# block 1

==> block_1/met4.png <==
The bar under the picture is 50 um long. Supply wires on this layer in grey.
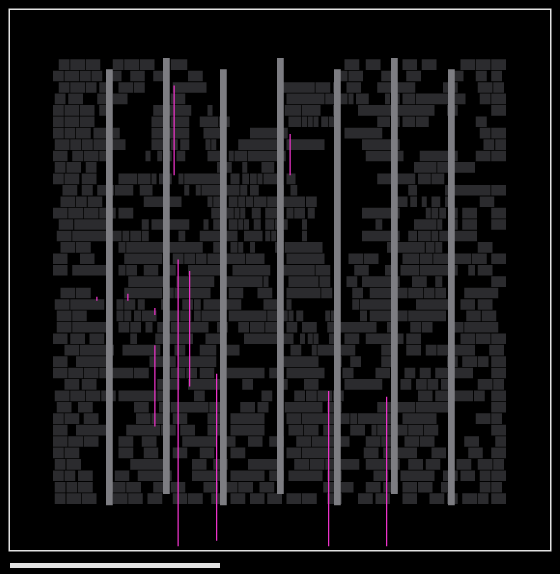

==> src/rtl/ips2l_expd_apb_mux_nch.sv <==
// Table-driven N-slave APB decode mux for the expansion register space.
// One access is tracked at a time. The FSM also handles decode misses and
// timeouts, and keeps a saturating count of each.
module ips2l_expd_apb_mux_nch #(
   parameter int unsigned NUM_SLV   = 4,
   parameter int unsigned ADDR_W    = 16,
   parameter int unsigned DATA_W    = 32,
   parameter int unsigned DEC_MSB   = 15,
   parameter int unsigned DEC_LSB   = 12,
   parameter logic [NUM_SLV*(DEC_MSB-DEC_LSB+1)-1:0] SLV_BASE = {4'hB, 4'hA, 4'h9, 4'h8},
   parameter int unsigned TIMEOUT   = 255,
   parameter logic [DATA_W-1:0] ERR_RDATA = 32'hDEAD_BEEF
) (
   input  logic                        i_clk,
   input  logic                        i_rst,
   input  logic                        i_p_sel,
   input  logic [DATA_W/8-1:0]         i_p_strb,
   input  logic [ADDR_W-1:0]           i_p_addr,
   input  logic [DATA_W-1:0]           i_p_wdata,
   input  logic                        i_p_ce,
   input  logic                        i_p_we,
   output logic                        o_p_rdy,
   output logic [DATA_W-1:0]           o_p_rdata,
   output logic                        o_p_err,
   output logic [NUM_SLV-1:0]          o_slv_p_sel,
   output logic [DATA_W/8-1:0]         o_slv_p_strb,
   output logic [ADDR_W-1:0]           o_slv_p_addr,
   output logic [DATA_W-1:0]           o_slv_p_wdata,
   output logic                        o_slv_p_ce,
   output logic                        o_slv_p_we,
   input  logic [NUM_SLV-1:0]          i_slv_p_rdy,
   input  logic [NUM_SLV*DATA_W-1:0]   i_slv_p_rdata,
   output logic [7:0]                  o_miss_cnt,
   output logic [7:0]                  o_tout_cnt
);

   localparam int unsigned DW = DEC_MSB - DEC_LSB + 1;
   localparam int unsigned IW = (NUM_SLV > 1) ? $clog2(NUM_SLV) : 1;

   typedef enum logic [1:0] {IDLE, ACCESS, ERR, WAIT_REL} state_t;

   state_t            state, state_nxt;
   logic [IW-1:0]     idx, idx_nxt, dec_idx;
   logic              dec_hit;
   logic [7:0]        tcnt, tcnt_nxt;
   logic              rdy_nxt, err_nxt, miss_inc, tout_inc;
   logic [DATA_W-1:0] rdata_nxt;
   logic              slv_rdy;
   logic [DATA_W-1:0] slv_rdata;

   // Shared downstream buses are straight copies of the upstream request
   assign o_slv_p_strb  = i_p_strb;
   assign o_slv_p_addr  = i_p_addr;
   assign o_slv_p_wdata = i_p_wdata;
   assign o_slv_p_ce    = i_p_ce;
   assign o_slv_p_we    = i_p_we;

   assign slv_rdy   = i_slv_p_rdy[idx];
   assign slv_rdata = i_slv_p_rdata[idx*DATA_W +: DATA_W];

   // Address decode; scanning downwards lets the lowest matching index win
   always_comb begin
      dec_hit = 1'b0;
      dec_idx = '0;
      for (int k = NUM_SLV - 1; k >= 0; k--) begin
         if (i_p_addr[DEC_MSB:DEC_LSB] == SLV_BASE[k*DW +: DW]) begin
            dec_hit = 1'b1;
            dec_idx = IW'(k);
         end
      end
   end

   // Slave select follows upstream sel, qualified by the registered index
   always_comb begin
      o_slv_p_sel = '0;
      if (state == ACCESS) o_slv_p_sel = NUM_SLV'(i_p_sel) << idx;
   end

   // Next-state and response generation
   always_comb begin
      state_nxt = state;
      idx_nxt   = idx;
      tcnt_nxt  = tcnt;
      rdy_nxt   = 1'b0;
      err_nxt   = 1'b0;
      rdata_nxt = o_p_rdata;
      miss_inc  = 1'b0;
      tout_inc  = 1'b0;
      case (state)
         IDLE: begin
            if (i_p_sel) begin
               idx_nxt   = dec_idx;
               tcnt_nxt  = '0;
               state_nxt = dec_hit ? ACCESS : ERR;
            end
         end
         ACCESS: begin
            tcnt_nxt = tcnt + 8'd1;
            if (!i_p_sel) begin
               state_nxt = IDLE;
            end else if (slv_rdy) begin
               rdy_nxt   = 1'b1;
               rdata_nxt = slv_rdata;
               state_nxt = WAIT_REL;
            end else if (tcnt == 8'(TIMEOUT - 1)) begin
               rdy_nxt   = 1'b1;
               err_nxt   = 1'b1;
               rdata_nxt = ERR_RDATA;
               tout_inc  = 1'b1;
               state_nxt = WAIT_REL;
            end
         end
         ERR: begin
            rdy_nxt   = 1'b1;
            err_nxt   = 1'b1;
            rdata_nxt = ERR_RDATA;
            miss_inc  = 1'b1;
            state_nxt = WAIT_REL;
         end
         WAIT_REL: begin
            if (!i_p_sel) state_nxt = IDLE;
         end
         default: state_nxt = IDLE;
      endcase
   end

   // State, index and timeout counter registers
   always_ff @(posedge i_clk or posedge i_rst) begin
      if (i_rst) begin
         state <= IDLE;
         idx   <= '0;
         tcnt  <= '0;
      end else begin
         state <= state_nxt;
         idx   <= idx_nxt;
         tcnt  <= tcnt_nxt;
      end
   end

   // Registered response and saturating error counters
   always_ff @(posedge i_clk or posedge i_rst) begin
      if (i_rst) begin
         o_p_rdy    <= 1'b0;
         o_p_err    <= 1'b0;
         o_p_rdata  <= '0;
         o_miss_cnt <= '0;
         o_tout_cnt <= '0;
      end else begin
         o_p_rdy   <= rdy_nxt;
         o_p_err   <= err_nxt;
         o_p_rdata <= rdata_nxt;
         if (miss_inc && (o_miss_cnt != 8'hFF)) o_miss_cnt <= o_miss_cnt + 8'd1;
         if (tout_inc && (o_tout_cnt != 8'hFF)) o_tout_cnt <= o_tout_cnt + 8'd1;
      end
   end

endmodule

==> config.mk <==
export PLATFORM = sky130hd
export DESIGN_NAME = ips2l_expd_apb_mux_nch
export DESIGN_NICKNAME = d
export VERILOG_FILES = /design/src/rtl/ips2l_expd_apb_mux_nch.sv
export SDC_FILE = /design/constraint.sdc
export NUM_CORES = 1
export LEC_CHECK = 0
export CAP_MARGIN = 0
export CORE_MARGIN = 10
export CORE_UTILIZATION = 35
export DETAILED_ROUTE_END_ITERATION = 10
export GPL_ROUTABILITY_DRIVEN = 1
export GPL_TIMING_DRIVEN = 0
export PLACE_DENSITY_LB_ADDON = 0.12
export RECOVER_POWER = 100
export SLEW_MARGIN = 20
export SYNTH_ARGS = -nofsm -noshare
export SYNTH_HDL_FRONTEND = slang
export SYNTH_SLANG_ARGS = --single-unit
==> constraint.sdc <==
create_clock -name i_clk -period 2.6 [get_ports i_clk]
set_input_delay 0.52 -clock i_clk [delete_from_list [all_inputs] [get_ports i_clk]]
set_output_delay 0.52 -clock i_clk [all_outputs]
set_load 0.05 [all_outputs]
# block 2

`src/rtl/motor_hbridge_sequencer_if.sv`:
```
// Request/bridge bundle between motion-control logic and the H-bridge sequencer.
// Channel k occupies hb[2k+1:2k] as {A_hi, A_lo}.
interface motor_hbridge_sequencer_if #(
    parameter int N_MOTORS = 2
);
    logic [N_MOTORS-1:0]   run;
    logic [N_MOTORS-1:0]   dir;
    logic                  estop;
    logic [2*N_MOTORS-1:0] hb;
    logic [N_MOTORS-1:0]   busy;
    logic [N_MOTORS-1:0]   driving;

    modport master (
        output run, dir, estop,
        input  hb, busy, driving
    );

    modport slave (
        input  run, dir, estop,
        output hb, busy, driving
    );
endinterface

```
`src/rtl/motor_hbridge_sequencer.sv`:
```
// Per-channel H-bridge sequencer: every drive change passes through an all-off
// dead interval so the high and low legs of a bridge never switch together.
module motor_hbridge_sequencer #(
    parameter int N_MOTORS    = 2,
    parameter int DEAD_CYCLES = 16
) (
    input  logic                        clk,
    input  logic                        reset,
    motor_hbridge_sequencer_if.slave    bus
);
    localparam int CNT_W = $clog2(DEAD_CYCLES + 1);
    localparam logic [CNT_W-1:0] CNT_LOAD = CNT_W'(DEAD_CYCLES - 1);
    localparam logic [CNT_W-1:0] CNT_ONE  = CNT_W'(1);

    generate
        if (DEAD_CYCLES < 1) begin : g_bad_dead
            $error("motor_hbridge_sequencer: DEAD_CYCLES must be at least 1");
        end
        if (N_MOTORS < 1) begin : g_bad_n
            $error("motor_hbridge_sequencer: N_MOTORS must be at least 1");
        end
    endgenerate

    typedef enum logic [1:0] {
        ST_IDLE = 2'd0,
        ST_FWD  = 2'd1,
        ST_REV  = 2'd2,
        ST_DEAD = 2'd3
    } state_t;

    genvar gi;
    generate
        for (gi = 0; gi < N_MOTORS; gi++) begin : g_ch
            state_t           r_state;
            state_t           w_state_next;
            logic [CNT_W-1:0] r_cnt;
            logic [CNT_W-1:0] w_cnt_next;
            logic             w_req_fwd;
            logic             w_req_rev;
            logic [1:0]       r_hb;
            logic             r_busy;
            logic             r_driving;

            // Estop masks the request, so every state sees it as a stop.
            assign w_req_fwd = !bus.estop && bus.run[gi] &&  bus.dir[gi];
            assign w_req_rev = !bus.estop && bus.run[gi] && !bus.dir[gi];

            always_comb begin
                w_state_next = r_state;
                w_cnt_next   = r_cnt;
                case (r_state)
                    ST_IDLE: begin
                        if (w_req_fwd)      w_state_next = ST_FWD;
                        else if (w_req_rev) w_state_next = ST_REV;
                    end
                    ST_FWD: begin
                        if (!w_req_fwd) begin
                            w_state_next = ST_DEAD;
                            w_cnt_next   = CNT_LOAD;
                        end
                    end
                    ST_REV: begin
                        if (!w_req_rev) begin
                            w_state_next = ST_DEAD;
                            w_cnt_next   = CNT_LOAD;
                        end
                    end
                    ST_DEAD: begin
                        if (bus.estop) begin
                            w_cnt_next = CNT_LOAD;
                        end else if (r_cnt != '0) begin
                            w_cnt_next = r_cnt - CNT_ONE;
                        end else if (w_req_fwd) begin
                            w_state_next = ST_FWD;
                        end else if (w_req_rev) begin
                            w_state_next = ST_REV;
                        end else begin
                            w_state_next = ST_IDLE;
                        end
                    end
                    default: begin
                        w_state_next = ST_IDLE;
                        w_cnt_next   = '0;
                    end
                endcase
            end

            // Outputs are registered from the next state so they track r_state exactly.
            always_ff @(posedge clk) begin
                if (reset) begin
                    r_state   <= ST_IDLE;
                    r_cnt     <= '0;
                    r_hb      <= 2'b00;
                    r_busy    <= 1'b0;
                    r_driving <= 1'b0;
                end else begin
                    r_state   <= w_state_next;
                    r_cnt     <= w_cnt_next;
                    r_hb      <= (w_state_next == ST_FWD) ? 2'b10 :
                                 (w_state_next == ST_REV) ? 2'b01 : 2'b00;
                    r_busy    <= (w_state_next == ST_DEAD);
                    r_driving <= (w_state_next == ST_FWD) || (w_state_next == ST_REV);
                end
            end

            assign bus.hb[2*gi +: 2] = r_hb;
            assign bus.busy[gi]      = r_busy;
            assign bus.driving[gi]   = r_driving;
        end
    endgenerate
endmodule

```
`src/flat_wrapper.sv`:
```
// flat-port wrapper written by rule: the top's interface ports become plain ports
module motor_hbridge_sequencer_flat 
#(
    parameter int N_MOTORS    = 2,
    parameter int DEAD_CYCLES = 16
)
  (clk, reset, bus_run, bus_dir, bus_estop, bus_hb, bus_busy, bus_driving);
  motor_hbridge_sequencer_if #(.N_MOTORS(N_MOTORS)) bus_i ();
  input  logic clk;
  input  logic reset;
  input wire logic [$bits(bus_i.run)-1:0] bus_run;
  input wire logic [$bits(bus_i.dir)-1:0] bus_dir;
  input wire logic [$bits(bus_i.estop)-1:0] bus_estop;
  output wire logic [$bits(bus_i.hb)-1:0] bus_hb;
  output wire logic [$bits(bus_i.busy)-1:0] bus_busy;
  output wire logic [$bits(bus_i.driving)-1:0] bus_driving;
  assign bus_i.run = bus_run;
  assign bus_i.dir = bus_dir;
  assign bus_i.estop = bus_estop;
  assign bus_hb = bus_i.hb;
  assign bus_busy = bus_i.busy;
  assign bus_driving = bus_i.driving;
  motor_hbridge_sequencer #(.N_MOTORS(N_MOTORS), .DEAD_CYCLES(DEAD_CYCLES)) u_core (.clk(clk), .reset(reset), .bus(bus_i));
endmodule
```
`config.mk`:
```
export PLATFORM = sky130hd
export DESIGN_NAME = motor_hbridge_sequencer_flat
export DESIGN_NICKNAME = d
export VERILOG_FILES = /design/src/rtl/motor_hbridge_sequencer_if.sv /design/src/rtl/motor_hbridge_sequencer.sv /design/src/flat_wrapper.sv
export SDC_FILE = /design/constraint.sdc
export NUM_CORES = 1
export LEC_CHECK = 0
export CAP_MARGIN = 20
export CORE_MARGIN = 2
export CORE_UTILIZATION = 30
export DETAILED_ROUTE_END_ITERATION = 6
export GPL_ROUTABILITY_DRIVEN = 0
export PLACE_DENSITY = 0.52
export SYNTH_ARGS = -nofsm -noshare
export SYNTH_HDL_FRONTEND = slang
export SYNTH_SLANG_ARGS = --single-unit
```
`constraint.sdc`:
```
create_clock -name clk -period 2.47 [get_ports clk]
set_clock_uncertainty 0.05 [all_clocks]
set_input_delay 0.3705 -clock clk [delete_from_list [all_inputs] [get_ports clk]]
set_output_delay 0.3705 -clock clk [all_outputs]
set_load 0.01 [all_outputs]
```
==> block_2/cell_classes.png <==
The bar under the picture is 20 um long. Fill, decap, tap and diode cells in grey.
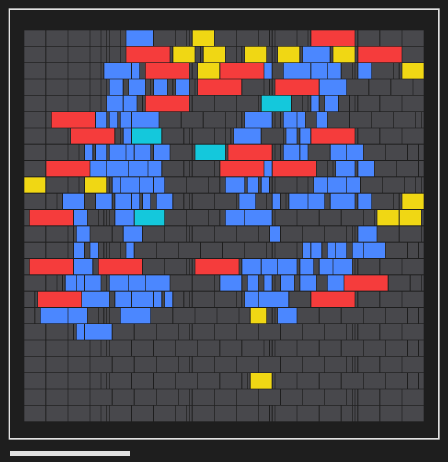
legend:
  flops:
    colour: red
    cells: 22
    share_of_their_area: 30%
  clock drivers and dummy loads:
    colour: cyan
    cells: 4
    share_of_their_area: 3.7%
  all other logic:
    colour: blue
    cells: 118
    share_of_their_area: 57%
  other buffers and delay cells:
    colour: yellow
    cells: 15
    share_of_their_area: 9.9%
final core occ: 35.7%
Row Count: 24

==> results.cfg, block 2 <==
; synthesis and place-and-route metrics
[clocking]
cts.clk_slew.worst_paths_ns = 0.08

[sta]
setup_tns_ns = 0

[die]
io_pins = 15

[status]
status = complete, no violations

[worst_setup_path]
rr_endpoint = u_core.g_ch[0].r_hb[0]$_SDFF_PP0_
cp.buffers_inverters = 1
critPathKind = reg -> reg

[yosys]
aoi_share_pct = 24.7
top_cell_area_share_pct = 32.4
most_common_cell = dfxtp_1
topCellsByArea = dfxtp_1, ha_1, inv_1
ys_cells = 153

[final_layout]
final_cells = 211
layout.cells.most_common = dfxtp_1

[power_and_ir_drop]
swShare_pct = 32.2

[place]
preCtsSetupSlack_ns = 0.268

[grt]
grt_max_degree = 24
grt_pass1_wl_um = 5040

[drt]
routed-wl-met2_um = 1410
block 2: state kept, by name, summed over array words and instances, names as in the netlist:
register	count
u_core.g_ch.r_busy	2
u_core.g_ch.r_state	4
u_core.g_ch.r_hb	4
u_core.g_ch.r_cnt	10
u_core.g_ch.r_driving	2
block 2: tightest hold or removal path: stages (launching register included):
cell and delay [ns]:
dfxtp_1 0.33, inv_1 0.11, a211oi_2 0.07
==> block_1/final_congestion.png <==
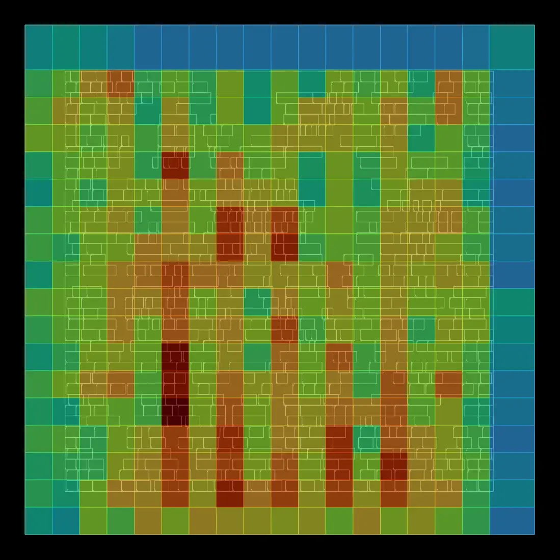
met1 Usage GRT: 19.2%
Total GRT Usage: 18.5%
GR Layer Usage met3: 9.40%
wire length per cell: 20.4 um
busiest metal layer after global routing: met2

Notes on block_1/met4.png above:
nets with wire on the layer: 9
main direction: vertical
share of all routed wire: 1.7%
final WL: 15700 um
via count: 3948

==> results.cfg, block 1 <==
; synthesis and place-and-route metrics
[worst_hold_path]
hold_class = reg -> reg
hp-start = o_p_rdata[23]$_DFFE_PP0P_

[worst_setup_path]
cp_slowest_stage_delay_ns = 0.88
worstPathCellList = clkdlybuf4s50_1 -> buf_4 -> dlygate4sd3_1
end_kind = output port

[power_and_ir_drop]
swShare_pct = 44.9

[sta]
max_freq_ghz = 0.393

[yosys]
yosys_warnings = 0
synth.distinct_cells = 38
synth-edff-count = 0

[die]
initCoreUtil_pct = 36.0

[drt]
postRouteAntennaNets = 0
wl_met3_um = 2020

[status]
status = complete, no violations

[final_layout]
clockNetworkAreaShare_pct = 4.25
-- block 1: per-stage QoR --
stage                     hold WS [ns]  power [mW]
after floorplan                  0.501        4.05
after global placement           0.475        5.27
after detailed placement         0.479        5.34
after CTS                        0.419        6.57
after global routing             0.491        6.81
final                            0.479        6.39
-- block 1: repair_timing --
action                                  4_1_cts  5_1_grt
resized                                      18        9
hold buffers                                  0        0
endpoints found under the setup margin       34       31
-- block 1: cells by family after synthesis --
kind of cell,count (synthesis)
simple gates,93
xor+xnor,14
mux,39
fa+ha+maj,8
compound gates,67
flops,62
buf+inv,88

# block 3

==> block_3/met1.png <==
Supply wires on this layer in grey.
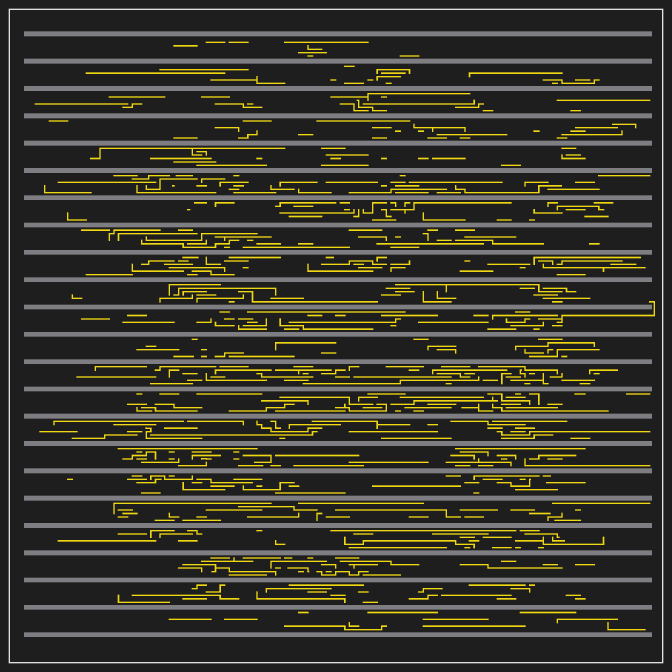

### src/rtl/shutter_pkg.sv
// shutter_pkg: direction constants, FSM encoding and request type shared by the shutter blocks
package shutter_pkg;
  localparam logic UP   = 1'b1;
  localparam logic DOWN = 1'b0;
  localparam logic [1:0] S_IDLE    = 2'd0;
  localparam logic [1:0] S_APPLY   = 2'd1;
  localparam logic [1:0] S_HOLDOFF = 2'd2;
  typedef struct packed {
    logic v;
    logic d;
  } req_t;
  function automatic req_t mk_req(input logic v, input logic d);
    mk_req = '{v: v, d: d};
  endfunction
endpackage

### src/rtl/btn_debounce.sv
// btn_debounce: synchronises a raw button, accepts a level stable for DEBOUNCE_MS ticks, pulses on press
module btn_debounce
  import shutter_pkg::*;
#(
  parameter int DEBOUNCE_MS = 20
) (
  input  logic clk_50,
  input  logic reset,
  input  logic tick,
  input  logic btn,
  output logic press
);
  localparam int W = $clog2(DEBOUNCE_MS) + 1;
  localparam logic [W-1:0] TERM = W'(DEBOUNCE_MS);
  logic [1:0] sync;
  logic acc;
  logic [W-1:0] cnt;
  logic hit;
  assign hit = cnt == TERM;
  // two-flop synchroniser for the asynchronous button
  always_ff @(posedge clk_50 or negedge reset)
    if (!reset) sync <= '0;
    else sync <= {sync[0], btn};
  // stability counter: runs on ticks while the input disagrees, saturates at the terminal count
  always_ff @(posedge clk_50 or negedge reset)
    if (!reset) cnt <= '0;
    else cnt <= (sync[1] == acc) ? '0 : (tick && !hit) ? cnt + 1'b1 : cnt;
  // accepted level and rising-edge press pulse
  always_ff @(posedge clk_50 or negedge reset)
    if (!reset) begin
      acc   <= 1'b0;
      press <= 1'b0;
    end else begin
      acc   <= hit ? sync[1] : acc;
      press <= hit & sync[1] & ~acc;
    end
endmodule

### src/rtl/shutter_dir_ctrl.sv
// shutter_dir_ctrl: button/light arbitration with direction hold-off; SHUTTER_AUTO_EN enables light decode
module shutter_dir_ctrl
  import shutter_pkg::*;
#(
  parameter int CLK_DIV     = 50000,
  parameter int DEBOUNCE_MS = 20,
  parameter int HOLDOFF_MS  = 500,
  parameter logic [7:0] LIGHT_HI = 8'hC0,
  parameter logic [7:0] LIGHT_LO = 8'h40
) (
  input  logic       clk_50,
  input  logic       reset,
  input  logic       btn_up,
  input  logic       btn_down,
  input  logic       auto_en,
  input  logic [7:0] light_level,
  input  logic       light_valid,
  output logic       direct,
  output logic       dir_changed,
  output logic       busy
);
  localparam int TW = $clog2(CLK_DIV) + 1;
  localparam int HW = $clog2(HOLDOFF_MS) + 1;
  localparam logic [TW-1:0] TTERM = TW'(CLK_DIV - 1);
  localparam logic [HW-1:0] HTERM = HW'(HOLDOFF_MS);
  logic [TW-1:0] tcnt;
  logic [HW-1:0] hcnt;
  logic tick, press_up, press_dn, man, h_end, go;
  logic [1:0] state, state_n;
  req_t rq, req_q, pend, pend_n;
  assign tick = tcnt == TTERM;
  // free-running 1 ms tick divider
  always_ff @(posedge clk_50 or negedge reset)
    if (!reset) tcnt <= '0;
    else tcnt <= tick ? '0 : tcnt + 1'b1;
  btn_debounce #(.DEBOUNCE_MS(DEBOUNCE_MS)) u_up (
    .clk_50(clk_50), .reset(reset), .tick(tick), .btn(btn_up), .press(press_up)
  );
  btn_debounce #(.DEBOUNCE_MS(DEBOUNCE_MS)) u_dn (
    .clk_50(clk_50), .reset(reset), .tick(tick), .btn(btn_down), .press(press_dn)
  );
  assign man = press_up ^ press_dn;
`ifdef SHUTTER_AUTO_EN
  logic lo, hi;
  assign hi = light_level >= LIGHT_HI;
  assign lo = light_level <= LIGHT_LO;
  assign rq = man ? mk_req(1'b1, press_up) : mk_req(auto_en & light_valid & (hi | lo), lo);
`else
  logic unused_auto;
  assign unused_auto = ^{auto_en, light_level, light_valid, LIGHT_HI, LIGHT_LO};
  assign rq = mk_req(man, press_up);
`endif
  assign h_end       = hcnt == HTERM;
  assign pend_n      = req_q.v ? mk_req(req_q.d != direct, req_q.d) : pend;
  assign go          = state == S_IDLE ? req_q.v && req_q.d != direct :
                       state == S_HOLDOFF ? h_end && pend_n.v : 1'b0;
  assign state_n     = go ? S_APPLY : state == S_APPLY ? S_HOLDOFF :
                       (state == S_HOLDOFF && !h_end) ? S_HOLDOFF : S_IDLE;
  assign dir_changed = state == S_APPLY;
  assign busy        = state == S_HOLDOFF;
  // request decode register, FSM, direction, hold-off counter and last-wins pending request
  always_ff @(posedge clk_50 or negedge reset)
    if (!reset) begin
      req_q  <= '0;
      state  <= S_IDLE;
      direct <= DOWN;
      hcnt   <= '0;
      pend   <= '0;
    end else begin
      req_q  <= rq;
      state  <= state_n;
      direct <= go ? ~direct : direct;
      hcnt   <= state == S_APPLY ? '0 : (busy && tick && !h_end) ? hcnt + 1'b1 : hcnt;
      pend   <= (busy && !h_end) ? pend_n : '0;
    end
endmodule

### config.mk
export PLATFORM = sky130hd
export DESIGN_NAME = shutter_dir_ctrl
export DESIGN_NICKNAME = d
export VERILOG_FILES = /design/src/rtl/shutter_pkg.sv /design/src/rtl/btn_debounce.sv /design/src/rtl/shutter_dir_ctrl.sv
export SDC_FILE = /design/constraint.sdc
export NUM_CORES = 1
export LEC_CHECK = 0
export CAP_MARGIN = 20
export CORE_UTILIZATION = 62
export CTS_CLUSTER_SIZE = 12
export DETAILED_ROUTE_END_ITERATION = 6
export PLACE_DENSITY = 0.87
export SYNTH_ARGS = -nofsm -noshare
export SYNTH_HDL_FRONTEND = slang
export SYNTH_SLANG_ARGS = --single-unit
### constraint.sdc
create_clock -name clk_50 -period 3.3 [get_ports clk_50]
set_input_delay 0.825 -clock clk_50 [delete_from_list [all_inputs] [get_ports clk_50]]
set_output_delay 0.825 -clock clk_50 [all_outputs]
set_load 0.01 [all_outputs]
# block 4

## config.mk

```make
export PLATFORM = sky130hd
export DESIGN_NAME = div_sequencer
export DESIGN_NICKNAME = d
export VERILOG_FILES = /design/src/rtl/div_sequencer.sv
export SDC_FILE = /design/constraint.sdc
export NUM_CORES = 1
export LEC_CHECK = 0
export ABC_AREA = 1
export CAP_MARGIN = 10
export CORE_MARGIN = 2
export CORE_UTILIZATION = 45
export DETAILED_ROUTE_END_ITERATION = 7
export PLACE_DENSITY = 0.77
export SLEW_MARGIN = 15
export SYNTH_ARGS = -nofsm -noshare
export SYNTH_HDL_FRONTEND = slang
export SYNTH_SLANG_ARGS = --single-unit
```

## constraint.sdc

```tcl
create_clock -name clk -period 2.1 [get_ports clk]
set_input_delay 0.42 -clock clk [delete_from_list [all_inputs] [get_ports clk]]
set_output_delay 0.42 -clock clk [all_outputs]
set_load 0.01 [all_outputs]
```

## src/rtl/div_sequencer.sv

```systemverilog
// div_sequencer: operand front-end and result back-end for the 8-bit
// non-restoring divider core. Screens divide-by-zero, optionally folds signed
// operands to magnitudes, runs the core and deserialises its quotient and
// remainder bytes into a held result with a valid/ready handshake.
module div_sequencer #(
   parameter bit SIGNED  = 1'b0,
   parameter int TIMEOUT = 31
) (
   input  logic       clk,
   input  logic       reset,
   input  logic       in_valid,
   output logic       in_ready,
   input  logic [7:0] in_dividend,
   input  logic [7:0] in_divisor,
   output logic       div_reset,
   output logic       div_start,
   output logic [7:0] div_Q,
   output logic [7:0] div_M,
   input  logic       div_busy,
   input  logic [7:0] div_outbus,
   output logic       out_valid,
   input  logic       out_ready,
   output logic [7:0] out_quot,
   output logic [7:0] out_rem,
   output logic       out_dz,
   output logic       out_timeout
);

   typedef enum logic [2:0] {IDLE, LOAD, START, RUN, FIX, OUT} state_t;

   state_t     state, state_nxt;
   logic       accept;
   logic       zero_div;
   logic       tmo;
   logic       run_done;
   logic [4:0] cnt;
   logic [5:0] cnt_inc;
   logic [7:0] last_byte;
   logic [7:0] quot_raw, rem_raw;
   logic       neg_q, neg_r;
   logic [7:0] mag_q, mag_m;

   assign zero_div = (in_divisor == 8'h00);
   assign cnt_inc  = {1'b0, cnt} + 6'd1;
   // Abort on the cycle whose increment makes the counter reach TIMEOUT, so
   // at most TIMEOUT cycles are spent waiting on the core.
   assign tmo      = ((state == START) || (state == RUN)) && (cnt_inc == 6'(TIMEOUT));
   assign run_done = (state == RUN) && !div_busy && !tmo;

   // The core is reset by the system reset and by the one-cycle LOAD pulse.
   assign div_reset = reset | (state == LOAD);

   // Magnitude conversion; -128 folds to 8'h80 which the core reads as 128.
   assign mag_q = (SIGNED && in_dividend[7]) ? 8'(-in_dividend) : in_dividend;
   assign mag_m = (SIGNED && in_divisor[7])  ? 8'(-in_divisor)  : in_divisor;

   // State register.
   always_ff @(posedge clk or posedge reset) begin
      if (reset) state <= IDLE;
      else       state <= state_nxt;
   end

   // Next-state and handshake/core-control outputs.
   always_comb begin
      state_nxt = state;
      in_ready  = 1'b0;
      div_start = 1'b0;
      out_valid = 1'b0;
      accept    = 1'b0;
      case (state)
         IDLE: begin
            in_ready = 1'b1;
            if (in_valid) begin
               accept    = 1'b1;
               state_nxt = zero_div ? OUT : LOAD;
            end
         end
         LOAD:  state_nxt = START;
         START: begin
            div_start = 1'b1;
            if (tmo)           state_nxt = OUT;
            else if (div_busy) state_nxt = RUN;
         end
         RUN: begin
            if (tmo)            state_nxt = OUT;
            else if (!div_busy) state_nxt = FIX;
         end
         FIX:   state_nxt = OUT;
         OUT: begin
            out_valid = 1'b1;
            if (out_ready) state_nxt = IDLE;
         end
         default: state_nxt = IDLE;
      endcase
   end

   // Operand capture: magnitudes to the core plus the result sign flags.
   always_ff @(posedge clk or posedge reset) begin
      if (reset) begin
         div_Q <= 8'h00;
         div_M <= 8'h00;
         neg_q <= 1'b0;
         neg_r <= 1'b0;
      end else if (accept && !zero_div) begin
         div_Q <= mag_q;
         div_M <= mag_m;
         neg_q <= SIGNED ? (in_dividend[7] ^ in_divisor[7]) : 1'b0;
         neg_r <= SIGNED ? in_dividend[7] : 1'b0;
      end
   end

   // Timeout counter (cleared while in LOAD, i.e. on entry to START) and the
   // result-byte deserialiser: the byte seen on the last busy cycle is the
   // quotient, the byte on the first idle cycle is the remainder.
   always_ff @(posedge clk or posedge reset) begin
      if (reset) begin
         cnt       <= 5'd0;
         last_byte <= 8'h00;
         quot_raw  <= 8'h00;
         rem_raw   <= 8'h00;
      end else begin
         if (state == LOAD)                        cnt <= 5'd0;
         else if ((state == START) || (state == RUN)) cnt <= cnt_inc[4:0];
         if (state == RUN) last_byte <= div_outbus;
         if (run_done) begin
            quot_raw <= last_byte;
            rem_raw  <= div_outbus;
         end
      end
   end

   // Result register: written only on the transition into OUT, held after.
   always_ff @(posedge clk or posedge reset) begin
      if (reset) begin
         out_quot    <= 8'h00;
         out_rem     <= 8'h00;
         out_dz      <= 1'b0;
         out_timeout <= 1'b0;
      end else if (accept && zero_div) begin
         out_quot    <= 8'hFF;
         out_rem     <= in_dividend;
         out_dz      <= 1'b1;
         out_timeout <= 1'b0;
      end else if (tmo) begin
         out_quot    <= 8'h00;
         out_rem     <= 8'h00;
         out_dz      <= 1'b0;
         out_timeout <= 1'b1;
      end else if (state == FIX) begin
         out_quot    <= neg_q ? 8'(-quot_raw) : quot_raw;
         out_rem     <= neg_r ? 8'(-rem_raw)  : rem_raw;
         out_dz      <= 1'b0;
         out_timeout <= 1'b0;
      end
   end

endmodule

```

# block 5

### src/rtl/vga_sync_gen_pkg.sv
// Shared raster-timing types and the default 640x480@60 timing set.
// Phase encoding and axis-total helper are shared by the generator and its axis counters.
package vga_sync_gen_pkg;

  typedef enum logic [1:0] {
    PH_ACTIVE = 2'd0,
    PH_FRONT  = 2'd1,
    PH_SYNC   = 2'd2,
    PH_BACK   = 2'd3
  } phase_e;

  localparam int DEF_H_ACTIVE = 640;
  localparam int DEF_H_FP     = 16;
  localparam int DEF_H_SYNC   = 96;
  localparam int DEF_H_BP     = 48;
  localparam int DEF_V_ACTIVE = 480;
  localparam int DEF_V_FP     = 10;
  localparam int DEF_V_SYNC   = 2;
  localparam int DEF_V_BP     = 33;
  localparam int DEF_CNT_W    = 10;

  function automatic int axis_total(input int active, input int fp, input int sync, input int bp);
    return active + fp + sync + bp;
  endfunction

  localparam int DEF_H_TOTAL = axis_total(DEF_H_ACTIVE, DEF_H_FP, DEF_H_SYNC, DEF_H_BP);
  localparam int DEF_V_TOTAL = axis_total(DEF_V_ACTIVE, DEF_V_FP, DEF_V_SYNC, DEF_V_BP);

endpackage

### src/rtl/vga_sync_gen_if.sv
// Raster timing bus: pix_en in, sync/video/coordinate outputs back to the renderer.
interface vga_sync_gen_if #(
  parameter int CNT_W = 10
) ();
  logic             pix_en;
  logic             hsync;
  logic             vsync;
  logic             video_on;
  logic [CNT_W-1:0] pix_x;
  logic [CNT_W-1:0] pix_y;
  logic             frame_start;

  modport master (
    input  pix_en,
    output hsync, vsync, video_on, pix_x, pix_y, frame_start
  );

  modport slave (
    output pix_en,
    input  hsync, vsync, video_on, pix_x, pix_y, frame_start
  );
endinterface

### src/rtl/vga_sync_gen_sync_axis_counter.sv
// One raster axis: position counter plus ACTIVE/FRONT/SYNC/BACK phase FSM.
// wrap flags the last count, qualified by wrap_en so the vertical axis reports end-of-frame only.
module sync_axis_counter
  import vga_sync_gen_pkg::*;
#(
  parameter int ACTIVE = DEF_H_ACTIVE,
  parameter int FP     = DEF_H_FP,
  parameter int SYNC   = DEF_H_SYNC,
  parameter int BP     = DEF_H_BP,
  parameter int CNT_W  = DEF_CNT_W
) (
  input  logic             I_CLK,
  input  logic             rst,
  input  logic             step,
  input  logic             wrap_en,
  output logic [CNT_W-1:0] count,
  output phase_e           phase,
  output logic             wrap
);

  localparam int TOTAL = axis_total(ACTIVE, FP, SYNC, BP);
  localparam logic [CNT_W-1:0] LAST_ACTIVE = CNT_W'(ACTIVE - 1);
  localparam logic [CNT_W-1:0] LAST_FRONT  = CNT_W'(ACTIVE + FP - 1);
  localparam logic [CNT_W-1:0] LAST_SYNC   = CNT_W'(ACTIVE + FP + SYNC - 1);
  localparam logic [CNT_W-1:0] LAST_COUNT  = CNT_W'(TOTAL - 1);

  logic [CNT_W-1:0] count_q, count_d;
  phase_e           phase_q, phase_d;
  logic             terminal;

  assign terminal = (count_q == LAST_COUNT);

  always_comb begin
    count_d = count_q;
    phase_d = phase_q;
    if (step) begin
      count_d = terminal ? '0 : count_q + 1'b1;
      // Phase steps on the last count of each segment, so it always matches count_d.
      unique case (phase_q)
        PH_ACTIVE: if (count_q == LAST_ACTIVE) phase_d = PH_FRONT;
        PH_FRONT:  if (count_q == LAST_FRONT)  phase_d = PH_SYNC;
        PH_SYNC:   if (count_q == LAST_SYNC)   phase_d = PH_BACK;
        PH_BACK:   if (terminal)               phase_d = PH_ACTIVE;
        default:                               phase_d = PH_ACTIVE;
      endcase
    end
  end

  always_ff @(posedge I_CLK) begin
    if (!rst) begin
      count_q <= '0;
      phase_q <= PH_ACTIVE;
    end else begin
      count_q <= count_d;
      phase_q <= phase_d;
    end
  end

  assign count = count_q;
  assign phase = phase_q;
  assign wrap  = terminal & wrap_en;

endmodule

### src/rtl/vga_sync_gen.sv
// Raster timing generator: horizontal and vertical axis counters with registered output decode.
// Outputs describe the counter position from the previous enabled edge, all aligned together.
module vga_sync_gen
  import vga_sync_gen_pkg::*;
#(
  parameter int H_ACTIVE = DEF_H_ACTIVE,
  parameter int H_FP     = DEF_H_FP,
  parameter int H_SYNC   = DEF_H_SYNC,
  parameter int H_BP     = DEF_H_BP,
  parameter int V_ACTIVE = DEF_V_ACTIVE,
  parameter int V_FP     = DEF_V_FP,
  parameter int V_SYNC   = DEF_V_SYNC,
  parameter int V_BP     = DEF_V_BP,
  parameter bit SYNC_POL = 1'b0,
  parameter int CNT_W    = DEF_CNT_W
) (
  input  logic          I_CLK,
  input  logic          rst,
  vga_sync_gen_if.master vif
);

  logic [CNT_W-1:0] h_cnt, v_cnt;
  phase_e           h_phase, v_phase;
  logic             h_wrap, v_wrap;
  logic             pix_en;

  assign pix_en = vif.pix_en;

  sync_axis_counter #(
    .ACTIVE (H_ACTIVE),
    .FP     (H_FP),
    .SYNC   (H_SYNC),
    .BP     (H_BP),
    .CNT_W  (CNT_W)
  ) u_h_axis (
    .I_CLK   (I_CLK),
    .rst     (rst),
    .step    (pix_en),
    .wrap_en (1'b1),
    .count   (h_cnt),
    .phase   (h_phase),
    .wrap    (h_wrap)
  );

  sync_axis_counter #(
    .ACTIVE (V_ACTIVE),
    .FP     (V_FP),
    .SYNC   (V_SYNC),
    .BP     (V_BP),
    .CNT_W  (CNT_W)
  ) u_v_axis (
    .I_CLK   (I_CLK),
    .rst     (rst),
    .step    (pix_en & h_wrap),
    .wrap_en (h_wrap),
    .count   (v_cnt),
    .phase   (v_phase),
    .wrap    (v_wrap)
  );

  // origin_q marks that the counters sit at (0,0): set by reset and by the end-of-frame wrap.
  logic             origin_q, origin_d;
  logic             hsync_q, hsync_d;
  logic             vsync_q, vsync_d;
  logic             video_on_q, video_on_d;
  logic [CNT_W-1:0] pix_x_q, pix_x_d;
  logic [CNT_W-1:0] pix_y_q, pix_y_d;
  logic             frame_start_q, frame_start_d;

  always_comb begin
    origin_d      = origin_q;
    hsync_d       = hsync_q;
    vsync_d       = vsync_q;
    video_on_d    = video_on_q;
    pix_x_d       = pix_x_q;
    pix_y_d       = pix_y_q;
    frame_start_d = frame_start_q;
    if (pix_en) begin
      origin_d      = v_wrap;
      hsync_d       = (h_phase == PH_SYNC) ? SYNC_POL : ~SYNC_POL;
      vsync_d       = (v_phase == PH_SYNC) ? SYNC_POL : ~SYNC_POL;
      video_on_d    = (h_phase == PH_ACTIVE) && (v_phase == PH_ACTIVE);
      pix_x_d       = h_cnt;
      pix_y_d       = v_cnt;
      frame_start_d = origin_q;
    end
  end

  always_ff @(posedge I_CLK) begin
    if (!rst) begin
      origin_q      <= 1'b1;
      hsync_q       <= ~SYNC_POL;
      vsync_q       <= ~SYNC_POL;
      video_on_q    <= 1'b0;
      pix_x_q       <= '0;
      pix_y_q       <= '0;
      frame_start_q <= 1'b0;
    end else begin
      origin_q      <= origin_d;
      hsync_q       <= hsync_d;
      vsync_q       <= vsync_d;
      video_on_q    <= video_on_d;
      pix_x_q       <= pix_x_d;
      pix_y_q       <= pix_y_d;
      frame_start_q <= frame_start_d;
    end
  end

  assign vif.hsync       = hsync_q;
  assign vif.vsync       = vsync_q;
  assign vif.video_on    = video_on_q;
  assign vif.pix_x       = pix_x_q;
  assign vif.pix_y       = pix_y_q;
  assign vif.frame_start = frame_start_q;

endmodule

### src/flat_wrapper.sv
// flat-port wrapper written by rule: the top's interface ports become plain ports
module vga_sync_gen_flat import vga_sync_gen_pkg::*;
#(
  parameter int H_ACTIVE = DEF_H_ACTIVE,
  parameter int H_FP     = DEF_H_FP,
  parameter int H_SYNC   = DEF_H_SYNC,
  parameter int H_BP     = DEF_H_BP,
  parameter int V_ACTIVE = DEF_V_ACTIVE,
  parameter int V_FP     = DEF_V_FP,
  parameter int V_SYNC   = DEF_V_SYNC,
  parameter int V_BP     = DEF_V_BP,
  parameter bit SYNC_POL = 1'b0,
  parameter int CNT_W    = DEF_CNT_W
)
  (I_CLK, rst, vif_pix_en, vif_hsync, vif_vsync, vif_video_on, vif_pix_x, vif_pix_y, vif_frame_start);
  vga_sync_gen_if #(.CNT_W(CNT_W)) vif_i ();
  input  logic I_CLK;
  input  logic rst;
  input wire logic [$bits(vif_i.pix_en)-1:0] vif_pix_en;
  output wire logic [$bits(vif_i.hsync)-1:0] vif_hsync;
  output wire logic [$bits(vif_i.vsync)-1:0] vif_vsync;
  output wire logic [$bits(vif_i.video_on)-1:0] vif_video_on;
  output wire logic [$bits(vif_i.pix_x)-1:0] vif_pix_x;
  output wire logic [$bits(vif_i.pix_y)-1:0] vif_pix_y;
  output wire logic [$bits(vif_i.frame_start)-1:0] vif_frame_start;
  assign vif_i.pix_en = vif_pix_en;
  assign vif_hsync = vif_i.hsync;
  assign vif_vsync = vif_i.vsync;
  assign vif_video_on = vif_i.video_on;
  assign vif_pix_x = vif_i.pix_x;
  assign vif_pix_y = vif_i.pix_y;
  assign vif_frame_start = vif_i.frame_start;
  vga_sync_gen #(.H_ACTIVE(H_ACTIVE), .H_FP(H_FP), .H_SYNC(H_SYNC), .H_BP(H_BP), .V_ACTIVE(V_ACTIVE), .V_FP(V_FP), .V_SYNC(V_SYNC), .V_BP(V_BP), .SYNC_POL(SYNC_POL), .CNT_W(CNT_W)) u_core (.I_CLK(I_CLK), .rst(rst), .vif(vif_i));
endmodule
### config.mk
export PLATFORM = sky130hd
export DESIGN_NAME = vga_sync_gen_flat
export DESIGN_NICKNAME = d
export VERILOG_FILES = /design/src/rtl/vga_sync_gen_pkg.sv /design/src/rtl/vga_sync_gen_if.sv /design/src/rtl/vga_sync_gen_sync_axis_counter.sv /design/src/rtl/vga_sync_gen.sv /design/src/flat_wrapper.sv
export SDC_FILE = /design/constraint.sdc
export NUM_CORES = 1
export LEC_CHECK = 0
export CAP_MARGIN = 15
export CORE_MARGIN = 2
export CORE_UTILIZATION = 56
export DETAILED_ROUTE_END_ITERATION = 8
export GPL_ROUTABILITY_DRIVEN = 0
export PLACE_DENSITY = 0.82
export SLEW_MARGIN = 0
export SYNTH_ARGS = -nofsm -noshare
export SYNTH_HDL_FRONTEND = slang
export SYNTH_HIERARCHICAL = 1
export SYNTH_SLANG_ARGS = --single-unit
### constraint.sdc
create_clock -name I_CLK -period 3.6 [get_ports I_CLK]
set_input_delay 0.54 -clock I_CLK [delete_from_list [all_inputs] [get_ports I_CLK]]
set_output_delay 0.54 -clock I_CLK [all_outputs]
set_load 0.1 [all_outputs]
# block 6

<file path="config.mk">
export PLATFORM = sky130hd
export DESIGN_NAME = truth_table_scanner_flat
export DESIGN_NICKNAME = d
export VERILOG_FILES = /design/src/rtl/truth_table_scanner_pkg.sv /design/src/rtl/truth_table_scanner_if.sv /design/src/rtl/truth_table_scanner_settle_counter.sv /design/src/rtl/truth_table_scanner.sv /design/src/flat_wrapper.sv
export SDC_FILE = /design/constraint.sdc
export NUM_CORES = 1
export LEC_CHECK = 0
export ABC_AREA = 1
export CAP_MARGIN = 5
export CELL_PAD_IN_SITES_DETAIL_PLACEMENT = 1
export CELL_PAD_IN_SITES_GLOBAL_PLACEMENT = 2
export CORE_ASPECT_RATIO = 0.7
export CORE_MARGIN = 2
export CORE_UTILIZATION = 25
export CTS_CLUSTER_DIAMETER = 200
export DETAILED_ROUTE_END_ITERATION = 10
export GPL_ROUTABILITY_DRIVEN = 0
export PLACE_DENSITY = 0.72
export REMOVE_ABC_BUFFERS = 1
export SYNTH_ARGS = -nofsm -noshare
export SYNTH_HDL_FRONTEND = slang
export SYNTH_SLANG_ARGS = --single-unit
</file>
<file path="constraint.sdc">
create_clock -name clk -period 2.1 [get_ports clk]
set_clock_uncertainty 0.2 [all_clocks]
set_input_delay 0.525 -clock clk [delete_from_list [all_inputs] [get_ports clk]]
set_output_delay 0.525 -clock clk [all_outputs]
set_load 0.005 [all_outputs]
</file>
<file path="src/rtl/truth_table_scanner_pkg.sv">
// Shared definitions for the truth table scanner: FSM state encoding,
// vector/table widths, the default expected table and a counter-width helper.
package scanner_pkg;

    typedef enum logic [1:0] {
        IDLE   = 2'd0,
        WAIT   = 2'd1,
        SAMPLE = 2'd2,
        DONE   = 2'd3
    } scan_state_t;

    localparam int VEC_W   = 4;
    localparam int TABLE_W = 16;

    // w = ~(d ? a&b : c), bit i = w for vector i = {a,b,c,d}
    localparam logic [TABLE_W-1:0] E3_TABLE = 16'h1BBB;

    // Bits needed to hold SETTLE_CYCLES-1; never less than one bit.
    function automatic int cnt_width(input int settle);
        return (settle > 1) ? $clog2(settle) : 1;
    endfunction

endpackage

</file>
<file path="src/rtl/truth_table_scanner_if.sv">
// Scanner bus: start request and network output in, stimulus vector,
// status and captured table out. master = stimulus side, slave = scanner.
interface truth_table_scanner_if;
    import scanner_pkg::*;

    logic                 start;
    logic                 w_in;
    logic [VEC_W-1:0]     vec_out;
    logic                 busy;
    logic                 done;
    logic [TABLE_W-1:0]   table_out;
    logic                 match;

    modport master (
        output start, w_in,
        input  vec_out, busy, done, table_out, match
    );

    modport slave (
        input  start, w_in,
        output vec_out, busy, done, table_out, match
    );

endinterface

</file>
<file path="src/rtl/truth_table_scanner_settle_counter.sv">
// Loadable settle-time down-counter. Counts toward zero while enabled and
// then holds; zero flags the end of the settle window.
module settle_counter
    import scanner_pkg::*;
#(
    parameter int SETTLE_CYCLES = 4,
    parameter int CNT_W         = cnt_width(SETTLE_CYCLES)
) (
    input  logic             clk,
    input  logic             rst,
    input  logic             load,
    input  logic             en,
    input  logic [CNT_W-1:0] load_val,
    output logic             zero
);

    logic [CNT_W-1:0] cnt_q, cnt_d;

    // Next count: load wins, otherwise decrement until zero is reached.
    always_comb begin
        cnt_d = cnt_q;
        if (load) begin
            cnt_d = load_val;
        end else if (en && (cnt_q != '0)) begin
            cnt_d = cnt_q - CNT_W'(1);
        end
    end

    // Count register, cleared by synchronous reset.
    always_ff @(posedge clk) begin
        if (rst) begin
            cnt_q <= '0;
        end else begin
            cnt_q <= cnt_d;
        end
    end

    assign zero = (cnt_q == '0);

endmodule

</file>
<file path="src/rtl/truth_table_scanner.sv">
// Truth table scanner: walks {a,b,c,d} through 0..15, waits SETTLE_CYCLES
// per vector for the gate network to resolve, samples w and builds a
// 16-bit table. Build option SCANNER_COMPARE_EN adds the EXPECTED
// comparator and the match register; without it match is tied low.
module truth_table_scanner
    import scanner_pkg::*;
#(
    parameter int                 SETTLE_CYCLES = 4,
    parameter logic [TABLE_W-1:0] EXPECTED      = E3_TABLE
) (
    input  logic                 clk,
    input  logic                 rst,
    truth_table_scanner_if.slave bus
);

    localparam int               CNT_W    = cnt_width(SETTLE_CYCLES);
    localparam logic [CNT_W-1:0] LOAD_VAL = CNT_W'(SETTLE_CYCLES - 1);
    localparam logic [VEC_W-1:0] LAST_VEC = VEC_W'(TABLE_W - 1);

    scan_state_t          state_q, state_d;
    logic [VEC_W-1:0]     vec_q, vec_d;
    logic [TABLE_W-1:0]   table_q, table_d;
    logic                 cnt_load;
    logic                 cnt_en;
    logic                 cnt_zero;
    logic                 scan_accept;
    logic                 sample_last;

    settle_counter #(
        .SETTLE_CYCLES (SETTLE_CYCLES),
        .CNT_W         (CNT_W)
    ) u_settle (
        .clk      (clk),
        .rst      (rst),
        .load     (cnt_load),
        .en       (cnt_en),
        .load_val (LOAD_VAL),
        .zero     (cnt_zero)
    );

    // FSM next state, vector stepping and table capture.
    always_comb begin
        state_d     = state_q;
        vec_d       = vec_q;
        table_d     = table_q;
        cnt_load    = 1'b0;
        cnt_en      = 1'b0;
        scan_accept = 1'b0;
        sample_last = 1'b0;
        case (state_q)
            IDLE: begin
                if (bus.start) begin
                    scan_accept = 1'b1;
                    vec_d       = '0;
                    table_d     = '0;
                    cnt_load    = 1'b1;
                    state_d     = WAIT;
                end
            end
            WAIT: begin
                cnt_en = 1'b1;
                if (cnt_zero) begin
                    state_d = SAMPLE;
                end
            end
            SAMPLE: begin
                table_d[vec_q] = bus.w_in;
                if (vec_q == LAST_VEC) begin
                    sample_last = 1'b1;
                    state_d     = DONE;
                end else begin
                    vec_d    = vec_q + VEC_W'(1);
                    cnt_load = 1'b1;
                    state_d  = WAIT;
                end
            end
            DONE: begin
                state_d = IDLE;
            end
            default: begin
                state_d = IDLE;
            end
        endcase
    end

    // State, vector and table registers.
    always_ff @(posedge clk) begin
        if (rst) begin
            state_q <= IDLE;
            vec_q   <= '0;
            table_q <= '0;
        end else begin
            state_q <= state_d;
            vec_q   <= vec_d;
            table_q <= table_d;
        end
    end

    assign bus.vec_out   = vec_q;
    assign bus.table_out = table_q;
    assign bus.busy      = (state_q == WAIT) || (state_q == SAMPLE);
    assign bus.done      = (state_q == DONE);

`ifdef SCANNER_COMPARE_EN
    logic match_q, match_d;

    // Compare the final table as it is completed, so match is already
    // valid in the DONE cycle alongside the done pulse.
    always_comb begin
        match_d = match_q;
        if (scan_accept) begin
            match_d = 1'b0;
        end else if (sample_last) begin
            match_d = (table_d == EXPECTED);
        end
    end

    // Match register, cleared on reset and on each accepted start.
    always_ff @(posedge clk) begin
        if (rst) begin
            match_q <= 1'b0;
        end else begin
            match_q <= match_d;
        end
    end

    assign bus.match = match_q;
`else
    logic unused_cmp;
    assign unused_cmp = ^{EXPECTED, scan_accept, sample_last};
    assign bus.match  = 1'b0;
`endif

endmodule

</file>
<file path="src/flat_wrapper.sv">
// flat-port wrapper written by rule: the top's interface ports become plain ports
module truth_table_scanner_flat import scanner_pkg::*;
#(
    parameter int                 SETTLE_CYCLES = 4,
    parameter logic [TABLE_W-1:0] EXPECTED      = E3_TABLE
)
  (clk, rst, bus_start, bus_w_in, bus_vec_out, bus_busy, bus_done, bus_table_out, bus_match);
  truth_table_scanner_if bus_i ();
  input  logic clk;
  input  logic rst;
  input wire logic [$bits(bus_i.start)-1:0] bus_start;
  input wire logic [$bits(bus_i.w_in)-1:0] bus_w_in;
  output wire logic [$bits(bus_i.vec_out)-1:0] bus_vec_out;
  output wire logic [$bits(bus_i.busy)-1:0] bus_busy;
  output wire logic [$bits(bus_i.done)-1:0] bus_done;
  output wire logic [$bits(bus_i.table_out)-1:0] bus_table_out;
  output wire logic [$bits(bus_i.match)-1:0] bus_match;
  assign bus_i.start = bus_start;
  assign bus_i.w_in = bus_w_in;
  assign bus_vec_out = bus_i.vec_out;
  assign bus_busy = bus_i.busy;
  assign bus_done = bus_i.done;
  assign bus_table_out = bus_i.table_out;
  assign bus_match = bus_i.match;
  truth_table_scanner #(.SETTLE_CYCLES(SETTLE_CYCLES), .EXPECTED(EXPECTED)) u_core (.clk(clk), .rst(rst), .bus(bus_i));
endmodule
</file>

==> gallery <==
Placed cells, one colour a class.
The bar under the picture is 20 um long. Fill, decap, tap and diode cells in grey.
(a)
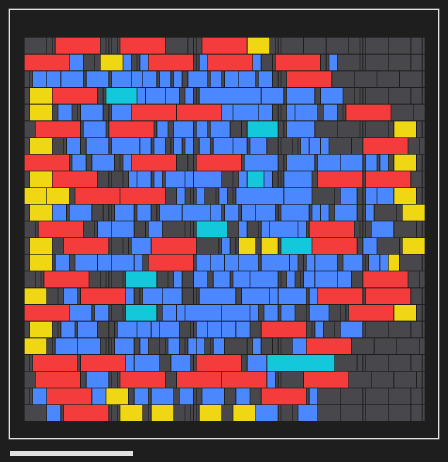
(b)
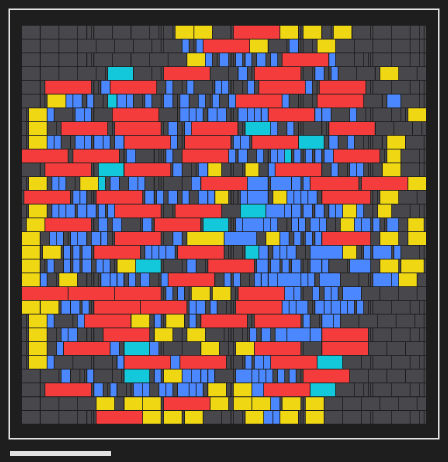
(c)
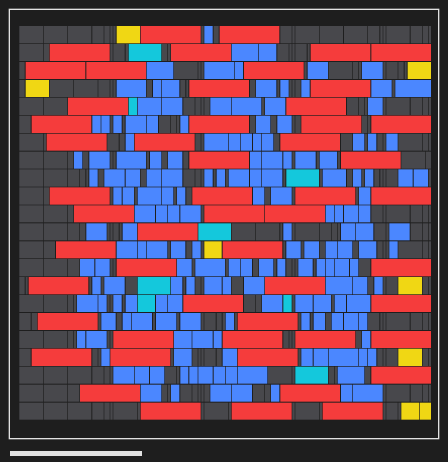
(d)
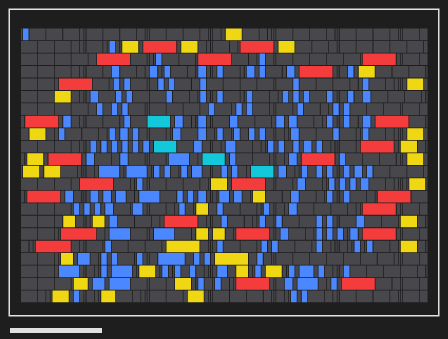
(b) -> block 4
(d) -> block 6
(c) -> block 3
(a) -> block 5
- most cells: (b)

Key to (b):
legend:
  flops:
    colour: red
    cells: 66
    share_of_their_area: 43%
  clock drivers and dummy loads:
    colour: cyan
    cells: 15
    share_of_their_area: 4.5%
  all other logic:
    colour: blue
    cells: 266
    share_of_their_area: 33%
  other buffers and delay cells:
    colour: yellow
    cells: 77
    share_of_their_area: 20%

==> block_5/final_congestion.png <==
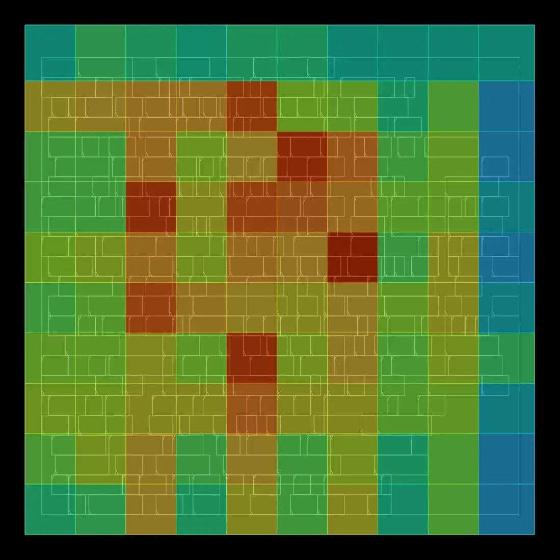
wire length per cell: 13.8 um
busiest metal layer after global routing: met2

==> block_5/port_nets.png <==
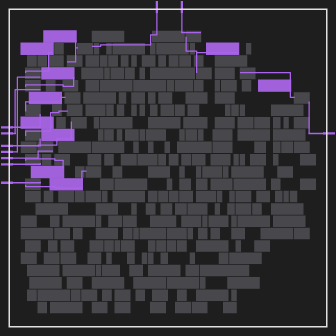
legend:
  vif_pix_y:
    colour: purple
    bits: 10
    direction: output
    edge: 7 left, 2 top, 1 right
    end_cells: 10
    buffers: 10
    wire: 254 um
Ports: 27
input/output buffers: 26

==> results.cfg, block 5 <==
; synthesis and place-and-route metrics
[final_layout]
buffers = 28
seq_area_share_pct = 34.7
comb_area_um2 = 1350
final_cell_mix = dfxtp_1, mux2i_1, clkdlybuf4s50_1
clockNetworkAreaShare_pct = 4.25

[yosys]
yosys_warnings = 6
netlist_instances = 249
topCellsByArea = dfxtp_1, mux2i_1, ha_1
async_flop_share_pct = 0

[worst_setup_path]
cp_slowest_stage_delay_ns = 0.64
critical_path_arrival_ns = 2.86

[grt]
grtUsageMet3_pct = 4.94
grt_max_degree = 25

[status]
status = complete, no violations

[die]
fp.dieH_um = 69.8

[clocking]
ctsHoldBuffers = 0
## block 5: per-stage QoR
| stage | area [um2] | utilization, % | hold WS (ns) | cells |
|---|---|---|---|---|
| global route | 2830 | 69.2 | 0.522 | 327 |
| detailed placement | 2710 | 66.2 | 0.463 | 319 |
| CTS | 2830 | 69.2 | 0.475 | 327 |
| floorplan | 2420 | - | 0.441 | 249 |
| global placement | 2710 | 66.2 | 0.460 | 319 |
| finish | 2830 | 69.2 | 0.472 | 327 |
## block 5: tightest hold or removal path, stage by stage, from the launching register on
cell and delay [ns]:
dfxtp_1 0.32, nand3b_1 0.07, o21ai_1 0.05
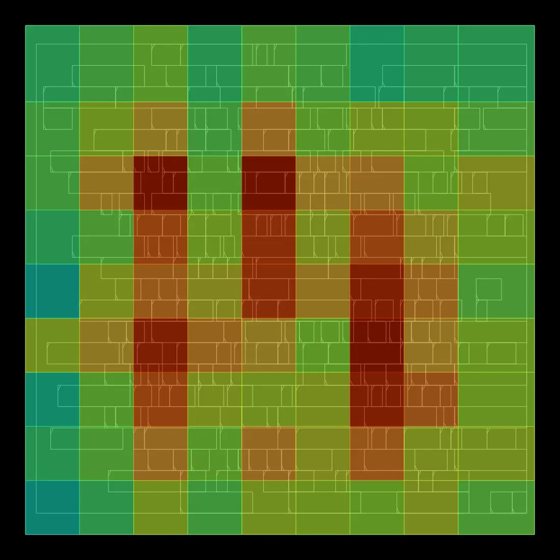
(block_3/final_congestion.png)
Total GRT Usage: 23.0%
final core occ: 71.0%
met1 Usage GRT: 30.9%

## Picture notes: block_3/met1.png
main direction: horizontal
nets with wire on the layer: 234
longest straight run: 18.4 um
wire length on this layer: 1980 um
share of all routed wire: 47%
via count: 1645
final WL: 4190 um

==> results.cfg, block 3 <==
; synthesis and place-and-route metrics
[power_and_ir_drop]
swShare_pct = 21.3
fin_total_pwr_mw = 1.02
powerComb_mw = 0.0188
switching_power_mw = 0.218
p_int_mw = 0.806

[sta]
tightest_slew_ns = 0.656
final-hold-violation-count = 0

[worst_setup_path]
critical_path_arrival_ns = 1.83

[final_layout]
fillers = 275
comb_area_share_pct = 40.7
buffers = 8

[die]
die_w_um = 64.9

[status]
status = complete, no violations

[drt]
postRouteAntennaNets = 0
post-route-drc-count = 0

[yosys]
syn_nets = 250
synthTopCellsByCount = dfrtp_1, nor2_1, xor2_1
ys_ff = 53

[place]
dp.cells = 282

[clocking]
tritoncts.num_buffers = 5

[grt]
grt_pass1_wl_um = 7280
-- block 3: logic make-up (layout without fill, tap and decap cells) --
logic type      after synthesis  in the layout  share of synthesized area, %
compound gates               10             10                          2.75
xor+xnor                     32             32                          11.4
fa+ha+maj                     7              7                          3.57
buf+inv                      12             25                          1.94
flops                        53             53                          54.0
mux                           7              7                          3.01
simple gates                108            108                          23.3
-- block 3: layer usage --
metal	track usage, %	share of wire, %	vias up
met1	30.9	47	798
met2	36.5	48	26
met3	4.23	2.7	7
met5	0	0	-
met4	10.0	1.9	0
li1	-	-	814
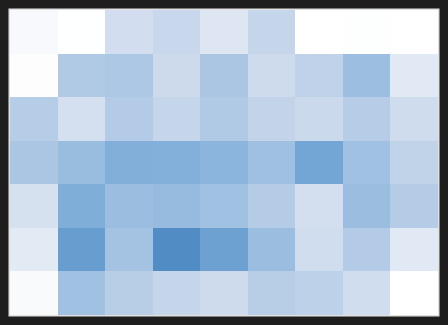
(block_6/density.png)
9 x 7 tiles, from white (low) to dark blue (high), 0 to 100% covered.
mean over tiles: 28%
emptiest ninth of the die: top right
fullest tile: 63%
nearly empty tiles: 9.5%
final core occ: 34.3%
core area: 5310 um2

==> results.cfg, block 6 <==
; synthesis and place-and-route metrics
[die]
die_w_um = 93.3
initCoreUtil_pct = 26.3
io_pins = 27
fp.dieH_um = 66.5

[yosys]
postSynthSeqShare_pct = 34.4
simple_gate_area_share_pct = 35.2
async_flop_share_pct = 0
topCellsByArea = dfxtp_1, nand2_1, ha_1
ys_sh_xor_pct = 0.628

[final_layout]
buffers = 35
area_growth_pct = 30.6

[worst_setup_path]
critical_path_arrival_ns = 1.28
worstPathCellList = clkdlybuf4s50_1

[clocking]
htreeDepth = 1

[status]
status = complete, no violations

[worst_hold_path]
holdPathEnd = u_core.bus.table_out[13]$_SDFFE_PP0P_

[power_and_ir_drop]
power_density_nw_per_um2 = 865
p_leak_nw = 0.795
switching_power_mw = 0.611

[drt]
drt_iter0_drc = 50
routedWlPerCell_um = 11.9

[sta]
finalMaxSlewViolations = 0

[grt]
grt_overflow = 0
[block 6: worst register-to-register path: stages, from the launching register on]
cell and delay [ns]:
dfxtp_2 0.35, buf_4 0.12, ha_1 0.20, buf_4 0.19, nand4_1 0.27, nor3b_1 0.24, nor2_1 0.11
[block 6: routing by layer]
metal | vias to the layer above | track usage, %
li1 | 721 | -
met1 | 577 | 20.0
met2 | 19 | 20.1
met3 | 4 | 2.83
met4 | 0 | 3.31
met5 | - | 0
[block 6: state kept, by name, summed over array words and instances, names as in the netlist]
register               flops
u_core.bus.table_out      16
u_core.bus.vec_out         4
u_core.state_q             2
u_core.u_settle.cnt_q      2
==> block_4/density.png <==
8 x 8 tiles, from white (low) to dark blue (high), 0 to 100% covered.
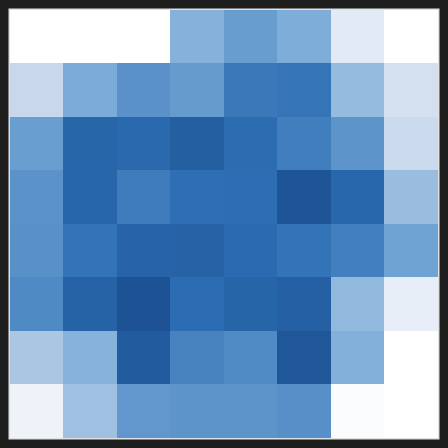
fullest tile: 86%
tiles over 75% full: 28%
nearly empty tiles: 9.4%
densest ninth of the die: middle
final core occ: 62.2%
core area: 6310 um2
Initial Util: 46.3%

==> block_4/final_congestion.png <==
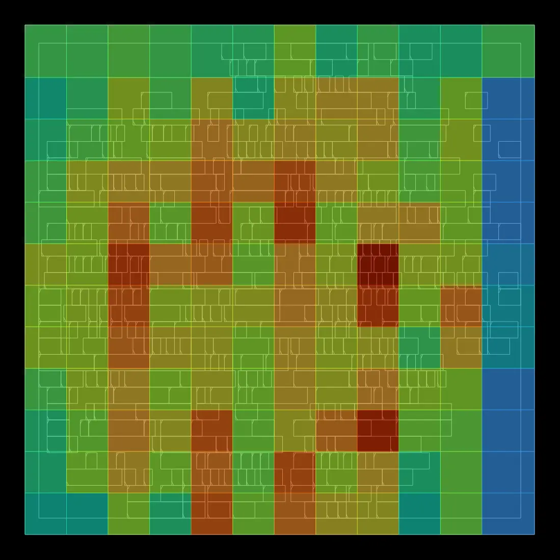
wire length per cell: 13.2 um
GR Layer Usage met3: 6.10%
busiest metal layer after global routing: met2

==> results.cfg, block 4 <==
; synthesis and place-and-route metrics
[final_layout]
comb_area_um2 = 1080
final_area_um2 = 3930

[clocking]
cts.clk_slew.worst_paths_ns = 0.07
htreeDepth = 3
cts_tree = yes

[yosys]
syn_nets = 373
yosys_warnings = 0
synthTopCellsByCount = nand2_1, dfrtp_1, inv_1
ys_sh_xor_pct = 0
ys_cells = 342
aoi_share_pct = 8.64

[grt]
grt_overflow = 0
grt_usage_pct = 19.8
grt_pass1_wl_um = 11200
grt_max_degree = 67

[die]
fp-row-count = 29

[power_and_ir_drop]
power_density_nw_per_um2 = 1350
clk-power_mw = 0.938
comb_power_share_pct = 40.8

[sta]
setup_viol = 0

[worst_setup_path]
startpoint_type = flop
worstPathCellList = nor3_2 -> clkdlybuf4s50_1
rr_endpoint = out_quot[4]$_DFFE_PP0P_
critPathKind = reg -> out
rrSetupSlack_ns = 0.30
cp_slowest_stage_delay_ns = 0.57
cp.buffers_inverters = 1

[status]
status = complete, no violations

[drt]
top_layer = met4

[run]
drv_cap = 0
block 4: area by class of cell:
type,instances,area share [%]
well taps,77,2.45
repair buffers,77,19.3
inverters,44,4.30
clock buffers,13,4.05
flip-flops and latches,66,42.2
clock inverters,2,0.319
multi-input cells,222,27.4
block 4: per-stage QoR:
stage	cells	worst slack, ns
floorplan	342	0.0387
global placement	483	-0.0132
detailed placement	483	-0.160
CTS	498	0.00213
global route	501	-0.00565
finish	501	0.0621
block 4: timing repair:
item,in CTS,in global routing
pin swaps,0,0
hold buffers,0,0
setup buffers,0,3
resized,6,4
setup endpoints to repair,4,11
gates cloned,0,0


## Gallery

Signal wires on met1.
Supply wires on this layer in grey.
image #1
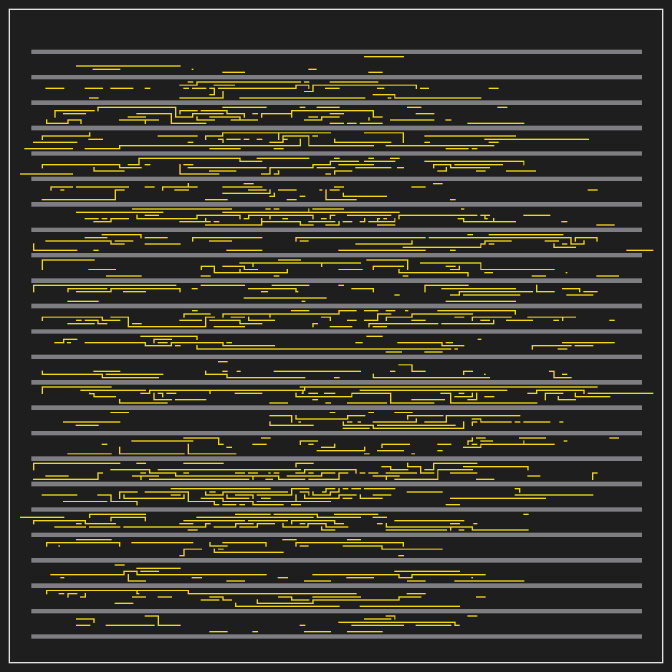
image #2
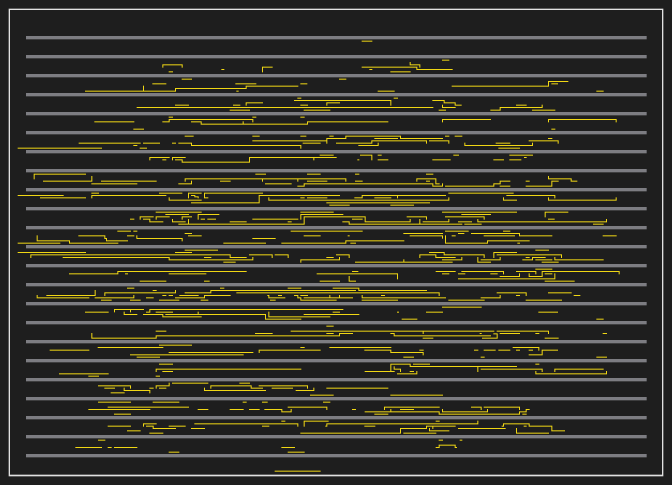
image #3
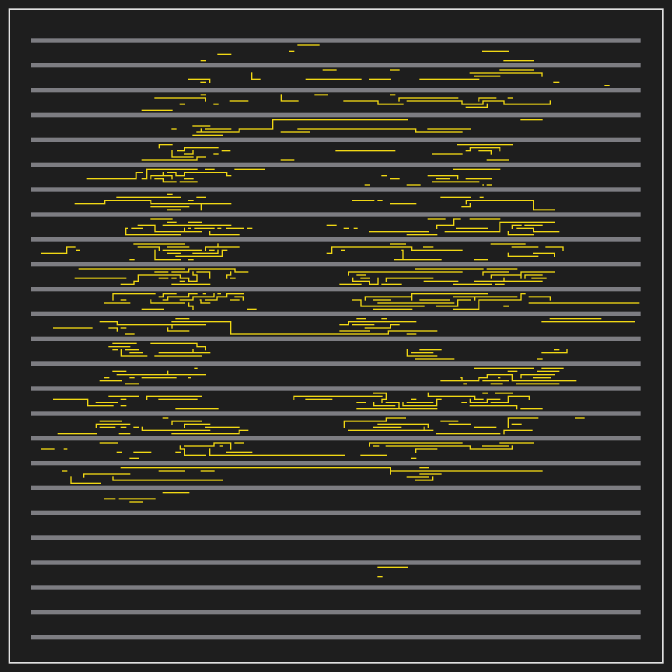
image #4
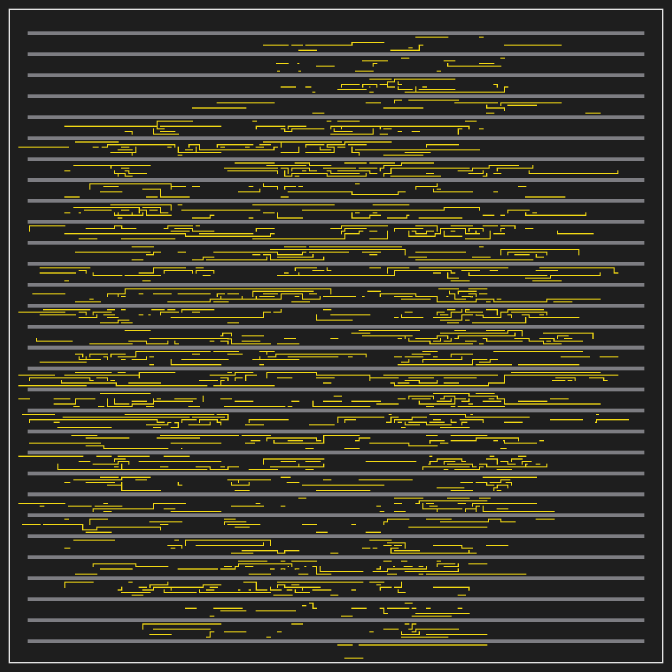
image #5
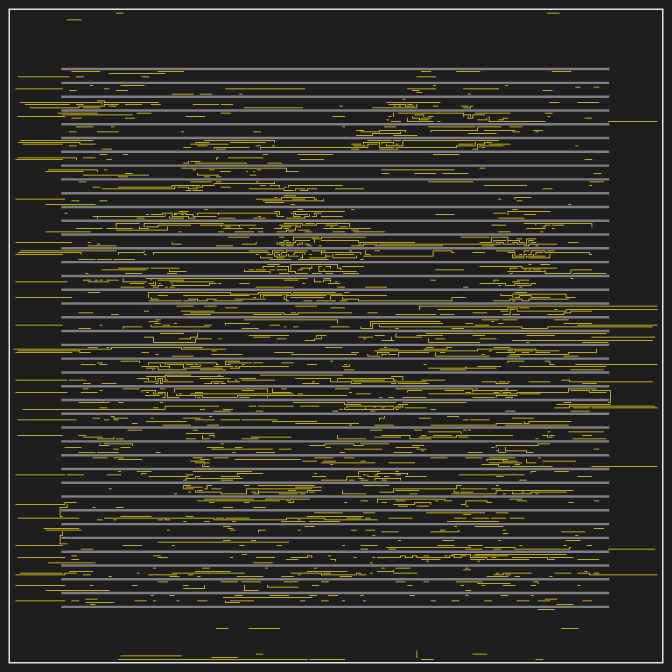
block 6: image #2
block 2: image #3
block 4: image #4
block 1: image #5
block 5: image #1

Key to image #1:
wire length on this layer: 2280 um
nets with wire on the layer: 258
main direction: horizontal


==> gallery <==
I/O nets highlighted.
picture 1
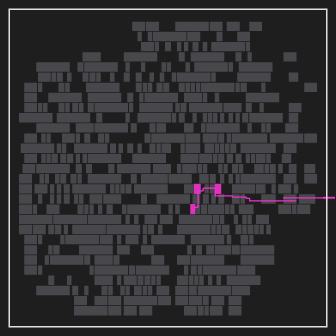
picture 2
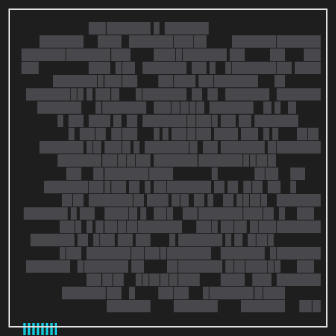
picture 3
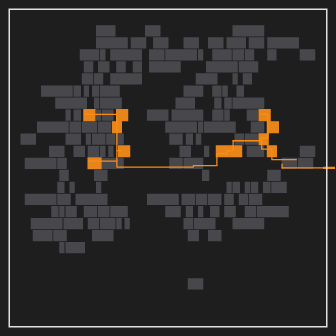
picture 4
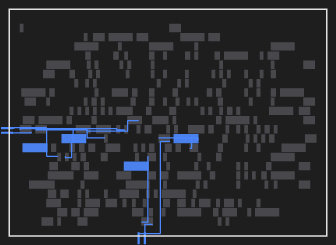
- most cells: picture 1
- fewest cells: picture 3
- picture 3 = block 2
- picture 1 = block 4
- picture 4 = block 6
- picture 2 = block 3

Power and IR drop assume default switching activity.
